# ---- design 1 ----
Figure 1. Clock wires, drivers and flops (design 1).
The bar under the picture is 20 um long.
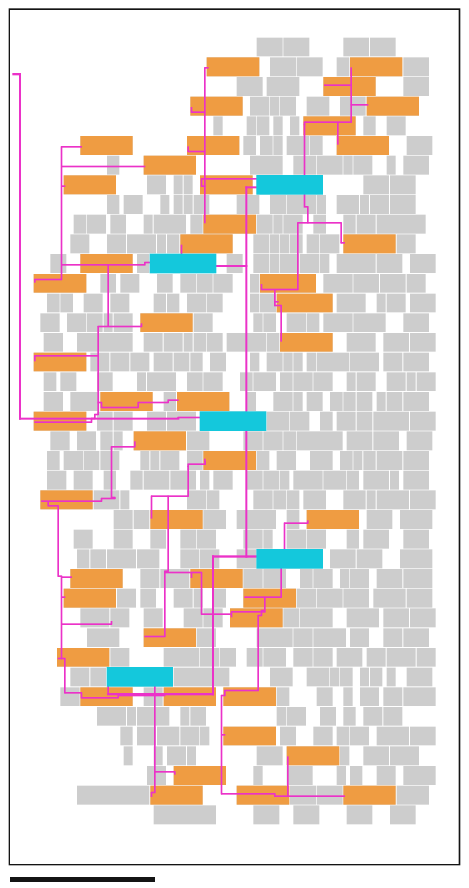

### src/rtl/bw_turn_scheduler.sv
// bw_turn_scheduler
// Round sequencer for the two-player black-and-white card game. It decides
// which player leads each round, enforces lead-then-follow play order,
// validates card selections against the active player's hand, emits
// one-cycle load pulses toward the hand/card registers, holds a reveal
// interval and finally strobes the score update.
//
// Ports
//   clk           system clock
//   resetn        synchronous reset, active-high
//   start         level; rising edge starts a game (from IDLE or DONE)
//   play_req      level; rising edge submits sel
//   sel[8:0]      card-select switches, bit n = card n
//   p1_hand[8:0]  player 1 remaining cards (bit set = available)
//   p2_hand[8:0]  player 2 remaining cards
//   match_result  comparator: 01 P1 wins, 10 P2 wins, 00/11 draw
//   game_over     early-finish flag from the score logic
//   p1_load       one-cycle commit pulse for player 1
//   p2_load       one-cycle commit pulse for player 2
//   card_idx[3:0] encoded index of the committed card (valid with a load)
//   score_pulse   one-cycle score/round update strobe
//   active_p2     0 = P1 must play, 1 = P2 must play (LEAD/FOLLOW only)
//   leader_p2     current round leader
//   round_cnt     current round 1..ROUNDS, 0 in IDLE
//   err_invalid   one-cycle pulse on a rejected submission
//   phase[2:0]    IDLE=000 LEAD=001 FOLLOW=010 REVEAL=011 SCORE=100 DONE=101

module bw_turn_scheduler #(
  parameter int ROUNDS        = 9,
  parameter int REVEAL_CYCLES = 50_000_000
) (
  input  logic       clk,
  input  logic       resetn,
  input  logic       start,
  input  logic       play_req,
  input  logic [8:0] sel,
  input  logic [8:0] p1_hand,
  input  logic [8:0] p2_hand,
  input  logic [1:0] match_result,
  input  logic       game_over,
  output logic       p1_load,
  output logic       p2_load,
  output logic [3:0] card_idx,
  output logic       score_pulse,
  output logic       active_p2,
  output logic       leader_p2,
  output logic [3:0] round_cnt,
  output logic       err_invalid,
  output logic [2:0] phase
);

  // The counter only ever holds REVEAL_CYCLES-1 down to 0.
  localparam int CW = (REVEAL_CYCLES > 1) ? $clog2(REVEAL_CYCLES) : 1;
  localparam logic [CW-1:0] REVEAL_LOAD = CW'(REVEAL_CYCLES - 1);
  localparam logic [3:0] LAST_ROUND = 4'(ROUNDS);

  typedef enum logic [2:0] {
    S_IDLE   = 3'b000,
    S_LEAD   = 3'b001,
    S_FOLLOW = 3'b010,
    S_REVEAL = 3'b011,
    S_SCORE  = 3'b100,
    S_DONE   = 3'b101
  } state_t;

  state_t          state_q, state_d;
  logic            start_q, start_d;
  logic            play_q, play_d;
  logic            arm_q, arm_d;
  logic [3:0]      round_q, round_d;
  logic            leader_q, leader_d;
  logic            active_q, active_d;
  logic            p1_load_q, p1_load_d;
  logic            p2_load_q, p2_load_d;
  logic            err_q, err_d;
  logic            score_q, score_d;
  logic [3:0]      card_idx_q, card_idx_d;
  logic [CW-1:0]   cnt_q, cnt_d;

  logic            start_e;
  logic            play_e;
  logic            act_p2;
  logic [8:0]      act_hand;
  logic            sel_ok;

  function automatic logic [3:0] enc_idx(input logic [8:0] v);
    logic [3:0] r;
    r = 4'd0;
    for (int i = 0; i < 9; i++) begin
      if (v[i]) r = 4'(i);
    end
    return r;
  endfunction

  // arm_q stays low for the first cycle after reset so the edge registers
  // can pick up a button that was already held; that press is not an event.
  always_comb begin
    start_e  = start & ~start_q & arm_q;
    play_e   = play_req & ~play_q & arm_q;
    act_p2   = (state_q == S_FOLLOW) ? ~leader_q : leader_q;
    act_hand = act_p2 ? p2_hand : p1_hand;
    sel_ok   = (sel != 9'd0) && ((sel & (sel - 9'd1)) == 9'd0) &&
               ((sel & act_hand) != 9'd0);
  end

  // Next-state and registered-output logic.
  always_comb begin
    state_d    = state_q;
    start_d    = start;
    play_d     = play_req;
    arm_d      = 1'b1;
    round_d    = round_q;
    leader_d   = leader_q;
    card_idx_d = card_idx_q;
    cnt_d      = cnt_q;
    p1_load_d  = 1'b0;
    p2_load_d  = 1'b0;
    err_d      = 1'b0;

    case (state_q)
      S_IDLE, S_DONE: begin
        if (start_e) begin
          state_d  = S_LEAD;
          round_d  = 4'd1;
          leader_d = 1'b0;
        end
      end
      S_LEAD, S_FOLLOW: begin
        if (play_e) begin
          if (sel_ok) begin
            p1_load_d  = ~act_p2;
            p2_load_d  = act_p2;
            card_idx_d = enc_idx(sel);
            if (state_q == S_LEAD) begin
              state_d = S_FOLLOW;
            end else begin
              state_d = S_REVEAL;
              cnt_d   = REVEAL_LOAD;
            end
          end else begin
            err_d = 1'b1;
          end
        end
      end
      S_REVEAL: begin
        if (cnt_q == '0) begin
          state_d = S_SCORE;
        end else begin
          cnt_d = cnt_q - 1'b1;
        end
      end
      S_SCORE: begin
        if (match_result == 2'b01) leader_d = 1'b0;
        else if (match_result == 2'b10) leader_d = 1'b1;
        if ((round_q == LAST_ROUND) || game_over) begin
          state_d = S_DONE;
        end else begin
          round_d = round_q + 4'd1;
          state_d = S_LEAD;
        end
      end
      default: state_d = S_IDLE;
    endcase

    // Strobe tracks the SCORE phase exactly so both appear in the same cycle.
    score_d  = (state_d == S_SCORE);
    active_d = (state_d == S_FOLLOW) ? ~leader_d : leader_d;
  end

  always_ff @(posedge clk) begin
    if (resetn) begin
      state_q    <= S_IDLE;
      start_q    <= 1'b0;
      play_q     <= 1'b0;
      arm_q      <= 1'b0;
      round_q    <= 4'd0;
      leader_q   <= 1'b0;
      active_q   <= 1'b0;
      p1_load_q  <= 1'b0;
      p2_load_q  <= 1'b0;
      err_q      <= 1'b0;
      score_q    <= 1'b0;
      card_idx_q <= 4'd0;
      cnt_q      <= '0;
    end else begin
      state_q    <= state_d;
      start_q    <= start_d;
      play_q     <= play_d;
      arm_q      <= arm_d;
      round_q    <= round_d;
      leader_q   <= leader_d;
      active_q   <= active_d;
      p1_load_q  <= p1_load_d;
      p2_load_q  <= p2_load_d;
      err_q      <= err_d;
      score_q    <= score_d;
      card_idx_q <= card_idx_d;
      cnt_q      <= cnt_d;
    end
  end

  assign p1_load     = p1_load_q;
  assign p2_load     = p2_load_q;
  assign card_idx    = card_idx_q;
  assign score_pulse = score_q;
  assign active_p2   = active_q;
  assign leader_p2   = leader_q;
  assign round_cnt   = round_q;
  assign err_invalid = err_q;
  assign phase       = state_q;

endmodule

### config.mk
export PLATFORM = sky130hd
export DESIGN_NAME = bw_turn_scheduler
export DESIGN_NICKNAME = d
export VERILOG_FILES = /design/src/rtl/bw_turn_scheduler.sv
export SDC_FILE = /design/constraint.sdc
export NUM_CORES = 1
export LEC_CHECK = 0
export CAP_MARGIN = 20
export CORE_AREA = 3 3 59 115
export DETAILED_ROUTE_END_ITERATION = 12
export DIE_AREA = 0 0 62 118
export PLACE_DENSITY = 0.73
export REMOVE_ABC_BUFFERS = 1
export SKIP_CTS_REPAIR_TIMING = 1
export SYNTH_ARGS = -nofsm -noshare
export SYNTH_HDL_FRONTEND = slang
export SYNTH_SLANG_ARGS = --single-unit
### constraint.sdc
create_clock -name clk -period 2.7 [get_ports clk]
set_input_delay 0.27 -clock clk [delete_from_list [all_inputs] [get_ports clk]]
set_output_delay 0.27 -clock clk [all_outputs]
set_load 0.02 [all_outputs]
# ---- design 2 ----
[config.mk]
export PLATFORM = sky130hd
export DESIGN_NAME = multi_digit_counter_display
export DESIGN_NICKNAME = d
export VERILOG_FILES = /design/src/rtl/multi_digit_counter_display.sv
export SDC_FILE = /design/constraint.sdc
export NUM_CORES = 1
export LEC_CHECK = 0
export CORE_MARGIN = 2
export CORE_UTILIZATION = 56
export CTS_CLUSTER_DIAMETER = 120
export CTS_CLUSTER_SIZE = 10
export DETAILED_ROUTE_END_ITERATION = 16
export PLACE_DENSITY_LB_ADDON = 0.2
export RECOVER_POWER = 100
export SYNTH_ARGS = -nofsm -noshare
export SYNTH_HDL_FRONTEND = slang
export SYNTH_SLANG_ARGS = --single-unit
[constraint.sdc]
create_clock -name clock -period 4.2 [get_ports clock]
set_input_delay 0.84 -clock clock [delete_from_list [all_inputs] [get_ports clock]]
set_output_delay 0.84 -clock clock [all_outputs]
set_load 0.01 [all_outputs]
[src/rtl/multi_digit_counter_display.sv]
// Multi-digit BCD/hex up/down counter with a time-multiplexed seven-segment display.
// The count steps once per prescaled tick, and the display scans one digit at a time.
module multi_digit_counter_display #(
  parameter int unsigned DIGITS   = 4,
  parameter int unsigned TICK_DIV = 12000000,
  parameter int unsigned SCAN_DIV = 12000,
  parameter int unsigned BCD      = 1
) (
  input  logic                  clock,
  input  logic                  reset_n,
  input  logic                  enable,
  input  logic                  up,
  input  logic                  clear,
  input  logic                  load,
  input  logic [4*DIGITS-1:0]   load_value,
  output logic [4*DIGITS-1:0]   value,
  output logic                  tick,
  output logic                  wrap,
  output logic [6:0]            abcdefg,
  output logic [DIGITS-1:0]     digit_sel
);

  localparam int unsigned VW = 4 * DIGITS;
  localparam int unsigned TW = (TICK_DIV > 1) ? $clog2(TICK_DIV) : 1;
  localparam int unsigned SW = (SCAN_DIV > 1) ? $clog2(SCAN_DIV) : 1;
  localparam int unsigned IW = (DIGITS > 1) ? $clog2(DIGITS) : 1;
  localparam logic [3:0]    DIG_MAX   = (BCD != 0) ? 4'h9 : 4'hF;
  localparam logic [TW-1:0] TICK_LAST = TW'(TICK_DIV - 1);
  localparam logic [SW-1:0] SCAN_LAST = SW'(SCAN_DIV - 1);
  localparam logic [IW-1:0] IDX_LAST  = IW'(DIGITS - 1);

  logic [VW-1:0]     r_value;
  logic [TW-1:0]     r_tick_cnt;
  logic              r_tick;
  logic              r_wrap;
  logic [SW-1:0]     r_scan_cnt;
  logic [IW-1:0]     r_scan_idx;
  logic [6:0]        r_abcdefg;
  logic [DIGITS-1:0] r_digit_sel;

  logic              w_step;
  logic [VW-1:0]     w_next_value;
  logic              w_carry;
  logic              w_wrap;
  logic [VW-1:0]     w_load_sat;
  logic              w_scan_term;
  logic [IW-1:0]     w_next_idx;
  logic [3:0]        w_scan_nib;

  function automatic logic [6:0] f_glyph(input logic [3:0] d);
    case (d)
      4'h0: f_glyph = 7'h7E;
      4'h1: f_glyph = 7'h30;
      4'h2: f_glyph = 7'h6D;
      4'h3: f_glyph = 7'h79;
      4'h4: f_glyph = 7'h33;
      4'h5: f_glyph = 7'h5B;
      4'h6: f_glyph = 7'h5F;
      4'h7: f_glyph = 7'h70;
      4'h8: f_glyph = 7'h7F;
      4'h9: f_glyph = 7'h7B;
      4'hA: f_glyph = 7'h77;
      4'hB: f_glyph = 7'h1F;
      4'hC: f_glyph = 7'h4E;
      4'hD: f_glyph = 7'h3D;
      4'hE: f_glyph = 7'h4F;
      4'hF: f_glyph = 7'h47;
    endcase
  endfunction

  assign w_step = enable && (r_tick_cnt == TICK_LAST);

  // Per-nibble increment/decrement; carry/borrow out of the top digit is the wrap.
  always_comb begin
    w_next_value = r_value;
    w_carry      = 1'b1;
    for (int i = 0; i < int'(DIGITS); i++) begin
      if (w_carry) begin
        if (up) begin
          if (r_value[4*i +: 4] == DIG_MAX) begin
            w_next_value[4*i +: 4] = 4'h0;
          end else begin
            w_next_value[4*i +: 4] = r_value[4*i +: 4] + 4'h1;
            w_carry                = 1'b0;
          end
        end else begin
          if (r_value[4*i +: 4] == 4'h0) begin
            w_next_value[4*i +: 4] = DIG_MAX;
          end else begin
            w_next_value[4*i +: 4] = r_value[4*i +: 4] - 4'h1;
            w_carry                = 1'b0;
          end
        end
      end
    end
    w_wrap = w_carry;
  end

  // Loaded nibbles above the digit maximum saturate (only reachable in BCD mode).
  always_comb begin
    w_load_sat = load_value;
    for (int i = 0; i < int'(DIGITS); i++) begin
      if (load_value[4*i +: 4] > DIG_MAX) begin
        w_load_sat[4*i +: 4] = DIG_MAX;
      end
    end
  end

  always_ff @(posedge clock or negedge reset_n) begin
    if (!reset_n) begin
      r_value    <= '0;
      r_tick_cnt <= '0;
      r_tick     <= 1'b0;
      r_wrap     <= 1'b0;
    end else begin
      r_tick <= 1'b0;
      r_wrap <= 1'b0;
      if (clear) begin
        r_value    <= '0;
        r_tick_cnt <= '0;
      end else begin
        if (enable) begin
          r_tick_cnt <= w_step ? TW'(0) : r_tick_cnt + TW'(1);
        end
        if (load) begin
          r_value <= w_load_sat;
        end else if (w_step) begin
          r_value <= w_next_value;
          r_tick  <= 1'b1;
          r_wrap  <= w_wrap;
        end
      end
    end
  end

  assign w_scan_term = (r_scan_cnt == SCAN_LAST);
  assign w_next_idx  = w_scan_term ? ((r_scan_idx == IDX_LAST) ? IW'(0) : r_scan_idx + IW'(1))
                                   : r_scan_idx;
  assign w_scan_nib  = r_value[{w_next_idx, 2'b00} +: 4];

  // Select and segments come from the same next index, so they always agree.
  always_ff @(posedge clock or negedge reset_n) begin
    if (!reset_n) begin
      r_scan_cnt  <= '0;
      r_scan_idx  <= '0;
      r_digit_sel <= DIGITS'(1);
      r_abcdefg   <= 7'h7E;
    end else begin
      r_scan_cnt  <= w_scan_term ? SW'(0) : r_scan_cnt + SW'(1);
      r_scan_idx  <= w_next_idx;
      r_digit_sel <= DIGITS'(1) << w_next_idx;
      r_abcdefg   <= f_glyph(w_scan_nib);
    end
  end

  assign value     = r_value;
  assign tick      = r_tick;
  assign wrap      = r_wrap;
  assign abcdefg   = r_abcdefg;
  assign digit_sel = r_digit_sel;

endmodule
# ---- design 3 ----
<file path="src/rtl/cone_match_pipe.sv">
// Per-lane care/value match with AOI bypass combine, behind a stall-together valid/ready pipeline.
// Optional per-lane saturating hit counters when CONE_MATCH_STATS_EN is defined.
module cone_match_pipe #(
    parameter int WIDTH    = 12,
    parameter int CHANNELS = 4,
    parameter int STAGES   = 2,
    localparam int MW      = WIDTH - 2,
    localparam int CH_W    = (CHANNELS > 1) ? $clog2(CHANNELS) : 1
) (
    input  logic                      clk,
    input  logic                      rst,
    input  logic                      in_valid,
    output logic                      in_ready,
    input  logic [CHANNELS*WIDTH-1:0] in_data,
    input  logic                      cfg_we,
    input  logic [CH_W-1:0]           cfg_ch,
    input  logic [MW-1:0]             cfg_care,
    input  logic [MW-1:0]             cfg_value,
    output logic                      out_valid,
    input  logic                      out_ready,
    output logic [CHANNELS-1:0]       out_y,
    output logic [CHANNELS-1:0]       out_hit
`ifdef CONE_MATCH_STATS_EN
    ,
    output logic [CHANNELS*16-1:0]    hit_cnt
`endif
);

    logic                adv;
    logic                accept;
    logic [CHANNELS-1:0] hit_next;
    logic [CHANNELS-1:0] y_next;

    logic [MW-1:0]       care_reg  [CHANNELS];
    logic [MW-1:0]       value_reg [CHANNELS];

    logic                valid_reg [STAGES];
    logic [CHANNELS-1:0] hit_reg   [STAGES];
    logic [CHANNELS-1:0] y_reg     [STAGES];

    // Whole pipe stalls together: it only moves when the output slot is free or draining.
    assign adv      = ~out_valid | out_ready;
    assign in_ready = adv;
    assign accept   = in_valid & adv;

    genvar gi;
    generate
        for (gi = 0; gi < CHANNELS; gi++) begin : g_lane
            logic [WIDTH-1:0] lane_d;
            assign lane_d       = in_data[gi*WIDTH +: WIDTH];
            assign hit_next[gi] = &(~(lane_d[MW-1:0] ^ value_reg[gi]) | ~care_reg[gi]);
            assign y_next[gi]   = ~((lane_d[WIDTH-1] & lane_d[WIDTH-2]) | hit_next[gi]);
        end
    endgenerate

    // Mask write lands at the edge, so a beat accepted in the same cycle still sees the old mask.
    always_ff @(posedge clk) begin
        if (rst) begin
            for (int c = 0; c < CHANNELS; c++) begin
                care_reg[c]  <= '0;
                value_reg[c] <= '0;
            end
        end else begin
            for (int c = 0; c < CHANNELS; c++) begin
                if (cfg_we && (cfg_ch == CH_W'(c))) begin
                    care_reg[c]  <= cfg_care;
                    value_reg[c] <= cfg_value;
                end
            end
        end
    end

    always_ff @(posedge clk) begin
        if (rst) begin
            for (int s = 0; s < STAGES; s++) begin
                valid_reg[s] <= 1'b0;
                hit_reg[s]   <= '0;
                y_reg[s]     <= '0;
            end
        end else if (adv) begin
            valid_reg[0] <= accept;
            if (accept) begin
                hit_reg[0] <= hit_next;
                y_reg[0]   <= y_next;
            end
            for (int s = 1; s < STAGES; s++) begin
                valid_reg[s] <= valid_reg[s-1];
                hit_reg[s]   <= hit_reg[s-1];
                y_reg[s]     <= y_reg[s-1];
            end
        end
    end

    assign out_valid = valid_reg[STAGES-1];
    assign out_hit   = hit_reg[STAGES-1];
    assign out_y     = y_reg[STAGES-1];

`ifdef CONE_MATCH_STATS_EN
    generate
        for (gi = 0; gi < CHANNELS; gi++) begin : g_stats
            logic [15:0] cnt_reg;
            // A lane clear on cfg_we takes priority over a retiring hit in the same cycle.
            always_ff @(posedge clk) begin
                if (rst) begin
                    cnt_reg <= '0;
                end else if (cfg_we && (cfg_ch == CH_W'(gi))) begin
                    cnt_reg <= '0;
                end else if (out_valid && out_ready && out_hit[gi] && (cnt_reg != 16'hFFFF)) begin
                    cnt_reg <= cnt_reg + 16'd1;
                end
            end
            assign hit_cnt[gi*16 +: 16] = cnt_reg;
        end
    endgenerate
`endif

endmodule
</file>
<file path="config.mk">
export PLATFORM = sky130hd
export DESIGN_NAME = cone_match_pipe
export DESIGN_NICKNAME = d
export VERILOG_FILES = /design/src/rtl/cone_match_pipe.sv
export SDC_FILE = /design/constraint.sdc
export NUM_CORES = 1
export LEC_CHECK = 0
export CORE_MARGIN = 4
export CORE_UTILIZATION = 50
export CTS_CLUSTER_SIZE = 10
export DETAILED_ROUTE_END_ITERATION = 10
export PLACE_DENSITY = 0.83
export SYNTH_ARGS = -nofsm -noshare
export SYNTH_HDL_FRONTEND = slang
export SYNTH_SLANG_ARGS = --single-unit
</file>
<file path="constraint.sdc">
create_clock -name clk -period 4 [get_ports clk]
set_input_delay 0.6 -clock clk [delete_from_list [all_inputs] [get_ports clk]]
set_output_delay 0.6 -clock clk [all_outputs]
set_load 0.05 [all_outputs]
</file>
Figure 2. Clock wires, drivers and flops (design 2).
The bar under the picture is 20 um long.
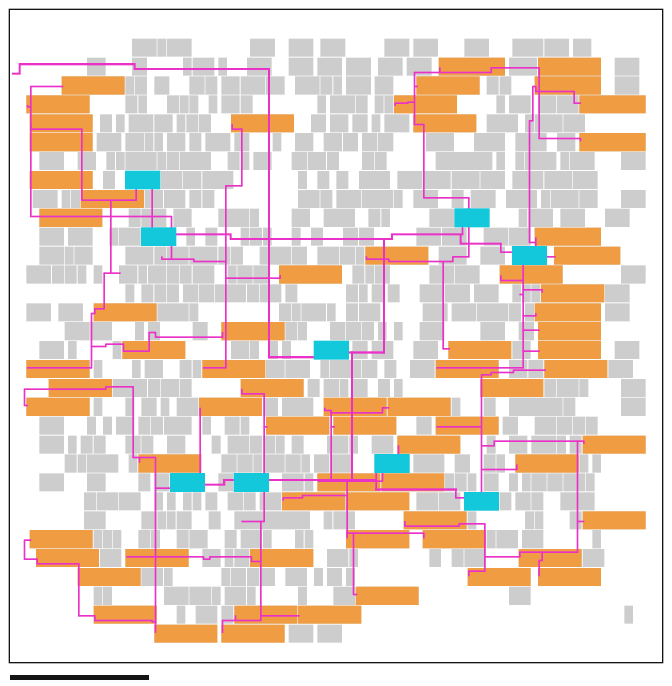
Key: orange = flip-flops [count 69]; magenta = clock wires [length 1020 um]; cyan = clock drivers [count 9]
There are 10 routed clock nets. Position of the flops: widely spread.
Insertion Delay late pin: 350 ps
Clock Power: 0.556 mW
Worst Skew: 10.5 ps
Clk network pwr share: 36.5%

==> CHANGELOG.md, design 2 <==
### Physical design

- Outcome: finished, violations left
- Post-cts gate resize count: 0
- Largest area contributor in the netlist: dfrtp_1
- Synth Instances: 509
- CORE AREA: 7770 um2
- Nets@finish: 593
- Hold wc startpoint: r_scan_cnt[0]
- Top pwr grp: sequential cells
- CP Capture Type: register
- IO Pins: 51
- Internal Power: 1.09 mW
- Final wirelength: 10.6 mm
- Netlist cell types: 58
- Vias in the first global route: 3644
- CTS Root Cell: clkbuf_8
- Die Y: 93.8 um
- XOR-XNOR Cells, Area Fraction: 5.82%
- Initial antenna violation count: 0
- Max-capacitance violation count: 1
- Buf/Inv on CP: 2
- Initial Util: 58.2%
- Most frequent cells in the layout: 75 x nor2_1, 62 x dfrtp_1, 32 x nand2_1, 31 x a21oi_1, 30 x dlygate4sd3_1
- Synth Register Bits: 69
- Register area: 1740 um2
- Worst Reg-to-Reg Cells: 10
- Post-synth ARST share: 100%
- Delay-heaviest family, CP: simple AND/OR/NAND/NOR gates
- Cell count of the worst hold path: 1
- Max Used Layer: met4
- Final Max Slew Viols: 40
- Biggest register: r_tick_cnt
- Post-synth EDFFs: 0
- DR pass1 iterations: 5
- Top cell type's share of synthesized area: 34.3%
- Failing checks: capacitance limit, slew limit
## design 2: metrics by stage
step | cells | setup slack, ps
4_1_cts | 656 | 555
2_1_floorplan | 509 | 1060
5_1_grt | 656 | 150
6_report | 656 | 562
3_5_place_dp | 640 | 572
3_3_place_gp | 640 | 695
## design 2: cells by family (layout without fill, tap and decap cells)
family	count (synthesis)	in the layout
xor+xnor	30	30
compound gates	99	99
simple gates	203	203
mux	38	38
fa+ha+maj	22	22
buf+inv	48	93
flops	69	69
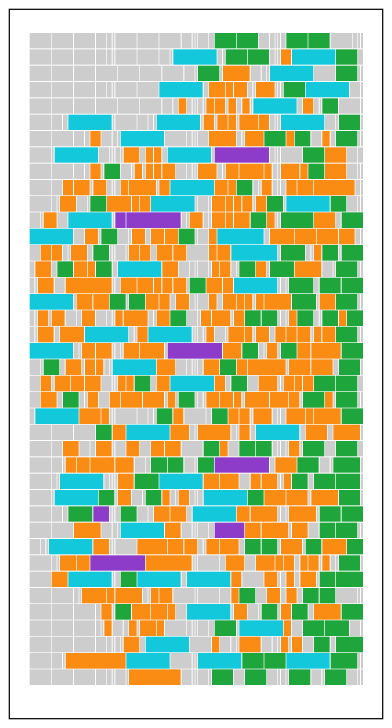
Figure 3: design 1, cell classes on the final placement.
Fill, decap, tap and diode cells in gray.
Key: cyan = sequential cells [cells 46]; green = remaining buffers and delay cells [cells 120]; purple = clock drivers and dummy loads [cells 8]; orange = combinational and other logic [cells 278]
Rows: 40
CORE AREA: 6060 um2
final instance area: 4180 um2

About Figure 1:
Key: orange = flip-flops [count 46]; magenta = clock wires [length 649 um]; cyan = clock drivers [count 5]
Position of the flops: widely spread.
Worst Skew: 6.80 ps
Clk network pwr share: 41.5%
Clock Power: 0.638 mW
Insertion Delay late pin: 290 ps

==> CHANGELOG.md, design 1 <==
### Physical design

- Outcome: finished, violations left
- Failing checks: setup timing
- CTS tree: built
- RSZ-0062 raised after global routing: yes
- Pre-CTS setup slack: -271 ps
- Combinational share of power: 13.8%
- Stages on worst setup path: 7
- Final Max Slew Viols: 0
- CP Capture Type: register
- Final Wtd Congestion: 0.885
- Vias in the first global route: 2945
- Chip area in the Yosys report: 2760 um2
- P_comb: 0.212 mW
- Largest net degree at the start of global routing: 34
- DRC viols: 0
- # setup viols final: 1
- Die area: 7320 um2
- Reg2reg end: cnt_q[25]
- Buffer share of cell area: 25.7%
- Sequential area share after synthesis: 33.3%
- Post-synth ARST share: 0%
- CTS Buf Count: 5
- Max VDD drop: 389 uV
- WL met2: 5.06 mm
- Peak Freq: 0.362 GHz
- Core Util, Final: 69.1%
- Initial Util: 45.6%
- Hold wc startpoint: card_idx[2]
- Netlist cell types: 62
- Area Overhead vs Synth: 51.4%
- Minimum clock period: 2760 ps
- DPL Wire Length: 6.36 mm
- Buf/Inv on CP: 0
- Clock Pin Slew Worst Setup and Hold Paths: 70 ps
- CTS Root Cell: clkbuf_16
- Worst Hold Class: reg2reg
- First-pass GRT wire length: 13.5 mm
- Top cells by count, synth: 46 x dfxtp_1, 29 x nor2_1, 25 x nand2_1, 23 x a21oi_1
- Switching part of the total power: 24.3%
- Setup ws final: -60.0 ps
- Die Y: 118 um
- Yosys cell count: 343
- Critical-path top delay cell: or4_4
- Top cell type's share of synthesized area: 33.3%
- Nets@finish: 488
- Clock Path Buffers: 2
- IO Pins: 51
- Share of power burned in registers: 44.7%
- Mean Syn Cell Area: 8.05 um2
## design 1: per-stage QoR
| stage | area, um2 | TNS (ps) | total power [mW] |
|---|---|---|---|
| 2_1_floorplan | 2690 | -13650 | 0.762 |
| 3_3_place_gp | 3690 | -4060 | 0.877 |
| 3_5_place_dp | 3690 | -5020 | 0.879 |
| 4_1_cts | 3840 | -313 | 1.51 |
| 5_1_grt | 4180 | -598 | 1.59 |
| 6_report | 4180 | -60.0 | 1.54 |
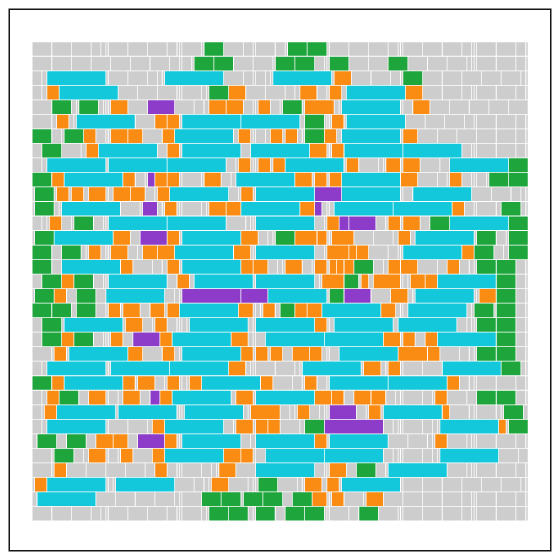
Figure 4: design 3, cell classes on the final placement.
Fill, decap, tap and diode cells in gray.
Key: green = remaining buffers and delay cells [cells 87]; purple = clock drivers and dummy loads [cells 16]; orange = combinational and other logic [cells 180]; cyan = sequential cells [cells 98]

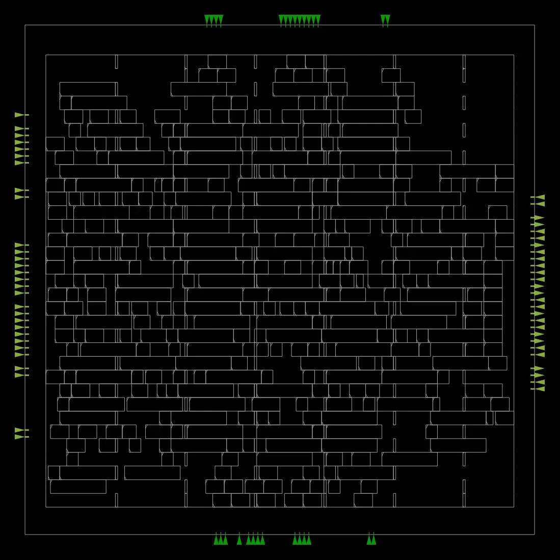
Figure 5: design 3, cell outlines without signal wires.
CORE AREA: 8340 um2
Core Util, Final: 65.4%
Filler cells: 598
post-route insts no fill: 486
n_taps: 105

==> CHANGELOG.md, design 3 <==
### Physical design

- Delay-heaviest family, CP: buffers and inverters
- Initial antenna violation count: 0
- Final-layout clock-cell area share: 3.83%
- Sequential area share after synthesis: 67.8%
- Psw: 0.482 mW
- Critical Path RT: 3400 ps
- CTS Sinks: 98
- Synth warnings: 0
- Peak Freq: 0.381 GHz
- Insertion Delay late pin: 360 ps
- Area Overhead vs Synth: 25.7%
- MI comb cells: 179
- Max-capacitance violation count: 0
- Tightest Pin Transition: 1170 ps
- Die W: 101 um
- Dominant comb cell: simple AND/OR/NAND/NOR gates
- Signal buffers: 87
- Leakage: 2.04 nW
- CP Launch Point: out_ready
- Multiplexer share: 0%
- Worst hold slack: 527 ps
- Stage-log warning count: 26
- DRT iter0 DRCs: 138
- Comb/total area: 23.9%
- Outcome: complete, no violations
## design 3: cell usage in the layout, fill, tap and decap left out
master            n
edfxtp_1         98
and2_1           90
clkdlybuf4s50_1  84
xor2_1           40
a22oi_1          16
clkbuf_8          9
o21bai_2          4
and4_1            4
nand2b_1          3
nand2_1           3
a221oi_2          3
and3_1            3
buf_4             3
nor3_1            2
nor2_1            2
a221oi_1          2
a22o_1            2
clkinv_2          2
bufinv_16         2
nand2b_2          1
a21o_1            1
inv_1             1
or2_2             1
nor2b_4           1
a31oi_1           1
clkinvlp_4        1
clkinv_1          1
clkbuf_1          1

==> notes/layouts.md <==
Pictures saved along the way, in no particular order.

Pin map.
Pins as bars across the die edge, other pins in gray.
shot_01.png
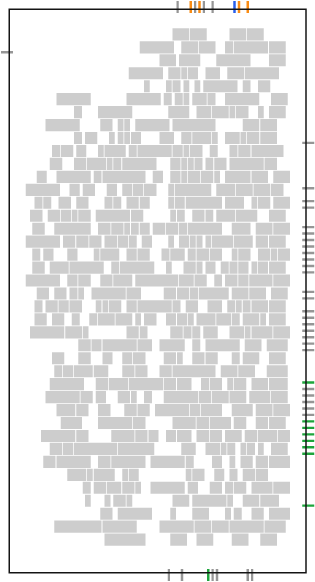
shot_02.png
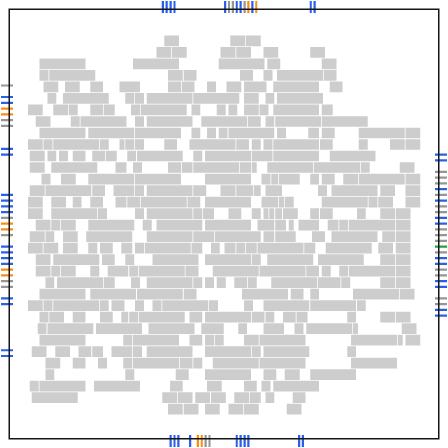
shot_03.png
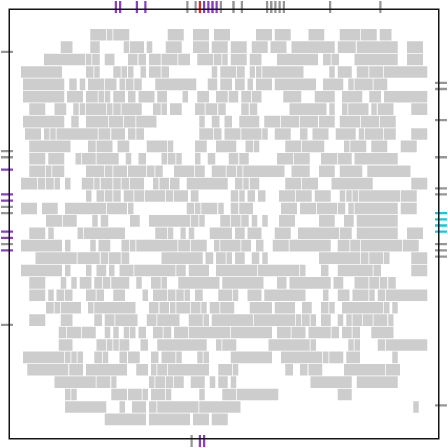
| from | picture |
|---|---|
| design 2 | shot_03.png |
| design 1 | shot_01.png |
| design 3 | shot_02.png |
The one with the most pins is shot_02.png.


# ---- design 4 ----
Figure 6. Routed metal, one color a layer (design 4).
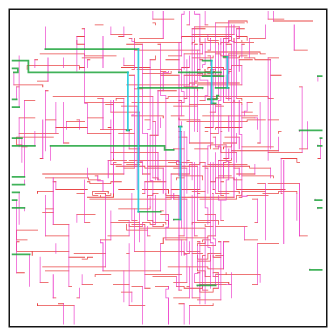

==> config.mk <==
export PLATFORM = sky130hd
export DESIGN_NAME = ttt_move_arbiter
export DESIGN_NICKNAME = d
export VERILOG_FILES = /design/src/rtl/ttt_pkg.sv /design/src/rtl/ttt_move_arbiter_btn_sync.sv /design/src/rtl/ttt_move_arbiter.sv
export SDC_FILE = /design/constraint.sdc
export NUM_CORES = 1
export LEC_CHECK = 0
export CAP_MARGIN = 5
export CORE_UTILIZATION = 52
export CTS_BUF_LIST = sky130_fd_sc_hd__clkbuf_16
export CTS_CLUSTER_SIZE = 8
export DETAILED_ROUTE_END_ITERATION = 7
export PLACE_DENSITY = 0.82
export SKIP_LAST_GASP = 1
export SLEW_MARGIN = 20
export SYNTH_ARGS = -nofsm -noshare
export SYNTH_HDL_FRONTEND = slang
export SYNTH_SLANG_ARGS = --single-unit
==> constraint.sdc <==
create_clock -name clk -period 3.55 [get_ports clk]
set_clock_uncertainty 0.2 [all_clocks]
set_input_delay 0.5325 -clock clk [delete_from_list [all_inputs] [get_ports clk]]
set_output_delay 0.5325 -clock clk [all_outputs]
set_load 0.02 [all_outputs]
==> src/rtl/ttt_pkg.sv <==
// ttt_pkg: shared types and constants for the tic-tac-toe move arbiter
package ttt_pkg;

    localparam int NUM_CELLS = 9;

    typedef logic [3:0] cell_idx_t;

    localparam logic P1 = 1'b0;
    localparam logic P2 = 1'b1;

    typedef enum logic [2:0] {
        IDLE,
        ARMED,
        ISSUE,
        RELEASE,
        DONE
    } arb_state_t;

    function automatic cell_idx_t lowest_cell(input logic [NUM_CELLS-1:0] v);
        lowest_cell = '0;
        for (int i = NUM_CELLS - 1; i >= 0; i--)
            if (v[i]) lowest_cell = cell_idx_t'(i);
    endfunction

endpackage

==> src/rtl/ttt_move_arbiter_btn_sync.sv <==
// btn_sync: multi-flop synchronizer per bit with a one-cycle rising-edge output
module btn_sync #(
    parameter int SYNC_STAGES = 2,
    parameter int WIDTH       = 1
) (
    input  logic             clk,
    input  logic             reset_n,
    input  logic [WIDTH-1:0] din,
    output logic [WIDTH-1:0] sync,
    output logic [WIDTH-1:0] rise
);

    logic [SYNC_STAGES-1:0][WIDTH-1:0] chain;
    logic [WIDTH-1:0]                  prev;

    // shift raw inputs through the chain; prev holds last cycle's synchronized value
    always_ff @(posedge clk or negedge reset_n) begin
        if (!reset_n) begin
            chain <= '0;
            prev  <= '0;
        end else begin
            chain <= {chain[SYNC_STAGES-2:0], din};
            prev  <= chain[SYNC_STAGES-1];
        end
    end

    assign sync = chain[SYNC_STAGES-1];
    assign rise = sync & ~prev;

endmodule

==> src/rtl/ttt_move_arbiter.sv <==
// ttt_move_arbiter: turn sequencer from cell buttons to board datapath; TTT_TURN_TIMER_EN adds a per-turn forfeit timer
module ttt_move_arbiter
    import ttt_pkg::*;
#(
    parameter int SYNC_STAGES    = 2,
    parameter int TIMEOUT_CYCLES = 1000
) (
    input  logic                 clk,
    input  logic                 reset_n,
    input  logic [NUM_CELLS-1:0] buttons,
    input  logic [NUM_CELLS-1:0] occupied,
    input  logic                 start,
    input  logic                 finished,
    input  logic                 move_ready,
    output logic                 move_valid,
    output logic [3:0]           move_cell,
    output logic                 move_player,
    output logic                 curr_player,
    output logic                 illegal_press,
    output logic                 turn_timeout,
    output logic                 new_game
);

    arb_state_t           state, state_n;
    logic [NUM_CELLS-1:0] sync, rise, cand;
    cell_idx_t            cell_n;
    logic                 mp_n, cp_n, ill_n;

    btn_sync #(.SYNC_STAGES(SYNC_STAGES), .WIDTH(NUM_CELLS)) u_sync (
        .clk     (clk),
        .reset_n (reset_n),
        .din     (buttons),
        .sync    (sync),
        .rise    (rise)
    );

    assign cand = rise & ~occupied;

`ifdef TTT_TURN_TIMER_EN
    localparam int TW = $clog2(TIMEOUT_CYCLES);
    logic [TW-1:0] tmr, tmr_n;
    logic          to_n;
`endif

    // next-state, latched move and turn bookkeeping; finished pre-empts ARMED and RELEASE
    always_comb begin
        state_n = state;
        cell_n  = move_cell;
        mp_n    = move_player;
        cp_n    = curr_player;
        ill_n   = 1'b0;
`ifdef TTT_TURN_TIMER_EN
        tmr_n   = '0;
        to_n    = 1'b0;
`endif
        unique case (state)
            IDLE: begin
                if (start) begin
                    state_n = ARMED;
                    cp_n    = P1;
                end
            end
            ARMED: begin
                if (finished) begin
                    state_n = DONE;
                end else if (|cand) begin
                    state_n = ISSUE;
                    cell_n  = lowest_cell(cand);
                    mp_n    = curr_player;
                end else begin
                    ill_n = |(rise & occupied);
`ifdef TTT_TURN_TIMER_EN
                    if (tmr == TW'(TIMEOUT_CYCLES - 1)) begin
                        to_n = 1'b1;
                        cp_n = ~curr_player;
                    end else begin
                        tmr_n = tmr + 1'b1;
                    end
`endif
                end
            end
            ISSUE: begin
                if (move_ready) begin
                    cp_n    = ~curr_player;
                    state_n = finished ? DONE : RELEASE;
                end
            end
            RELEASE: begin
                state_n = finished ? DONE : (|sync ? RELEASE : ARMED);
            end
            DONE: begin
                state_n = IDLE;
            end
            default: begin
                state_n = IDLE;
            end
        endcase
    end

    // state and registered outputs; valid/new_game decode the next state so they align with it
    always_ff @(posedge clk or negedge reset_n) begin
        if (!reset_n) begin
            state         <= IDLE;
            move_valid    <= 1'b0;
            move_cell     <= '0;
            move_player   <= 1'b0;
            curr_player   <= 1'b0;
            illegal_press <= 1'b0;
            new_game      <= 1'b0;
        end else begin
            state         <= state_n;
            move_valid    <= (state_n == ISSUE);
            move_cell     <= cell_n;
            move_player   <= mp_n;
            curr_player   <= cp_n;
            illegal_press <= ill_n;
            new_game      <= (state_n == DONE);
        end
    end

`ifdef TTT_TURN_TIMER_EN
    // turn timer runs only in ARMED and is zero on every entry to it
    always_ff @(posedge clk or negedge reset_n) begin
        if (!reset_n) begin
            tmr          <= '0;
            turn_timeout <= 1'b0;
        end else begin
            tmr          <= tmr_n;
            turn_timeout <= to_n;
        end
    end
`else
    assign turn_timeout = 1'b0;
`endif

endmodule

# ---- design 5 ----
## config.mk

```make
export PLATFORM = sky130hd
export DESIGN_NAME = dds_multichannel
export DESIGN_NICKNAME = d
export VERILOG_FILES = /design/src/rtl/dds_multichannel.sv
export SDC_FILE = /design/constraint.sdc
export NUM_CORES = 1
export LEC_CHECK = 0
export CORE_MARGIN = 1.5
export CORE_UTILIZATION = 35
export CTS_CLUSTER_DIAMETER = 60
export DETAILED_ROUTE_END_ITERATION = 6
export PLACE_DENSITY = 0.51
export SLEW_MARGIN = 20
export SYNTH_ARGS = -nofsm -noshare
export SYNTH_HDL_FRONTEND = slang
export SYNTH_SLANG_ARGS = --single-unit
export TNS_END_PERCENT = 10
```

## constraint.sdc

```tcl
create_clock -name clk -period 9.4 [get_ports clk]
set_input_delay 2.35 -clock clk [delete_from_list [all_inputs] [get_ports clk]]
set_output_delay 2.35 -clock clk [all_outputs]
set_load 0.1 [all_outputs]
```

## src/rtl/dds_multichannel.sv

```systemverilog
// -----------------------------------------------------------------------------
// dds_multichannel
//
// Multi-channel direct digital synthesiser. A shared divider produces a
// sample tick every DIV clocks. On each tick every enabled channel advances
// its phase accumulator by its active tuning word. The registered outputs are
// refreshed in the cycle after the tick. Each channel can generate a sawtooth,
// square, triangle, variable-duty pulse or shared-LFSR noise waveform. A mix
// output carries the exact unsigned sum of all channel samples.
//
// Ports
//   clk          system clock, all logic on the rising edge
//   rst          synchronous active-high reset
//   wr_en        register write strobe (one write per asserted cycle)
//   wr_ch        target channel; indices >= CH are ignored
//   wr_addr      0 tuning (shadowed), 1 phase offset, 2 duty, 3 control
//   wr_data      write data; control = {phase_reset[4], enable[3], wave[2:0]}
//   ch_out       registered per-channel samples, channel k at [k*M +: M]
//   mix_out      registered sum of all channel samples
//   sample_valid one-cycle strobe marking new ch_out / mix_out
// -----------------------------------------------------------------------------
module dds_multichannel #(
  parameter int CH   = 4,
  parameter int N    = 14,
  parameter int M    = 12,
  parameter int TUNE = 16,
  parameter int DIV  = 14
) (
  input  logic                                     clk,
  input  logic                                     rst,
  input  logic                                     wr_en,
  input  logic [((CH > 1) ? $clog2(CH) : 1)-1:0]   wr_ch,
  input  logic [1:0]                               wr_addr,
  input  logic [TUNE-1:0]                          wr_data,
  output logic [CH*M-1:0]                          ch_out,
  output logic [M+((CH > 1) ? $clog2(CH) : 1)-1:0] mix_out,
  output logic                                     sample_valid
);

  localparam int CHW  = (CH > 1) ? $clog2(CH) : 1;
  localparam int MIXW = M + CHW;
  localparam int CNTW = $clog2(DIV);

  localparam logic [CHW:0]  CH_L       = (CHW+1)'(CH);
  localparam logic [M-1:0]  FS         = '1;
  localparam logic [M-1:0]  DUTY_RESET = {1'b1, {(M-1){1'b0}}};
  localparam logic [22:0]   LFSR_SEED  = 23'd1;

  localparam logic [1:0] ADDR_TUNE   = 2'd0;
  localparam logic [1:0] ADDR_OFFSET = 2'd1;
  localparam logic [1:0] ADDR_DUTY   = 2'd2;
  localparam logic [1:0] ADDR_CTRL   = 2'd3;

  localparam logic [2:0] WAVE_SAW    = 3'd0;
  localparam logic [2:0] WAVE_SQUARE = 3'd1;
  localparam logic [2:0] WAVE_TRI    = 3'd2;
  localparam logic [2:0] WAVE_PULSE  = 3'd3;
  localparam logic [2:0] WAVE_NOISE  = 3'd4;

  // ---------------------------------------------------------------------------
  // State
  // ---------------------------------------------------------------------------
  logic [CNTW-1:0] cnt_q, cnt_d;
  logic            tick;
  logic            tick_q;
  logic [22:0]     lfsr_q, lfsr_d;

  logic [TUNE-1:0] acc_q    [CH];
  logic [TUNE-1:0] acc_d    [CH];
  logic [TUNE-1:0] shadow_q [CH];
  logic [TUNE-1:0] shadow_d [CH];
  logic [TUNE-1:0] active_q [CH];
  logic [TUNE-1:0] active_d [CH];
  logic [N-1:0]    offset_q [CH];
  logic [N-1:0]    offset_d [CH];
  logic [M-1:0]    duty_q   [CH];
  logic [M-1:0]    duty_d   [CH];
  logic [2:0]      wave_q   [CH];
  logic [2:0]      wave_d   [CH];
  logic            enable_q [CH];
  logic            enable_d [CH];
  logic            pend_q   [CH];
  logic            pend_d   [CH];

  logic [CH*M-1:0] ch_out_q;
  logic [MIXW-1:0] mix_q;
  logic            valid_q;

  // Combinational sample path
  logic [M-1:0]    sample [CH];
  logic [N-1:0]    phase;
  logic [M-1:0]    phase_top;
  logic [N-2:0]    fold;
  logic [M-1:0]    tri_val;
  logic [M-1:0]    wave_val;
  logic [CH*M-1:0] ch_pack;
  logic [MIXW-1:0] mix_sum;
  logic            wr_ok;

  // ---------------------------------------------------------------------------
  // Sample-rate divider and shared noise source
  // ---------------------------------------------------------------------------
  assign tick  = (cnt_q == CNTW'(DIV - 1));
  assign cnt_d = tick ? '0 : cnt_q + 1'b1;

  // Fibonacci LFSR, taps 23 and 18; steps once per sample so every noise
  // channel sees the same value within a sample period.
  assign lfsr_d = tick ? {lfsr_q[21:0], lfsr_q[22] ^ lfsr_q[17]} : lfsr_q;

  // Channel indices beyond CH address nothing.
  assign wr_ok = wr_en && ({1'b0, wr_ch} < CH_L);

  // ---------------------------------------------------------------------------
  // Per-channel register file and accumulators
  //
  // Tick handling is evaluated first from the current register values, then
  // any write is layered on top. A write that lands on a tick edge is
  // therefore stored, but the tick itself sees only pre-write state.
  // ---------------------------------------------------------------------------
  always_comb begin
    for (int k = 0; k < CH; k++) begin
      // NOTE: every always_comb output gets a default before any branch so
      // partial assignments can never infer a latch.
      acc_d[k]    = acc_q[k];
      shadow_d[k] = shadow_q[k];
      active_d[k] = active_q[k];
      offset_d[k] = offset_q[k];
      duty_d[k]   = duty_q[k];
      wave_d[k]   = wave_q[k];
      enable_d[k] = enable_q[k];
      pend_d[k]   = pend_q[k];

      if (tick) begin
        // Frequency changes commit on a sample boundary. The accumulator
        // still advances by the tuning word that was active before this edge.
        active_d[k] = shadow_q[k];
        if (pend_q[k]) begin
          // A pending phase reset fires even on a disabled channel.
          acc_d[k]  = '0;
          pend_d[k] = 1'b0;
        end else if (enable_q[k]) begin
          acc_d[k] = acc_q[k] + active_q[k];
        end
      end

      if (wr_ok && (wr_ch == CHW'(k))) begin
        case (wr_addr)
          ADDR_TUNE:   shadow_d[k] = wr_data;
          ADDR_OFFSET: offset_d[k] = wr_data[N-1:0];
          ADDR_DUTY:   duty_d[k]   = wr_data[M-1:0];
          ADDR_CTRL: begin
            wave_d[k]   = wr_data[2:0];
            enable_d[k] = wr_data[3];
            // Only a set request is honoured here; clearing happens on the tick.
            if (wr_data[4]) pend_d[k] = 1'b1;
          end
          default: ;
        endcase
      end
    end
  end

  // ---------------------------------------------------------------------------
  // Waveform generation
  // ---------------------------------------------------------------------------
  always_comb begin
    phase     = '0;
    phase_top = '0;
    fold      = '0;
    tri_val   = '0;
    wave_val  = '0;
    for (int k = 0; k < CH; k++) begin
      // Phase is the top N accumulator bits plus the offset, wrapping mod 2^N.
      phase     = N'(acc_q[k] >> (TUNE - N)) + offset_q[k];
      phase_top = M'(phase >> (N - M));
      // The triangle mirrors the lower phase half about the MSB so it
      // rises for the first half cycle and falls for the second.
      fold      = phase[N-1] ? ~phase[N-2:0] : phase[N-2:0];
      tri_val   = M'(fold >> (N - 1 - M));

      case (wave_q[k])
        WAVE_SAW:    wave_val = phase_top;
        WAVE_SQUARE: wave_val = phase[N-1] ? '0 : FS;
        WAVE_TRI:    wave_val = tri_val;
        WAVE_PULSE:  wave_val = (phase_top < duty_q[k]) ? FS : '0;
        WAVE_NOISE:  wave_val = lfsr_q[M-1:0];
        default:     wave_val = '0;
      endcase

      sample[k] = enable_q[k] ? wave_val : '0;
    end
  end

  // Unsigned sum is sized to hold CH full-scale samples without overflow.
  always_comb begin
    mix_sum = '0;
    ch_pack = '0;
    for (int k = 0; k < CH; k++) begin
      mix_sum             = mix_sum + MIXW'(sample[k]);
      ch_pack[k*M +: M]   = sample[k];
    end
  end

  // ---------------------------------------------------------------------------
  // Registers
  // ---------------------------------------------------------------------------
  always_ff @(posedge clk) begin
    if (rst) begin
      cnt_q    <= '0;
      tick_q   <= 1'b0;
      lfsr_q   <= LFSR_SEED;
      ch_out_q <= '0;
      mix_q    <= '0;
      valid_q  <= 1'b0;
      // NOTE: the per-channel arrays are reset element by element because
      // their reset values (e.g. mid-scale duty, disabled channel) are
      // visible at the outputs; they are flops, not an inferred RAM.
      for (int k = 0; k < CH; k++) begin
        acc_q[k]    <= '0;
        shadow_q[k] <= '0;
        active_q[k] <= '0;
        offset_q[k] <= '0;
        duty_q[k]   <= DUTY_RESET;
        wave_q[k]   <= WAVE_SAW;
        enable_q[k] <= 1'b0;
        pend_q[k]   <= 1'b0;
      end
    end else begin
      // NOTE: non-blocking assignments keep every register sampling the
      // pre-edge value of every other register, independent of statement order.
      cnt_q  <= cnt_d;
      tick_q <= tick;
      lfsr_q <= lfsr_d;
      for (int k = 0; k < CH; k++) begin
        acc_q[k]    <= acc_d[k];
        shadow_q[k] <= shadow_d[k];
        active_q[k] <= active_d[k];
        offset_q[k] <= offset_d[k];
        duty_q[k]   <= duty_d[k];
        wave_q[k]   <= wave_d[k];
        enable_q[k] <= enable_d[k];
        pend_q[k]   <= pend_d[k];
      end
      // Outputs are captured in the cycle after the accumulators move and
      // hold until the next sample.
      if (tick_q) begin
        ch_out_q <= ch_pack;
        mix_q    <= mix_sum;
      end
      valid_q <= tick_q;
    end
  end

  assign ch_out       = ch_out_q;
  assign mix_out      = mix_q;
  assign sample_valid = valid_q;

endmodule

```

Figure 7. Cell outlines without signal wires (design 5).
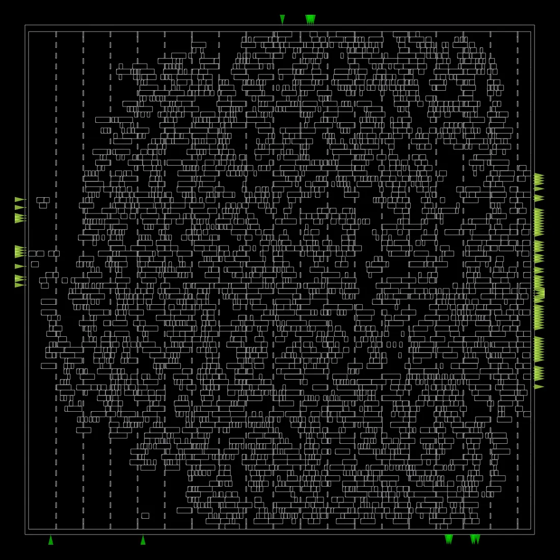
flop share of the area: 30.9%
post-route insts no fill: 3733

==> CHANGELOG.md, design 5 <==
### Physical design

- Reg2reg setup slack: 1420 ps
- Buf/Inv on CP: 1
- Syn_nets: 3037
- Yosys cell count: 2815
- N_taps: 855
- DR pass1 iterations: 6
- CP Max Fanout: 8
- Main area contributors: dfxtp_1 36%, nand2_1 9.7%, ha_1 9.1%
- Worst hold slack: 447 ps
- Area Overhead vs Synth: 14.8%
- Clk network pwr share: 51.0%
- Initial Util: 35.5%
- Core Util, Final: 40.8%
- Peak Freq: 0.125 GHz
- TNS Setup: 0 ps
- Final instance area: 26300 um2
- Critical Path AT: 8430 ps
- DRC viols: 0
- Combinational share of power: 5.3%
- Top cells by count, synth: 594 x nand2_1, 407 x dfxtp_1, 359 x a21oi_1, 211 x nor2_1, 167 x ha_1
- Area-dominant class: multi-input combinational cells
- Clock Power: 2.04 mW
- Die area: 67100 um2
- Final-layout clock buffer total: 72
- Filler cells: 6538
- Worst path max stage delay: 800 ps
- Invs w/o clock: 104
- Outcome: complete, no violations
- Worst setup SP type: register
- Worst Hold Class: reg2reg
- # port buffers: 85
- Pre-CTS setup slack: 1640 ps
- Leakage: 10.1 nW
- Stage-log warning count: 29
- Worst Skew: 24.4 ps
- CORE AREA: 64600 um2
- Post-synth ARST share: 0%
- Clock Pin Slew Worst Setup and Hold Paths: 60 ps
- Share of power burned in registers: 43.7%
- Tot Pwr: 4.00 mW
- Post-cts gate resize count: 0
[design 5: metal layers]
| metal | vias to the layer above | part of all wire [%] | routed length [um] |
|---|---|---|---|
| met5 | - | 0.089 | 66 |
| met1 | 9660 | 49 | 36200 |
| met3 | 107 | 6.0 | 4460 |
| met4 | 10 | 2.2 | 1680 |
| met2 | 508 | 43 | 32000 |
| li1 | 9832 | - | - |
[design 5: cells by family after synthesis]
group,Yosys count,share of synthesized area [%]
fa+ha+maj,199,11.9
flops,407,35.5
mux,69,3.07
buf+inv,248,4.13
compound gates,745,20.4
simple gates,997,18.4
xor+xnor,150,6.54
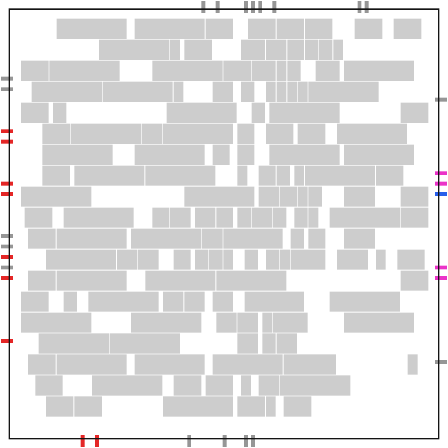
Figure 8: design 4, pin map.
Pins as bars across the die edge, other pins in gray.
Key: blue = illegal_press [pins 1, direction output, edge east]; red = buttons [pins 9, direction input, edge 7 west, 2 south]; magenta = move_cell [pins 4, direction output, edge east]

## Picture notes: Figure 6
Key: red = metal 1 [wire length 1110 um]; cyan = metal 4 [wire length 68.0 um]; green = metal 3 [wire length 130 um]; magenta = metal 2 [wire length 1400 um]

==> CHANGELOG.md, design 4 <==
### Physical design

- Worst setup path category: in2reg
- Yosys aoi share: 7.65%
- Register area: 976 um2
- Mapped Area: 1490 um2
- MI comb cells: 70
- Share of cells above drive strength 1: 9.87%
- # port buffers: 31
- Mean Syn Cell Area: 12.9 um2
- Adder Area Share: 0%
- Synth Register Bits: 39
- Area-dominant class: registers
- Top cell excl fill/tap: dfrtp_1
- CTS Root Cell: clkbuf_16
- First-pass GRT wire length: 4.69 mm
- Comb/total area: 24.7%
- Synth Instances: 115
- Critical Path AT: 2350 ps
- Postcts setup bufs: 0
- H-tree Lvls: 2
- Synth warnings: 0
- Outcome: complete, no violations
- Final-layout clock buffer total: 5
- Leakage: 0.832 nW
- Worst setup SP type: input pin
- Die W: 55.5 um
- Invs w/o clock: 4
- GRT met2 Usage: 34.3%
- Buffer share of cell area: 15.5%
- Max-capacitance violation count: 0
- Critical-path top delay cell: nor3b_1
- Initial antenna violation count: 0
- Delay-heaviest family, CP: simple AND/OR/NAND/NOR gates
- Worst Hold Class: in2async
- Overflow after GRT: 0
- DR pass1 iterations: 5
- PwrDens: 658 nW/um2
- Buf/Inv on CP: 1
- DRC viols: 0
- Met1 WL: 1.11 mm
- Area Overhead vs Synth: 32.1%
- Signal buffers: 31
- Nets@finish: 174
- Final Wtd Congestion: 0.827
- WL/cell: 14.8 um
- Rel. slew slack: 45.7%
- TNS Setup: 0 ps
- Yosys cell count: 115
- CP Max Fanout: 5
- IO Pins: 33
- Stage-log warning count: 26
- XOR-XNOR Cells, Area Fraction: 0%
- Logic cell area: 485 um2
- CTS Sinks: 39
- GRT met3 Usage: 7.26%
- CP Launch Point: occupied[1]
- Largest net degree at the start of global routing: 40
- Final instance area: 1970 um2
- Reg2reg end: move_cell[1]
[design 4: through the flow]
stage          hold WS [ps]  cells  setup WS [ps]
2_1_floorplan          36.9    115           1580
3_3_place_gp            132    175            989
3_5_place_dp            135    175            893
4_1_cts                 145    183           1150
5_1_grt                 154    183           1080
6_report                144    183           1150
[design 4: power breakdown]
group / switching, mW / internal [mW] / total, mW
logic: 0.146 / 0.151 / 0.297
clock network: 0.167 / 0.258 / 0.425
registers: 0.0557 / 0.514 / 0.570

## Gallery

Cell classes on the final placement.
Fill, decap, tap and diode cells in gray.
panel A
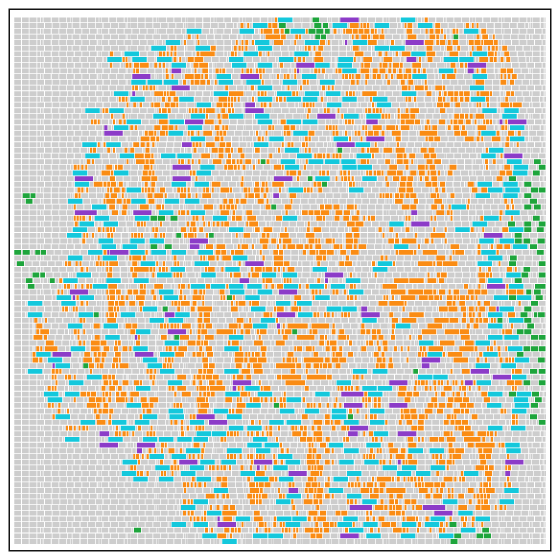
panel B
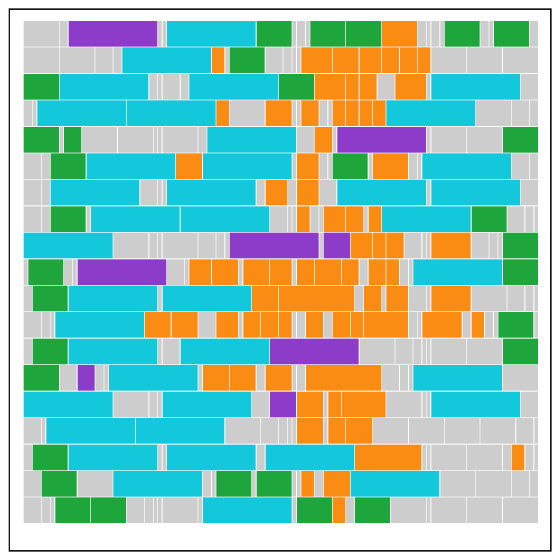
design 4: panel B
design 5: panel A
Of these, highest utilization: panel B
Of these, most cells: panel A

Key to panel B:
Key: green = remaining buffers and delay cells [cells 31]; purple = clock drivers and dummy loads [cells 8]; orange = combinational and other logic [cells 74]; cyan = sequential cells [cells 39]


# ---- design 6 ----
Figure 9. Cell classes on the final placement (design 6).
Fill, decap, tap and diode cells in gray.
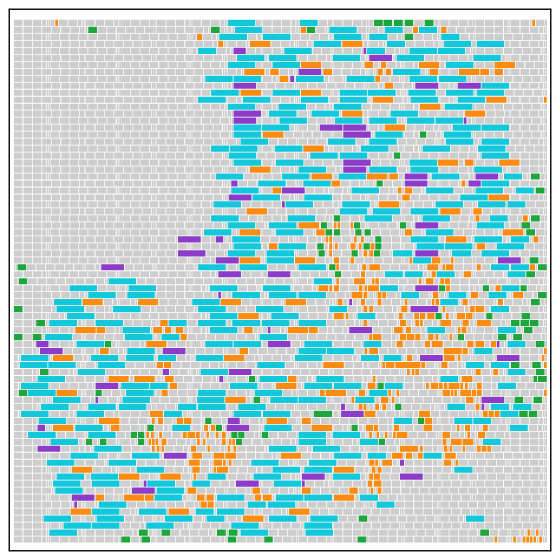

### src/rtl/serial_port_fifo_slave.sv
// serial_port_fifo_slave: pipelined Wishbone slave bridging the bus to a byte UART through TX/RX FIFOs
// with status, control and interrupt registers.
module serial_port_fifo_slave #(
    parameter int TX_DEPTH = 16,
    parameter int RX_DEPTH = 16
) (
    input  logic        clk_bus,
    input  logic        rst_bus,
    input  logic [31:0] dat_i,
    output logic [31:0] dat_o,
    output logic        ack_o,
    input  logic [31:0] adr_i,
    input  logic        cyc_i,
    output logic        err_o,
    output logic        rty_o,
    input  logic [3:0]  sel_i,
    input  logic        stb_i,
    input  logic        we_i,
    output logic        stall_o,
    input  logic        uart_busy,
    input  logic        uart_ready,
    input  logic [7:0]  uart_dat_i,
    output logic        uart_start,
    output logic [7:0]  uart_dat_o,
    output logic        irq_o
);
    localparam int TAW = $clog2(TX_DEPTH);
    localparam int RAW = $clog2(RX_DEPTH);
    localparam int TCW = TAW + 1;
    localparam int RCW = RAW + 1;
    localparam logic [TCW-1:0] TX_MAX = TCW'(TX_DEPTH);
    localparam logic [RCW-1:0] RX_MAX = RCW'(RX_DEPTH);

    typedef enum logic [1:0] {IDLE, START, SEND} tx_state_t;

    logic [7:0]     tx_mem [TX_DEPTH];
    logic [7:0]     rx_mem [RX_DEPTH];
    logic [TAW-1:0] tx_wp, tx_rp;
    logic [RAW-1:0] rx_wp, rx_rp;
    logic [TCW-1:0] tx_cnt;
    logic [RCW-1:0] rx_cnt;
    logic [2:0]     ctrl;
    logic           overrun;
    logic           ready_q, ready_qq;
    logic [7:0]     rx_dat_q;
    tx_state_t      state;

    logic        acc, is_data, is_stat, is_ctrl;
    logic        tx_req, tx_push, tx_pop, tx_err, tx_full, tx_empty;
    logic        rx_edge, rx_push, rx_pop, rx_ne, ovr_clr;
    logic [31:0] stat, rdata;
    logic        unused;

    function automatic logic [7:0] sat8(input logic [8:0] c);
        return c[8] ? 8'hff : c[7:0];
    endfunction

    assign rty_o    = 1'b0;
    assign stall_o  = 1'b0;
    assign unused   = ^{adr_i[31:4], adr_i[1:0], dat_i[31:8], sel_i[3:1]};

    assign acc      = cyc_i & stb_i;
    assign is_data  = adr_i[3:2] == 2'd0;
    assign is_stat  = adr_i[3:2] == 2'd1;
    assign is_ctrl  = adr_i[3:2] == 2'd2;
    assign tx_full  = tx_cnt == TX_MAX;
    assign tx_empty = tx_cnt == '0;
    assign rx_ne    = rx_cnt != '0;

    assign tx_pop   = state == IDLE && !tx_empty && !uart_busy;
    assign tx_req   = acc & we_i & is_data & sel_i[0];
    assign tx_push  = tx_req & (!tx_full | tx_pop);
    assign tx_err   = tx_req & !tx_push;

    // The RX byte is captured alongside ready so the pushed byte is the one present at the edge.
    assign rx_edge  = ready_q & ~ready_qq;
    assign rx_pop   = acc & ~we_i & is_data & rx_ne;
    assign rx_push  = rx_edge & (rx_cnt != RX_MAX | rx_pop);
    assign ovr_clr  = acc & we_i & is_stat & dat_i[3];

    assign stat = {8'b0, sat8(9'(tx_cnt)), sat8(9'(rx_cnt)), 4'b0, overrun, tx_empty, tx_full, rx_ne};

    always_comb
        rdata = is_data ? {23'b0, rx_ne, rx_ne ? rx_mem[rx_rp] : 8'h00} :
                is_stat ? stat :
                is_ctrl ? {29'b0, ctrl} : 32'b0;

    always_ff @(posedge clk_bus) begin
        if (tx_push) tx_mem[tx_wp] <= dat_i[7:0];
        if (rx_push) rx_mem[rx_wp] <= rx_dat_q;
    end

    always_ff @(posedge clk_bus) begin
        if (rst_bus) begin
            ack_o    <= 1'b0;
            err_o    <= 1'b0;
            dat_o    <= '0;
            tx_wp    <= '0;
            tx_rp    <= '0;
            tx_cnt   <= '0;
            rx_wp    <= '0;
            rx_rp    <= '0;
            rx_cnt   <= '0;
            ctrl     <= '0;
            overrun  <= 1'b0;
            irq_o    <= 1'b0;
            ready_q  <= uart_ready;
            ready_qq <= uart_ready;
            rx_dat_q <= '0;
        end else begin
            ack_o    <= acc & ~tx_err;
            err_o    <= tx_err;
            dat_o    <= (acc & ~we_i) ? rdata : '0;
            tx_wp    <= tx_push ? tx_wp + TAW'(1) : tx_wp;
            tx_rp    <= tx_pop ? tx_rp + TAW'(1) : tx_rp;
            tx_cnt   <= tx_cnt + TCW'(tx_push) - TCW'(tx_pop);
            rx_wp    <= rx_push ? rx_wp + RAW'(1) : rx_wp;
            rx_rp    <= rx_pop ? rx_rp + RAW'(1) : rx_rp;
            rx_cnt   <= rx_cnt + RCW'(rx_push) - RCW'(rx_pop);
            ctrl     <= (acc & we_i & is_ctrl & sel_i[0]) ? dat_i[2:0] : ctrl;
            overrun  <= (rx_edge & ~rx_push) ? 1'b1 : ovr_clr ? 1'b0 : overrun;
            irq_o    <= (ctrl[0] & rx_ne) | (ctrl[1] & tx_empty) | (ctrl[2] & overrun);
            ready_q  <= uart_ready;
            ready_qq <= ready_q;
            rx_dat_q <= uart_dat_i;
        end
    end

    always_ff @(posedge clk_bus) begin
        if (rst_bus) begin
            state      <= IDLE;
            uart_start <= 1'b0;
            uart_dat_o <= '0;
        end else begin
            case (state)
                IDLE: if (tx_pop) begin
                    uart_dat_o <= tx_mem[tx_rp];
                    uart_start <= 1'b1;
                    state      <= START;
                end
                START: if (uart_busy) begin
                    uart_start <= 1'b0;
                    state      <= SEND;
                end
                SEND: if (!uart_busy) state <= IDLE;
                default: state <= IDLE;
            endcase
        end
    end
endmodule

### config.mk
export PLATFORM = sky130hd
export DESIGN_NAME = serial_port_fifo_slave
export DESIGN_NICKNAME = d
export VERILOG_FILES = /design/src/rtl/serial_port_fifo_slave.sv
export SDC_FILE = /design/constraint.sdc
export NUM_CORES = 1
export LEC_CHECK = 0
export ABC_CLOCK_PERIOD_IN_PS = 3660
export CORE_UTILIZATION = 30
export DETAILED_ROUTE_END_ITERATION = 8
export GPL_ROUTABILITY_DRIVEN = 1
export PLACE_DENSITY = 0.46
export SETUP_SLACK_MARGIN = 0.2
export SYNTH_ARGS = -nofsm -noshare
export SYNTH_HDL_FRONTEND = slang
export SYNTH_SLANG_ARGS = --single-unit
### constraint.sdc
create_clock -name clk_bus -period 3.66 [get_ports clk_bus]
set_input_delay 0.366 -clock clk_bus [delete_from_list [all_inputs] [get_ports clk_bus]]
set_output_delay 0.366 -clock clk_bus [all_outputs]
set_load 0.02 [all_outputs]
# ---- design 7 ----
File: src/rtl/mult_share_pkg.sv
// Shared types and constants for the shared-multiplier scheduler.
// Holds the FSM state encoding, default sizes and the round-robin pointer update.
package mult_share_pkg;

    localparam int NREQ_DEF = 4;
    localparam int W_DEF    = 4;

    typedef logic [1:0] state_t;

    localparam state_t ST_IDLE = 2'd0;
    localparam state_t ST_CALC = 2'd1;
    localparam state_t ST_RESP = 2'd2;

    // The pointer moves past the winner so that it has the lowest priority next time.
    function automatic int unsigned rr_next(
        input int unsigned g,
        input int unsigned n
    );
        return (g == n - 1) ? 0 : g + 1;
    endfunction

endpackage

File: src/rtl/mult_share_sched_rr_arbiter.sv
// Combinational round-robin arbiter: the search starts at ptr and wraps modulo NREQ.
// Ports: req (requests), ptr (start index), grant (one-hot), gidx (index), any (grant valid).
module rr_arbiter
    import mult_share_pkg::*;
#(
    parameter  int NREQ = NREQ_DEF,
    localparam int IDW  = $clog2(NREQ)
) (
    input  logic [NREQ-1:0] req,
    input  logic [IDW-1:0]  ptr,
    output logic [NREQ-1:0] grant,
    output logic [IDW-1:0]  gidx,
    output logic            any
);

    int idx;

    always_comb begin
        grant = '0;
        gidx  = '0;
        any   = 1'b0;
        idx   = 0;
        for (int k = 0; k < NREQ; k++) begin
            idx = int'(ptr) + k;
            if (idx >= NREQ) begin
                idx = idx - NREQ;
            end
            if (!any && req[idx]) begin
                any        = 1'b1;
                grant[idx] = 1'b1;
                gidx       = IDW'(idx);
            end
        end
    end

endmodule

File: src/rtl/mult_share_sched.sv
// Shares one external combinational WxW multiplier between NREQ requesters, one op in flight.
// Ports: clk, rst_n, req_valid/ready/x/y (clients), rsp_valid/ready/id/prod (results),
// mul_x/mul_y/mul_o (multiplier), chk_err. Define MULT_SHARE_CHECK_EN for the product checker.
module mult_share_sched
    import mult_share_pkg::*;
#(
    parameter  int NREQ = NREQ_DEF,
    parameter  int W    = W_DEF,
    localparam int IDW  = $clog2(NREQ)
) (
    input  logic              clk,
    input  logic              rst_n,
    input  logic [NREQ-1:0]   req_valid,
    output logic [NREQ-1:0]   req_ready,
    input  logic [NREQ*W-1:0] req_x,
    input  logic [NREQ*W-1:0] req_y,
    output logic              rsp_valid,
    input  logic              rsp_ready,
    output logic [IDW-1:0]    rsp_id,
    output logic [2*W-1:0]    rsp_prod,
    output logic [W-1:0]      mul_x,
    output logic [W-1:0]      mul_y,
    input  logic [2*W-1:0]    mul_o,
    output logic              chk_err
);

    state_t         state_q, state_d;
    logic [IDW-1:0] ptr_q, ptr_d;
    logic [IDW-1:0] rsp_id_q, rsp_id_d;
    logic [2*W-1:0] rsp_prod_q, rsp_prod_d;
    logic [W-1:0]   mul_x_q, mul_x_d;
    logic [W-1:0]   mul_y_q, mul_y_d;

    logic [NREQ-1:0] grant;
    logic [IDW-1:0]  gidx;
    logic            any;

    rr_arbiter #(.NREQ(NREQ)) u_arb (
        .req   (req_valid),
        .ptr   (ptr_q),
        .grant (grant),
        .gidx  (gidx),
        .any   (any)
    );

    // rst_n gates ready so nothing looks accepted while reset is held.
    assign req_ready = (state_q == ST_IDLE && rst_n) ? grant : '0;
    assign rsp_valid = (state_q == ST_RESP);
    assign rsp_id    = rsp_id_q;
    assign rsp_prod  = rsp_prod_q;
    assign mul_x     = mul_x_q;
    assign mul_y     = mul_y_q;

    always_comb begin
        state_d    = state_q;
        ptr_d      = ptr_q;
        rsp_id_d   = rsp_id_q;
        rsp_prod_d = rsp_prod_q;
        mul_x_d    = mul_x_q;
        mul_y_d    = mul_y_q;
        unique case (state_q)
            ST_IDLE: begin
                if (any) begin
                    mul_x_d  = req_x[int'(gidx)*W +: W];
                    mul_y_d  = req_y[int'(gidx)*W +: W];
                    rsp_id_d = gidx;
                    ptr_d    = IDW'(rr_next(32'(gidx), NREQ));
                    state_d  = ST_CALC;
                end
            end
            ST_CALC: begin
                rsp_prod_d = mul_o;
                state_d    = ST_RESP;
            end
            ST_RESP: begin
                if (rsp_ready) begin
                    state_d = ST_IDLE;
                end
            end
            default: begin
                state_d = ST_IDLE;
            end
        endcase
    end

    always_ff @(posedge clk or negedge rst_n) begin
        if (!rst_n) begin
            state_q    <= ST_IDLE;
            ptr_q      <= '0;
            rsp_id_q   <= '0;
            rsp_prod_q <= '0;
            mul_x_q    <= '0;
            mul_y_q    <= '0;
        end else begin
            state_q    <= state_d;
            ptr_q      <= ptr_d;
            rsp_id_q   <= rsp_id_d;
            rsp_prod_q <= rsp_prod_d;
            mul_x_q    <= mul_x_d;
            mul_y_q    <= mul_y_d;
        end
    end

`ifdef MULT_SHARE_CHECK_EN
    logic           chk_err_q, chk_err_d;
    logic [2*W-1:0] ref_prod;

    always_comb begin
        ref_prod  = (2*W)'(mul_x_q) * (2*W)'(mul_y_q);
        chk_err_d = chk_err_q;
        if (state_q == ST_CALC && mul_o != ref_prod) begin
            chk_err_d = 1'b1;
        end
    end

    always_ff @(posedge clk or negedge rst_n) begin
        if (!rst_n) begin
            chk_err_q <= 1'b0;
        end else begin
            chk_err_q <= chk_err_d;
        end
    end

    assign chk_err = chk_err_q;
`else
    assign chk_err = 1'b0;
`endif

endmodule

File: config.mk
export PLATFORM = sky130hd
export DESIGN_NAME = mult_share_sched
export DESIGN_NICKNAME = d
export VERILOG_FILES = /design/src/rtl/mult_share_pkg.sv /design/src/rtl/mult_share_sched_rr_arbiter.sv /design/src/rtl/mult_share_sched.sv
export SDC_FILE = /design/constraint.sdc
export NUM_CORES = 1
export LEC_CHECK = 0
export ABC_AREA = 1
export CAP_MARGIN = 20
export CORE_UTILIZATION = 40
export DETAILED_ROUTE_END_ITERATION = 10
export PLACE_DENSITY = 0.75
export SYNTH_ARGS = -nofsm -noshare
export SYNTH_HDL_FRONTEND = slang
export SYNTH_SLANG_ARGS = --single-unit
File: constraint.sdc
create_clock -name clk -period 2.9 [get_ports clk]
set_clock_uncertainty 0.15 [all_clocks]
set_input_delay 0.58 -clock clk [delete_from_list [all_inputs] [get_ports clk]]
set_output_delay 0.58 -clock clk [all_outputs]
set_load 0.005 [all_outputs]
Figure 10. Clock wires, drivers and flops (design 7).
The bar under the picture is 20 um long.
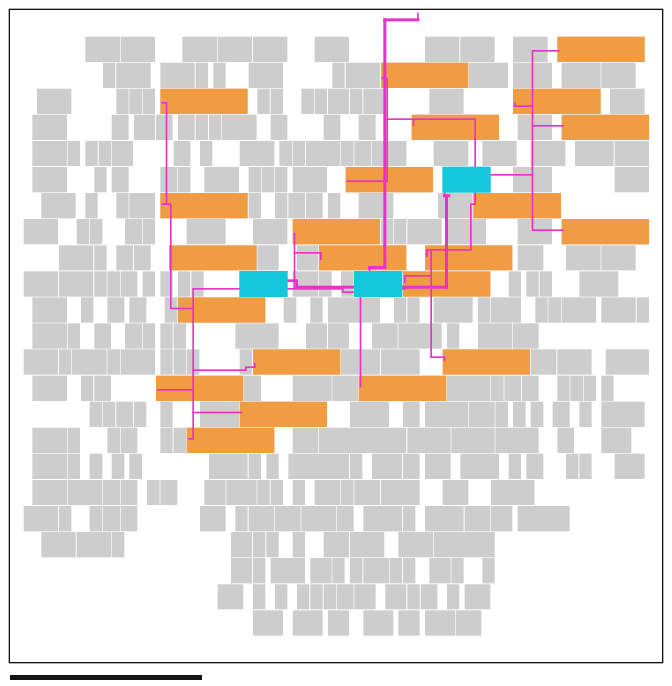
Key: orange = flip-flops [count 22]; cyan = clock drivers [count 3]; magenta = clock wires [length 261 um]
There are 4 routed clock nets.
Insertion Delay late pin: 260 ps
Clk network pwr share: 5.5%
Clock Power: 0.186 mW

==> CHANGELOG.md, design 7 <==
### Physical design

- Via Count: 1809
- Core Util, Final: 67.3%
- Stage-log warning count: 31
- Multiplexer share: 5.17%
- Final instance area: 2750 um2
- Final-layout clock-cell area share: 1.50%
- TNS Setup: 0 ps
- Most frequent cells in the layout: 63 x nand2_1, 61 x clkdlybuf4s50_1, 45 x inv_1, 32 x nand3_1, 22 x dfrtp_1
- Peak Freq: 0.359 GHz
- Post-route ant nets: 0
- Yosys cell count: 249
- Share of power burned in registers: 16.9%
- Vias per cell: 4.69
- Placed Instances: 382
- Register area: 551 um2
- Nets@finish: 391
- Critical Path AT: 2050 ps
- Critical-path top delay cell: dfrtp_1
- DPL Wire Length: 3.37 mm
- Final Wtd Congestion: 0.908
- Overflow after GRT: 0
- Post-synth EDFFs: 0
- CP cell instances: inv_6, buf_8, nand2_2, nand3_2, nand2_4, buf_4, a22oi_1, o221ai_2, nand2_1, inv_1, dlygate4sd2_1
- Largest register FFs: 8
- Max Used Layer: met4
- Clock Pin Slew Worst Setup and Hold Paths: 70 ps
- Logic cell area: 1040 um2
- Outcome: complete, no violations
- Final-layout clock buffer total: 3
- Top cell excl fill/tap: nand2_1
- Adder Area Share: 4.31%
- Delay-heaviest family, CP: buffers and inverters
- IO Pins: 71
- CP Max Fanout: 10
- WL/cell: 11.6 um
- Switching part of the total power: 47.7%
- Synth Flop Type: dfrtp_1
- Filler cells: 344
- Initial antenna violation count: 0
- # diodes: 0
- H-tree Lvls: 1
- Post-synth ARST share: 100%
- Worst path max stage delay: 440 ps
- CTS Sinks: 22
- Most instantiated library cell after synthesis: nand2_1
- P_comb: 2.63 mW
- Netlist cell types: 30
- Max VDD drop: 612 uV
- Buffer share of cell area: 30.9%
- Die area: 4630 um2
- CTS tree: built
- Setup ws final: 116 ps
- Mapped Area: 1740 um2
- Pre-CTS setup slack: -342 ps
- GRT met3 Usage: 2.83%
- Top cell type's share of synthesized area: 31.6%
- GRT met2 Usage: 35.3%
- CTS Buf Count: 3
- DRT iter0 DRCs: 84
## design 7: final timing paths
check,end,startpoint,depth (start not counted),slack [ps]
worst max-delay path,req_ready[2],ptr_q[0],11,120
worst min-delay path,mul_y[3],mul_y[3],2,340
worst max register to register,ptr_q[1],ptr_q[0],14,390
worst min register to register,mul_y[3],mul_y[3],2,340
max in group asynchronous,mul_x[1],rst_n,2,1840
min in group asynchronous,rsp_prod[4],rst_n,2,540
## design 7: repair_timing
item                                    in CTS  in global routing
pin swaps                                    3                  2
endpoints found under the hold margin        0                  0
buffers inserted                             0                  1
endpoints found under the setup margin       4                  4
gates resized                               22                 14
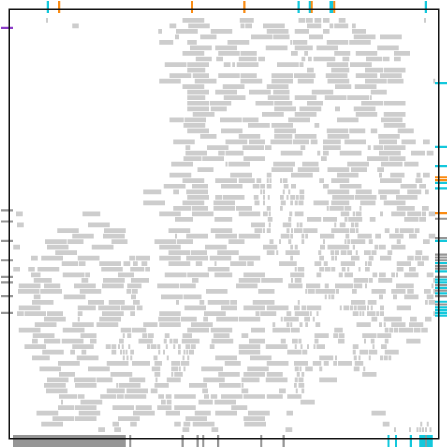
Figure 11: design 6, pin map.
Pins as bars across the die edge, other pins in gray.
Key: orange = uart_dat_i [pins 8, direction input, edge 5 north, 3 east]; purple = clk_bus [pins 1, direction input, edge west]; cyan = dat_o [pins 32, direction output, edge 17 east, 9 south, 6 north]
All pins by edge: 77 south, 32 east, 11 north, 9 west.
Die W: 210 um
Die Y: 210 um

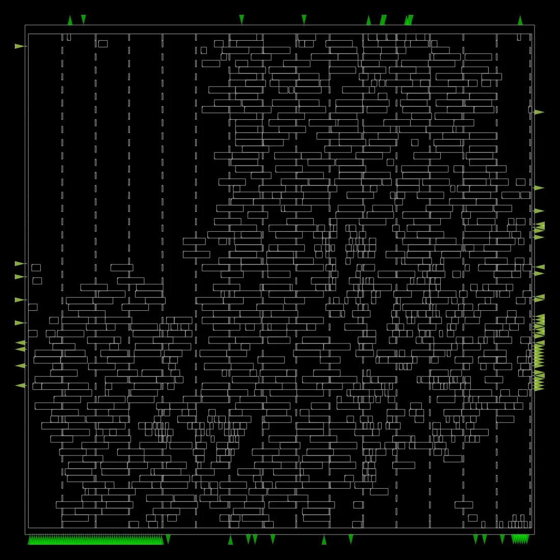
Figure 12: design 6, cell outlines without signal wires.
Filler cells: 4005
Core Util, Final: 37.3%
Flop Count: 332

About Figure 9:
Key: green = remaining buffers and delay cells [cells 103]; orange = combinational and other logic [cells 384]; cyan = sequential cells [cells 332]; purple = clock drivers and dummy loads [cells 70]
CORE AREA: 42400 um2
flop share of the area: 58.3%
Rows: 75

==> CHANGELOG.md, design 6 <==
### Physical design

- IO Pins: 129
- Largest area contributor in the netlist: edfxtp_1
- Sequential area share after synthesis: 70.7%
- Tot Pwr: 9.28 mW
- Worst Hold Class: in2reg
- DRT iter0 DRCs: 402
- CTS Buf Count: 39
- Adder Area Share: 2.32%
- Top pwr grp: sequential cells
- Final-layout clock-cell area share: 8.40%
- Vias per cell: 4.58
- Outcome: complete, no violations
- Buf/Inv on CP: 3
- Combinational share of power: 11.4%
- Clock Path Buffers: 3
- Area-dominant class: registers
- Final-layout clock buffer total: 53
- Synth Register Bits: 332
- Final Max Slew Viols: 0
- CTS tree: built
- Critical R2R Launch: rx_cnt[2]
- CTS Sinks: 332
- Max-capacitance violation count: 0
- Via Count: 6730
## design 6: flip-flops by register name, summed over array words and instances (netlist names), named ones only
register / flops
uart_start: 1
rx_rp: 4
rx_mem: 128
rx_wp: 4
tx_wp: 4
state: 2
ctrl: 3
rx_cnt: 5
overrun: 1
irq_o: 1
ack_o: 1
ready_qq: 1
tx_rp: 4
dat_o: 18
err_o: 1
rx_dat_q: 8
tx_cnt: 5
ready_q: 1
uart_dat_o: 8
tx_mem: 128

# ---- design 8 ----
Figure 13. Pin map (design 8).
Pins as bars across the die edge, other pins in gray.
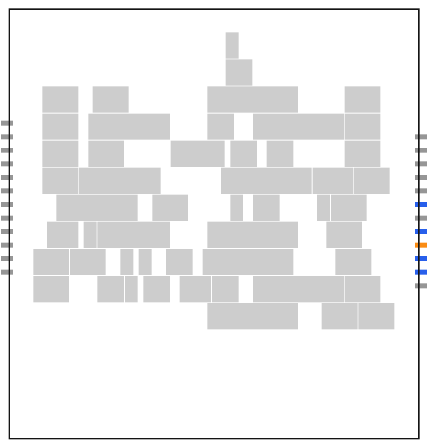

<file path="src/rtl/ripple_carry_adder.sv">
// 4-bit ripple-carry adder: combinational sum/carry from four chained full adders,
// plus a registered copy of the result with carry, overflow, zero and negative flags.

module rca_full_adder (
    input  logic i_a,
    input  logic i_b,
    input  logic i_c,
    output logic o_s,
    output logic o_c
);

    logic w_p;

    assign w_p = i_a ^ i_b;
    assign o_s = w_p ^ i_c;
    assign o_c = (i_a & i_b) | (i_c & w_p);

endmodule

module ripple_carry_adder (
    input  logic       clk,
    input  logic       rst,
    input  logic       a0,
    input  logic       a1,
    input  logic       a2,
    input  logic       a3,
    input  logic       b0,
    input  logic       b1,
    input  logic       b2,
    input  logic       b3,
    input  logic       cin,
    output logic       sum0,
    output logic       sum1,
    output logic       sum2,
    output logic       sum3,
    output logic       cout,
    output logic [3:0] sum_q,
    output logic       cout_q,
    output logic       ovf_q,
    output logic       zero_q,
    output logic       neg_q
);

    localparam int unsigned W = 4;

    logic [W-1:0] w_a;
    logic [W-1:0] w_b;
    logic [W-1:0] w_sum;
    logic [W:0]   w_c;
    logic         w_ovf;
    logic         w_zero;

    logic [W-1:0] r_sum;
    logic         r_cout;
    logic         r_ovf;
    logic         r_zero;
    logic         r_neg;

    assign w_a    = {a3, a2, a1, a0};
    assign w_b    = {b3, b2, b1, b0};
    assign w_c[0] = cin;

    // Carry ripples strictly stage to stage; no lookahead.
    for (genvar i = 0; i < W; i++) begin : g_stage
        rca_full_adder u_fa (
            .i_a (w_a[i]),
            .i_b (w_b[i]),
            .i_c (w_c[i]),
            .o_s (w_sum[i]),
            .o_c (w_c[i+1])
        );
    end

    assign sum0 = w_sum[0];
    assign sum1 = w_sum[1];
    assign sum2 = w_sum[2];
    assign sum3 = w_sum[3];
    assign cout = w_c[W];

    // Signed overflow: carry into the MSB disagrees with carry out of it.
    assign w_ovf  = w_c[W-1] ^ w_c[W];
    assign w_zero = (w_sum == W'(0));

    always_ff @(posedge clk or posedge rst) begin
        if (rst) begin
            r_sum  <= '0;
            r_cout <= 1'b0;
            r_ovf  <= 1'b0;
            r_zero <= 1'b0;
            r_neg  <= 1'b0;
        end else begin
            r_sum  <= w_sum;
            r_cout <= w_c[W];
            r_ovf  <= w_ovf;
            r_zero <= w_zero;
            r_neg  <= w_sum[W-1];
        end
    end

    assign sum_q  = r_sum;
    assign cout_q = r_cout;
    assign ovf_q  = r_ovf;
    assign zero_q = r_zero;
    assign neg_q  = r_neg;

endmodule

</file>
<file path="config.mk">
export PLATFORM = sky130hd
export DESIGN_NAME = ripple_carry_adder
export DESIGN_NICKNAME = d
export VERILOG_FILES = /design/src/rtl/ripple_carry_adder.sv
export SDC_FILE = /design/constraint.sdc
export NUM_CORES = 1
export LEC_CHECK = 0
export CORE_AREA = 2 2 39 41
export DETAILED_ROUTE_END_ITERATION = 8
export DIE_AREA = 0 0 41 43
export HOLD_SLACK_MARGIN = 0.1
export REMOVE_ABC_BUFFERS = 1
export SETUP_SLACK_MARGIN = 0.4
export SYNTH_ARGS = -nofsm -noshare
export SYNTH_HDL_FRONTEND = slang
export SYNTH_SLANG_ARGS = --single-unit
</file>
<file path="constraint.sdc">
create_clock -name clk -period 6.2 [get_ports clk]
set_input_delay 1.86 -clock clk [delete_from_list [all_inputs] [get_ports clk]]
set_output_delay 1.86 -clock clk [all_outputs]
set_load 0.03 [all_outputs]
</file>
# ---- design 9 ----
<file path="src/rtl/spectro_pkg.sv">
// Shared constants, deserializer state type and parity helper.
// Optional parity support is compiled in with PARITY_CHECK_EN.
package spectro_pkg;

   localparam int TIME_WORD_W = 32;

   typedef enum logic [1:0] {
      ST_IDLE   = 2'd0,
      ST_SHIFT  = 2'd1
`ifdef PARITY_CHECK_EN
      , ST_PARITY = 2'd2
`endif
   } deser_state_t;

`ifdef PARITY_CHECK_EN
   // XOR-reduce; callers zero-extend narrower words, which leaves parity unchanged
   function automatic logic word_parity(input logic [63:0] value);
      return ^value;
   endfunction
`endif

endpackage

</file>
<file path="src/rtl/sipo_shift_reg.sv">
// Serial-in parallel-out register with bit-position counter, LSB first.
// load restarts a frame at bit 0; shift writes bit [counter] and advances.
module sipo_shift_reg #(
   parameter int WORD_W = 32,
   parameter int CNT_W  = 5
) (
   input  logic              clk,
   input  logic              reset,
   input  logic              load,
   input  logic              shift,
   input  logic              serial_in,
   output logic [WORD_W-1:0] word,
   output logic [CNT_W-1:0]  bit_cnt
);

   localparam logic [CNT_W-1:0] LAST_BIT = CNT_W'(WORD_W - 1);

   logic [WORD_W-1:0] shift_r;
   logic [CNT_W-1:0]  cnt_r;

   // Capture serial bits at the counter position; counter wraps after the last bit
   always_ff @(posedge clk or posedge reset) begin
      if (reset) begin
         shift_r <= '0;
         cnt_r   <= '0;
      end else if (load) begin
         shift_r <= {{(WORD_W-1){1'b0}}, serial_in};
         cnt_r   <= CNT_W'(1);
      end else if (shift) begin
         shift_r[cnt_r] <= serial_in;
         cnt_r          <= (cnt_r == LAST_BIT) ? '0 : cnt_r + CNT_W'(1);
      end
   end

   assign word    = shift_r;
   assign bit_cnt = cnt_r;

endmodule

</file>
<file path="src/rtl/serial_time_deserializer.sv">
// Frame FSM, output holding register and valid/ready handshake around sipo_shift_reg.
// Define PARITY_CHECK_EN to append a checked even-parity bit to every frame.
module serial_time_deserializer
   import spectro_pkg::*;
#(
   parameter int WORD_W = TIME_WORD_W
) (
   input  logic              clk,
   input  logic              reset,
   input  logic              serial_in,
   input  logic              frame_start,
   output logic [WORD_W-1:0] data_out,
   output logic              data_valid,
   input  logic              data_ready,
   output logic              overrun,
   output logic              frame_err
`ifdef PARITY_CHECK_EN
   , output logic            parity_err
`endif
);

   localparam int CNT_W = (WORD_W > 2) ? $clog2(WORD_W) : 1;
   localparam logic [CNT_W-1:0] LAST_BIT = CNT_W'(WORD_W - 1);

   deser_state_t      state_r, state_nxt_s;
   logic              load_s, shift_s, complete_s, frame_err_s;
   logic [WORD_W-1:0] word_s, complete_word_s;
   logic [CNT_W-1:0]  bit_cnt_s;
   logic [WORD_W-1:0] data_out_r;
   logic              data_valid_r, overrun_r, frame_err_r;
`ifdef PARITY_CHECK_EN
   logic              parity_err_r;
   logic              parity_bad_s;
`endif

   sipo_shift_reg #(.WORD_W(WORD_W), .CNT_W(CNT_W)) u_sipo (
      .clk       (clk),
      .reset     (reset),
      .load      (load_s),
      .shift     (shift_s),
      .serial_in (serial_in),
      .word      (word_s),
      .bit_cnt   (bit_cnt_s)
   );

   // FSM state register
   always_ff @(posedge clk or posedge reset) begin
      if (reset) begin
         state_r <= ST_IDLE;
      end else begin
         state_r <= state_nxt_s;
      end
   end

   // Next state and frame control; a frame_start outside IDLE always restarts the frame
   always_comb begin
      state_nxt_s     = state_r;
      load_s          = 1'b0;
      shift_s         = 1'b0;
      complete_s      = 1'b0;
      frame_err_s     = 1'b0;
      complete_word_s = word_s;
      case (state_r)
         ST_IDLE: begin
            if (frame_start) begin
               load_s      = 1'b1;
               state_nxt_s = ST_SHIFT;
            end else begin
               state_nxt_s = ST_IDLE;
            end
         end
         ST_SHIFT: begin
            if (frame_start) begin
               load_s      = 1'b1;
               frame_err_s = 1'b1;
               state_nxt_s = ST_SHIFT;
            end else begin
               shift_s = 1'b1;
               if (bit_cnt_s == LAST_BIT) begin
`ifdef PARITY_CHECK_EN
                  state_nxt_s = ST_PARITY;
`else
                  // Last bit bypasses the shift register so the word lands this edge
                  complete_s                  = 1'b1;
                  complete_word_s[WORD_W-1]   = serial_in;
                  state_nxt_s                 = ST_IDLE;
`endif
               end else begin
                  state_nxt_s = ST_SHIFT;
               end
            end
         end
`ifdef PARITY_CHECK_EN
         ST_PARITY: begin
            if (frame_start) begin
               load_s      = 1'b1;
               frame_err_s = 1'b1;
               state_nxt_s = ST_SHIFT;
            end else begin
               complete_s  = 1'b1;
               state_nxt_s = ST_IDLE;
            end
         end
`endif
         default: begin
            state_nxt_s = ST_IDLE;
         end
      endcase
   end

`ifdef PARITY_CHECK_EN
   assign parity_bad_s = word_parity(64'(word_s)) ^ serial_in;
`endif

   // Output holding register: a new word is dropped only when the old one is not taken this edge
   always_ff @(posedge clk or posedge reset) begin
      if (reset) begin
         data_out_r   <= '0;
         data_valid_r <= 1'b0;
         overrun_r    <= 1'b0;
         frame_err_r  <= 1'b0;
`ifdef PARITY_CHECK_EN
         parity_err_r <= 1'b0;
`endif
      end else begin
         overrun_r   <= 1'b0;
         frame_err_r <= frame_err_s;
`ifdef PARITY_CHECK_EN
         parity_err_r <= complete_s & parity_bad_s;
`endif
         if (complete_s) begin
            if (data_valid_r && !data_ready) begin
               overrun_r <= 1'b1;
            end else begin
               data_out_r   <= complete_word_s;
               data_valid_r <= 1'b1;
            end
         end else if (data_valid_r && data_ready) begin
            data_valid_r <= 1'b0;
         end
      end
   end

   assign data_out   = data_out_r;
   assign data_valid = data_valid_r;
   assign overrun    = overrun_r;
   assign frame_err  = frame_err_r;
`ifdef PARITY_CHECK_EN
   assign parity_err = parity_err_r;
`endif

endmodule

</file>
<file path="config.mk">
export PLATFORM = sky130hd
export DESIGN_NAME = serial_time_deserializer
export DESIGN_NICKNAME = d
export VERILOG_FILES = /design/src/rtl/spectro_pkg.sv /design/src/rtl/sipo_shift_reg.sv /design/src/rtl/serial_time_deserializer.sv
export SDC_FILE = /design/constraint.sdc
export NUM_CORES = 1
export LEC_CHECK = 0
export CORE_UTILIZATION = 60
export DETAILED_ROUTE_END_ITERATION = 12
export HOLD_SLACK_MARGIN = 0.03
export PLACE_DENSITY = 0.82
export SYNTH_ARGS = -nofsm -noshare
export SYNTH_HDL_FRONTEND = slang
export SYNTH_SLANG_ARGS = --single-unit
</file>
<file path="constraint.sdc">
create_clock -name clk -period 4.8 [get_ports clk]
set_input_delay 0.96 -clock clk [delete_from_list [all_inputs] [get_ports clk]]
set_output_delay 0.96 -clock clk [all_outputs]
set_load 0.03 [all_outputs]
</file>
# ---- design 10 ----
--- config.mk ---
export PLATFORM = sky130hd
export DESIGN_NAME = pid_alloc
export DESIGN_NICKNAME = d
export VERILOG_FILES = /design/src/rtl/pid_alloc_pkg.sv /design/src/rtl/pid_prio_enc.sv /design/src/rtl/pid_alloc.sv
export SDC_FILE = /design/constraint.sdc
export NUM_CORES = 2
export LEC_CHECK = 0
export CORE_MARGIN = 5
export CORE_UTILIZATION = 30
export DETAILED_ROUTE_END_ITERATION = 7
export HOLD_SLACK_MARGIN = 0.05
export PLACE_DENSITY_LB_ADDON = 0.2
export SETUP_SLACK_MARGIN = 0.02
export SLEW_MARGIN = 20
export SYNTH_ARGS = -nofsm -noshare
export SYNTH_HDL_FRONTEND = slang
export SYNTH_SLANG_ARGS = --single-unit
--- constraint.sdc ---
create_clock -name clk -period 9.8 [get_ports clk]
set_clock_uncertainty 0.15 [all_clocks]
set_input_delay 1.96 -clock clk [delete_from_list [all_inputs] [get_ports clk]]
set_output_delay 1.96 -clock clk [all_outputs]
set_load 0.01 [all_outputs]
--- src/rtl/pid_alloc_pkg.sv ---
// rtl/pid_alloc_pkg.sv - shared constants and types for the PID free-list controller
// Contents: slot counts, reserved ranges, encoder grouping, pid_t, reset_bitmap()
package pid_alloc_pkg;

   localparam int NUM_PID    = 512;
   localparam int PID_WIDTH  = 9;
   localparam int RESV_LO    = 8;
   localparam int RESV_HI    = 8;

   localparam int PID_FIRST  = RESV_LO;
   localparam int PID_LAST   = NUM_PID - RESV_HI - 1;
   localparam int PID_USABLE = PID_LAST - PID_FIRST + 1;

   // Two-level priority encode: NUM_GRP groups of GRP_SIZE bits.
   localparam int GRP_SIZE   = 32;
   localparam int GRP_BITS   = 5;
   localparam int NUM_GRP    = NUM_PID / GRP_SIZE;
   localparam int SEL_BITS   = PID_WIDTH - GRP_BITS;

   typedef logic [PID_WIDTH-1:0] pid_t;

   // Bitmap after reset: only the allocatable range is free.
   function automatic logic [NUM_PID-1:0] reset_bitmap();
      logic [NUM_PID-1:0] m;
      for (int i = 0; i < NUM_PID; i++) begin
         m[i] = (i >= PID_FIRST) && (i <= PID_LAST);
      end
      return m;
   endfunction

endpackage

--- src/rtl/pid_prio_enc.sv ---
// rtl/pid_prio_enc.sv - two-level lowest-set-bit encoder over the PID bitmap
// Ports: vec (in, NUM_PID) bitmap; idx (out, PID_WIDTH) lowest set index; found (out) any bit set
module pid_prio_enc
   import pid_alloc_pkg::*;
(
   input  logic [NUM_PID-1:0] vec,
   output pid_t               idx,
   output logic               found
);

   logic [NUM_GRP-1:0]               grp_any;
   logic [NUM_GRP-1:0][GRP_BITS-1:0] grp_idx;

   // First level: per-group OR and lowest index inside the group.
   // Scanning high to low leaves the lowest set bit as the final value.
   always_comb begin
      grp_any = '0;
      grp_idx = '0;
      for (int g = 0; g < NUM_GRP; g++) begin
         grp_any[g] = |vec[g*GRP_SIZE +: GRP_SIZE];
         for (int b = GRP_SIZE - 1; b >= 0; b--) begin
            if (vec[g*GRP_SIZE + b]) begin
               grp_idx[g] = GRP_BITS'(b);
            end
         end
      end
   end

   // Second level: lowest non-empty group selects its local index.
   always_comb begin
      idx   = '0;
      found = |grp_any;
      for (int g = NUM_GRP - 1; g >= 0; g--) begin
         if (grp_any[g]) begin
            idx = {SEL_BITS'(g), grp_idx[g]};
         end
      end
   end

endmodule

--- src/rtl/pid_alloc.sv ---
// rtl/pid_alloc.sv - PID free-list controller with one prefetched free PID
// Ports: clk, reset (sync, active-high); alloc_valid/alloc_pid (out) prefetched PID;
//        alloc_rd (in) consume it; rel_valid/rel_pid (in) PID return;
//        free_cnt (out) free PIDs incl. held one; empty (out);
//        err_double_free, err_underflow (out) one-cycle error pulses
module pid_alloc
   import pid_alloc_pkg::*;
(
   input  logic        clk,
   input  logic        reset,
   output logic        alloc_valid,
   output logic [8:0]  alloc_pid,
   input  logic        alloc_rd,
   input  logic        rel_valid,
   input  logic [8:0]  rel_pid,
   output logic [9:0]  free_cnt,
   output logic        empty,
   output logic        err_double_free,
   output logic        err_underflow
);

   logic [NUM_PID-1:0] bitmap;
   logic [NUM_PID-1:0] bitmap_nxt;
   pid_t               enc_idx;
   logic               enc_found;

   logic               load;
   logic               rd_ok;
   logic               rel_in_range;
   logic               rel_ok;
   logic               rel_bad;
   logic [9:0]         free_cnt_nxt;

   // Search runs on the registered bitmap, so a release is visible one cycle later.
   pid_prio_enc u_enc (
      .vec   (bitmap),
      .idx   (enc_idx),
      .found (enc_found)
   );

   always_comb begin
      load         = !alloc_valid || alloc_rd;
      rd_ok        = alloc_rd && alloc_valid;
      rel_in_range = (rel_pid >= PID_WIDTH'(PID_FIRST)) && (rel_pid <= PID_WIDTH'(PID_LAST));
      // A held PID counts as free, so returning it is a duplicate even if it is
      // being consumed this very cycle.
      rel_ok       = rel_valid && rel_in_range && !bitmap[rel_pid]
                     && !(alloc_valid && (rel_pid == alloc_pid));
      rel_bad      = rel_valid && !rel_ok;

      // The prefetched bit is set and the released bit is clear, so these never collide.
      bitmap_nxt = bitmap;
      if (load && enc_found) begin
         bitmap_nxt[enc_idx] = 1'b0;
      end
      if (rel_ok) begin
         bitmap_nxt[rel_pid] = 1'b1;
      end

      case ({rel_ok, rd_ok})
         2'b10:   free_cnt_nxt = free_cnt + 10'd1;
         2'b01:   free_cnt_nxt = free_cnt - 10'd1;
         default: free_cnt_nxt = free_cnt;
      endcase
   end

   always_ff @(posedge clk) begin
      if (reset) begin
         bitmap          <= reset_bitmap();
         alloc_valid     <= 1'b0;
         alloc_pid       <= '0;
         free_cnt        <= 10'(PID_USABLE);
         err_double_free <= 1'b0;
         err_underflow   <= 1'b0;
      end else begin
         bitmap          <= bitmap_nxt;
         free_cnt        <= free_cnt_nxt;
         err_double_free <= rel_bad;
         err_underflow   <= alloc_rd && !alloc_valid;
         if (load) begin
            alloc_valid <= enc_found;
            if (enc_found) begin
               alloc_pid <= enc_idx;
            end
         end
      end
   end

   assign empty = (free_cnt == 10'd0);

endmodule
Figure 14. Pin map (design 10).
Pins as bars across the die edge, other pins in gray.
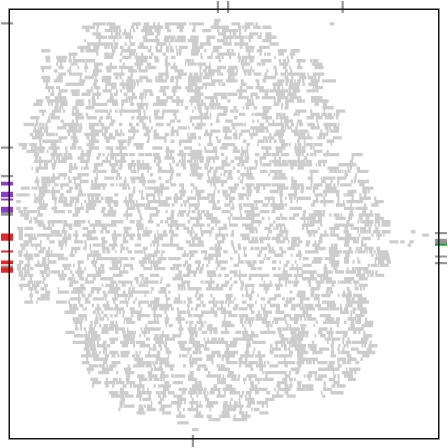
Key: purple = alloc_pid [pins 9, direction output, edge west]; green = err_double_free [pins 1, direction output, edge east]; red = free_cnt [pins 10, direction output, edge west]
All pins by edge: 25 west, 7 east, 3 north, 1 south.
# port buffers: 35
Die W: 347 um

==> CHANGELOG.md, design 10 <==
### Physical design

- DRC viols: 0
- Peak Freq: 0.123 GHz
- Final instance area: 38100 um2
- DP Area: 35800 um2
- CORE AREA: 113000 um2
- TNS Setup: 0 ps
- Signal buffers: 113
- Multiplexer share: 8.46%
- Buffer share of cell area: 2.65%
- Clock Pin Slew Worst Setup and Hold Paths: 60 ps
- # setup viols final: 0
- CTS tree: built
- Max-capacitance violation count: 0
- Reg2reg end: bitmap[423]
- CP Max Fanout: 17
- Max Used Layer: met5
- Post-synth ARST share: 0%
- Stages on worst setup path: 22
- Top cells by count, synth: 534 x dfxtp_1, 458 x inv_1, 445 x a21oi_1, 433 x o21ai_0, 331 x o211ai_1
- Rel. slew slack: 15.0%
- RSZ-0062 raised after global routing: no
- Flop share of the area: 28.0%
- Synth Register Bits: 534
- DRT iter0 DRCs: 5202
- Core Util, Final: 33.9%
- CTS Root Cell: clkbuf_16
- Invs w/o clock: 460
- Clock Power: 2.69 mW
- GR Util All Layers: 26.2%
- DR pass1 iterations: 6
- Final Wtd Congestion: 0.993
- Worst setup SP type: input pin
- Flop Count: 534
- Outcome: complete, no violations
## design 10: kinds of logic (layout without fill, tap and decap cells)
kind of cell,count (synthesis),in the layout
compound gates,1872,1872
xor+xnor,14,14
fa+ha+maj,10,10
buf+inv,761,693
flops,534,534
mux,157,157
other cells,0,4
simple gates,970,970
## design 10: state kept, by name, indices dropped and copies added, names as in the netlist
name	cells
err_underflow	1
err_double_free	1
alloc_valid	1
alloc_pid	9
bitmap	512
free_cnt	10
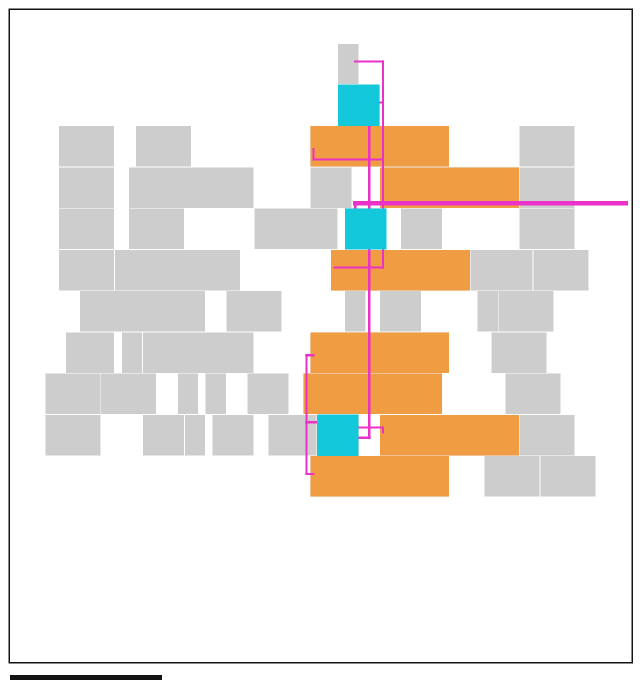
Figure 15: design 8, clock wires, drivers and flops.
The bar under the picture is 10 um long.
Key: magenta = clock wires [length 82.7 um]; cyan = clock drivers [count 3]; orange = flip-flops [count 7]
There are 4 routed clock nets.

## Picture notes: Figure 13
Key: blue = sum_q [pins 4, direction output, edge east]; orange = zero_q [pins 1, direction output, edge east]
All pins by edge: 12 west, 12 east.

==> CHANGELOG.md, design 8 <==
### Physical design

- CTS Buf Count: 3
- Worst path max stage delay: 430 ps
- Yosys aoi share: 0%
- Peak Freq: 0.175 GHz
- P_comb: 0.0857 mW
- Outcome: complete, no violations
- Initial Util: 22.3%
- GR Util All Layers: 8.56%
- GRT met2 Usage: 12.5%
- Minimum clock period: 5700 ps
- Busiest grt layer: met2
- Multiplexer share: 0%
- Nets@finish: 67
- Adder Area Share: 25.9%
- Postcts setup bufs: 1
- Leakage: 0.279 nW
- Post-synth EDFFs: 0
- Max VDD drop: 114 uV
- DRT iter0 DRCs: 1
- Final wirelength: 616 um
- Overflow after GRT: 0
==> design 8: layout make-up <==
class                   instances  area share (%)
multi-input cells               6            17.9
well taps                      16            3.23
inverters                       6            3.63
repair buffers                 28            42.7
flip-flops and latches          7            28.2
clock buffers                   4            4.23
==> design 8: worst max path at each step <==
stage                 to  depth (start not counted)  start
floorplan           sum3                          6     a0
global placement    cout                          8     a0
detailed placement  cout                          8     a0
CTS                 sum3                          8    cin
global route        sum3                          8     a0
finish              sum3                          8     a0
==> design 8: sequential cells by signal (all words and copies together) (netlist names) <==
signal  flops
sum_q       3
cout_q      1
neg_q       1
ovf_q       1
zero_q      1
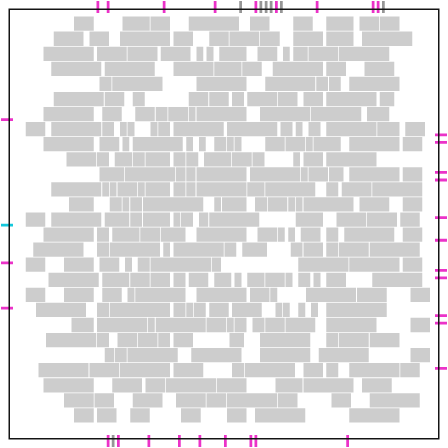
Figure 16: design 9, pin map.
Pins as bars across the die edge, other pins in gray.
Key: magenta = data_out [pins 32, direction output, edge 11 east, 9 south, 9 north, 3 west]; cyan = frame_err [pins 1, direction output, edge west]

==> CHANGELOG.md, design 9 <==
### Physical design

- Largest area contributor in the netlist: dfrtp_1
- MI comb cells: 166
- Nets@finish: 305
- CP Launch Point: frame_start
- Cell count of the worst hold path: 1
- Reg2reg setup slack: 2030 ps
- Max Used Layer: met4
- Leakage: 2.03 nW
- Invs w/o clock: 4
- Final hold violation count: 0
- Flop share of the area: 44.7%
- Share of power burned in registers: 47.1%
- Final-layout clock buffer total: 11
- DRT iter0 DRCs: 93
- Synth Instances: 260
- Busiest grt layer: met2
- Delay-heaviest family, CP: buffers and inverters
- DPL Wire Length: 3.63 mm
- CP Capture Type: register
- Synth Register Bits: 72
- Pre-CTS setup slack: 1450 ps
- Sequential logic power: 0.625 mW
- TNS Setup: 0 ps
- CTS tree: built
- Worst setup SP type: input pin
- Tightest Pin Transition: 1050 ps
- Synth Flop Type: dfrtp_1
- Mean Syn Cell Area: 13.1 um2
- IO Pins: 40
- DRC viols: 0
- # hold bufs at CTS: 0
- Peak Freq: 0.341 GHz
- Tot Pwr: 1.33 mW
- Outcome: complete, no violations
- Post-route insts no fill: 372
- Synth warnings: 0
- Main area contributors: dfrtp_1 53%, mux2_4 13%, mux2i_1 9.4%
- Stages on worst setup path: 6
- Post-synth ARST share: 100%
- Top cells by count, synth: 72 x dfrtp_1, 34 x nand2b_1, 32 x mux2i_1, 31 x nand2_1, 30 x mux2_4
- WL met2: 2.91 mm
- Final instance area: 4030 um2
- Area Overhead vs Synth: 18.4%
- Hold wc startpoint: data_out[15]
- Share of cells above drive strength 1: 18.7%
- M1 GR Usage: 28.5%
- # setup viols final: 0
- Rows: 27
- Basic Gates by Area: 15.5%
- CTS Root Cell: clkbuf_8
- Post-route ant nets: 0
- GRT met2 Usage: 35.6%
- Chip area in the Yosys report: 3400 um2
- Syn_nets: 270
- Clock Path Buffers: 2
- # diodes: 0
- Critical Path RT: 5020 ps
- Signal buffers: 42
- Final-layout clock-cell area share: 6.68%
- Max VDD drop: 253 uV
- Clock Power: 0.628 mW
- First-pass GRT wire length: 10.0 mm
- Vias per cell: 5.30
- Top cell type's share of synthesized area: 53.0%
- PwrDens: 330 nW/um2
[design 9: cell usage in the layout (no fill, tap or decap), types with 4 or more instances in the layout]
| cell type | Yosys | final |
|---|---|---|
| clkdlybuf4s50_1 | 0 | 39 |
| bufinv_16 | 0 | 4 |
| mux2i_1 | 32 | 32 |
| nor2_1 | 4 | 4 |
| nand2b_1 | 34 | 34 |
| mux2_4 | 30 | 30 |
| clkbuf_8 | 0 | 10 |
| nand2_1 | 31 | 31 |
| ha_1 | 5 | 5 |
| dfrtp_1 | 72 | 72 |
| and2_1 | 4 | 4 |


==> screenshots <==
Routed metal, one color a layer.
image #1
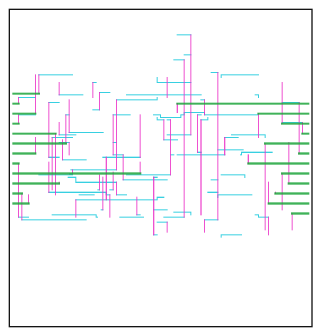
image #2
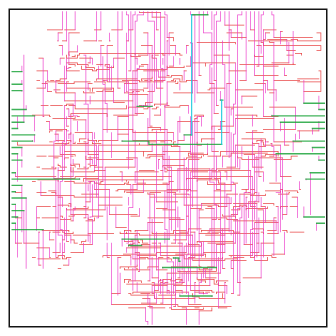
image #3
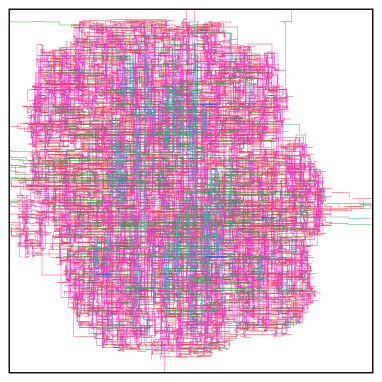
image #4
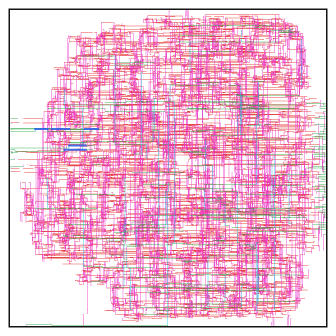
image #5
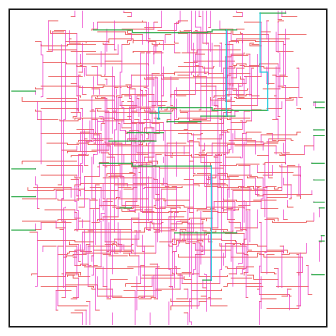
image #6
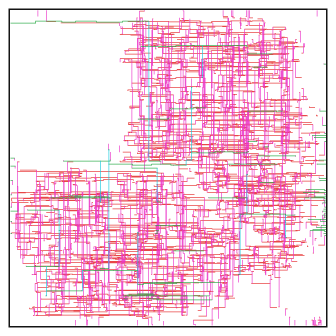
image #5: design 9
image #3: design 10
image #6: design 6
image #2: design 7
image #4: design 5
image #1: design 8
- least wire: image #1
- most wire: image #3


==> layout pictures side by side <==
Cell classes on the final placement.
Fill, decap, tap and diode cells in gray.
Plate I
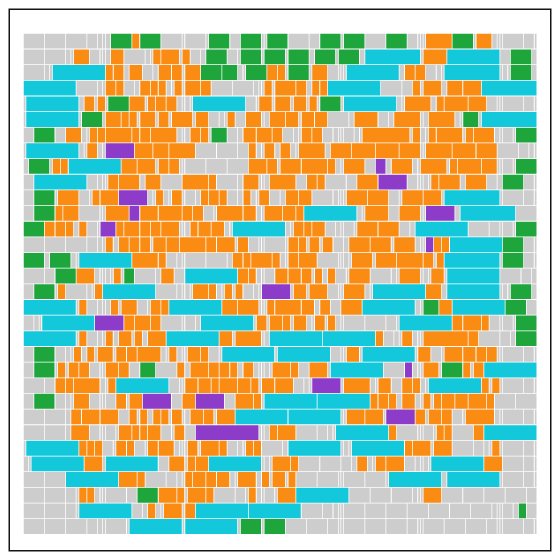
Plate II
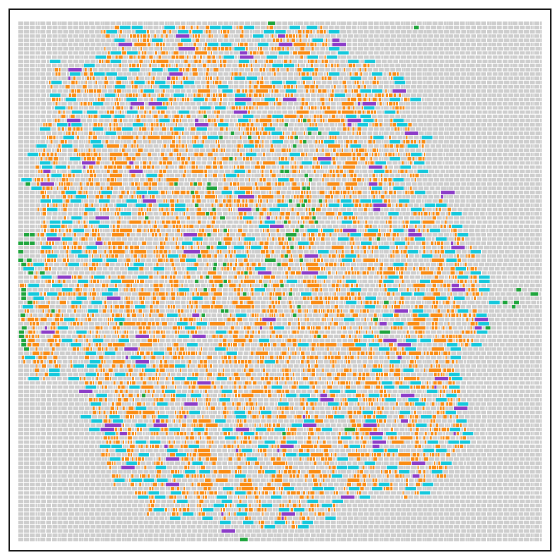
Plate III
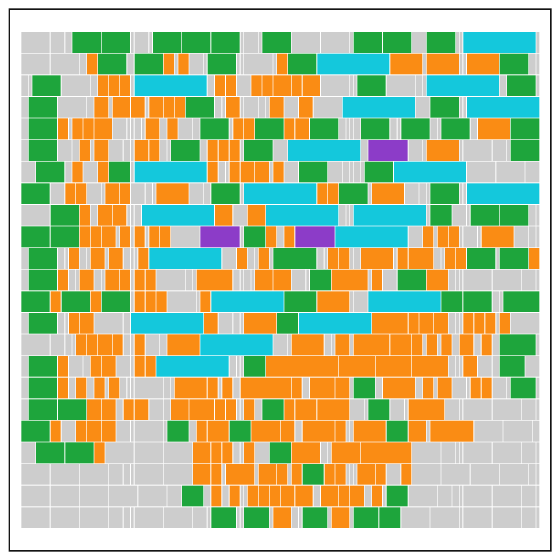
Plate IV
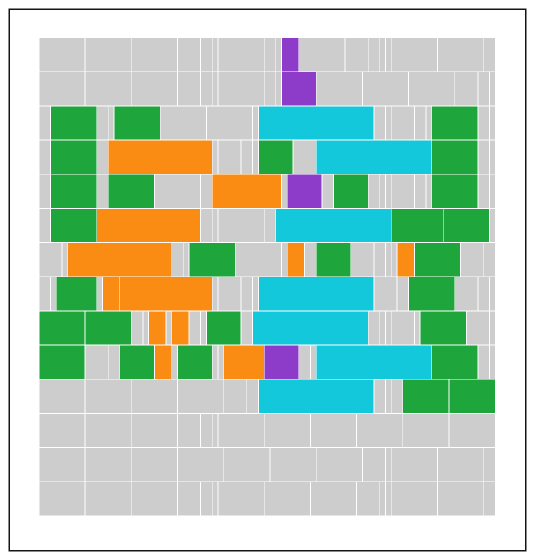
Plate V
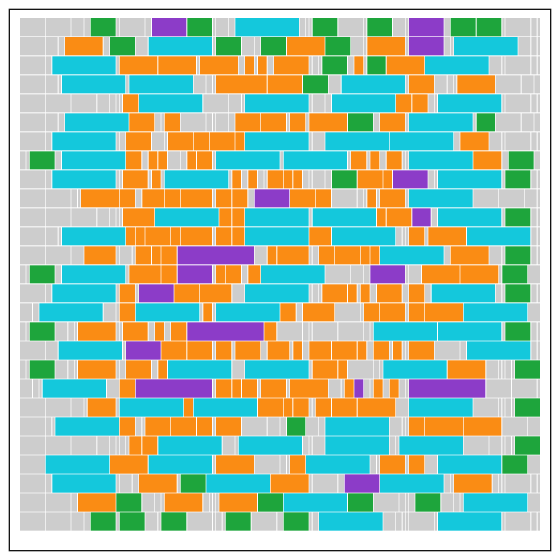
| from | picture |
|---|---|
| design 10 | Plate II |
| design 7 | Plate III |
| design 9 | Plate V |
| design 2 | Plate I |
| design 8 | Plate IV |
The one with the fewest sequential cells is Plate IV.
The one with the lowest utilization is Plate II.

Key to Plate V:
Key: purple = clock drivers and dummy loads [cells 16]; green = remaining buffers and delay cells [cells 42]; orange = combinational and other logic [cells 170]; cyan = sequential cells [cells 72]

No activity file was given, so power comes from the tool's default toggle rates.
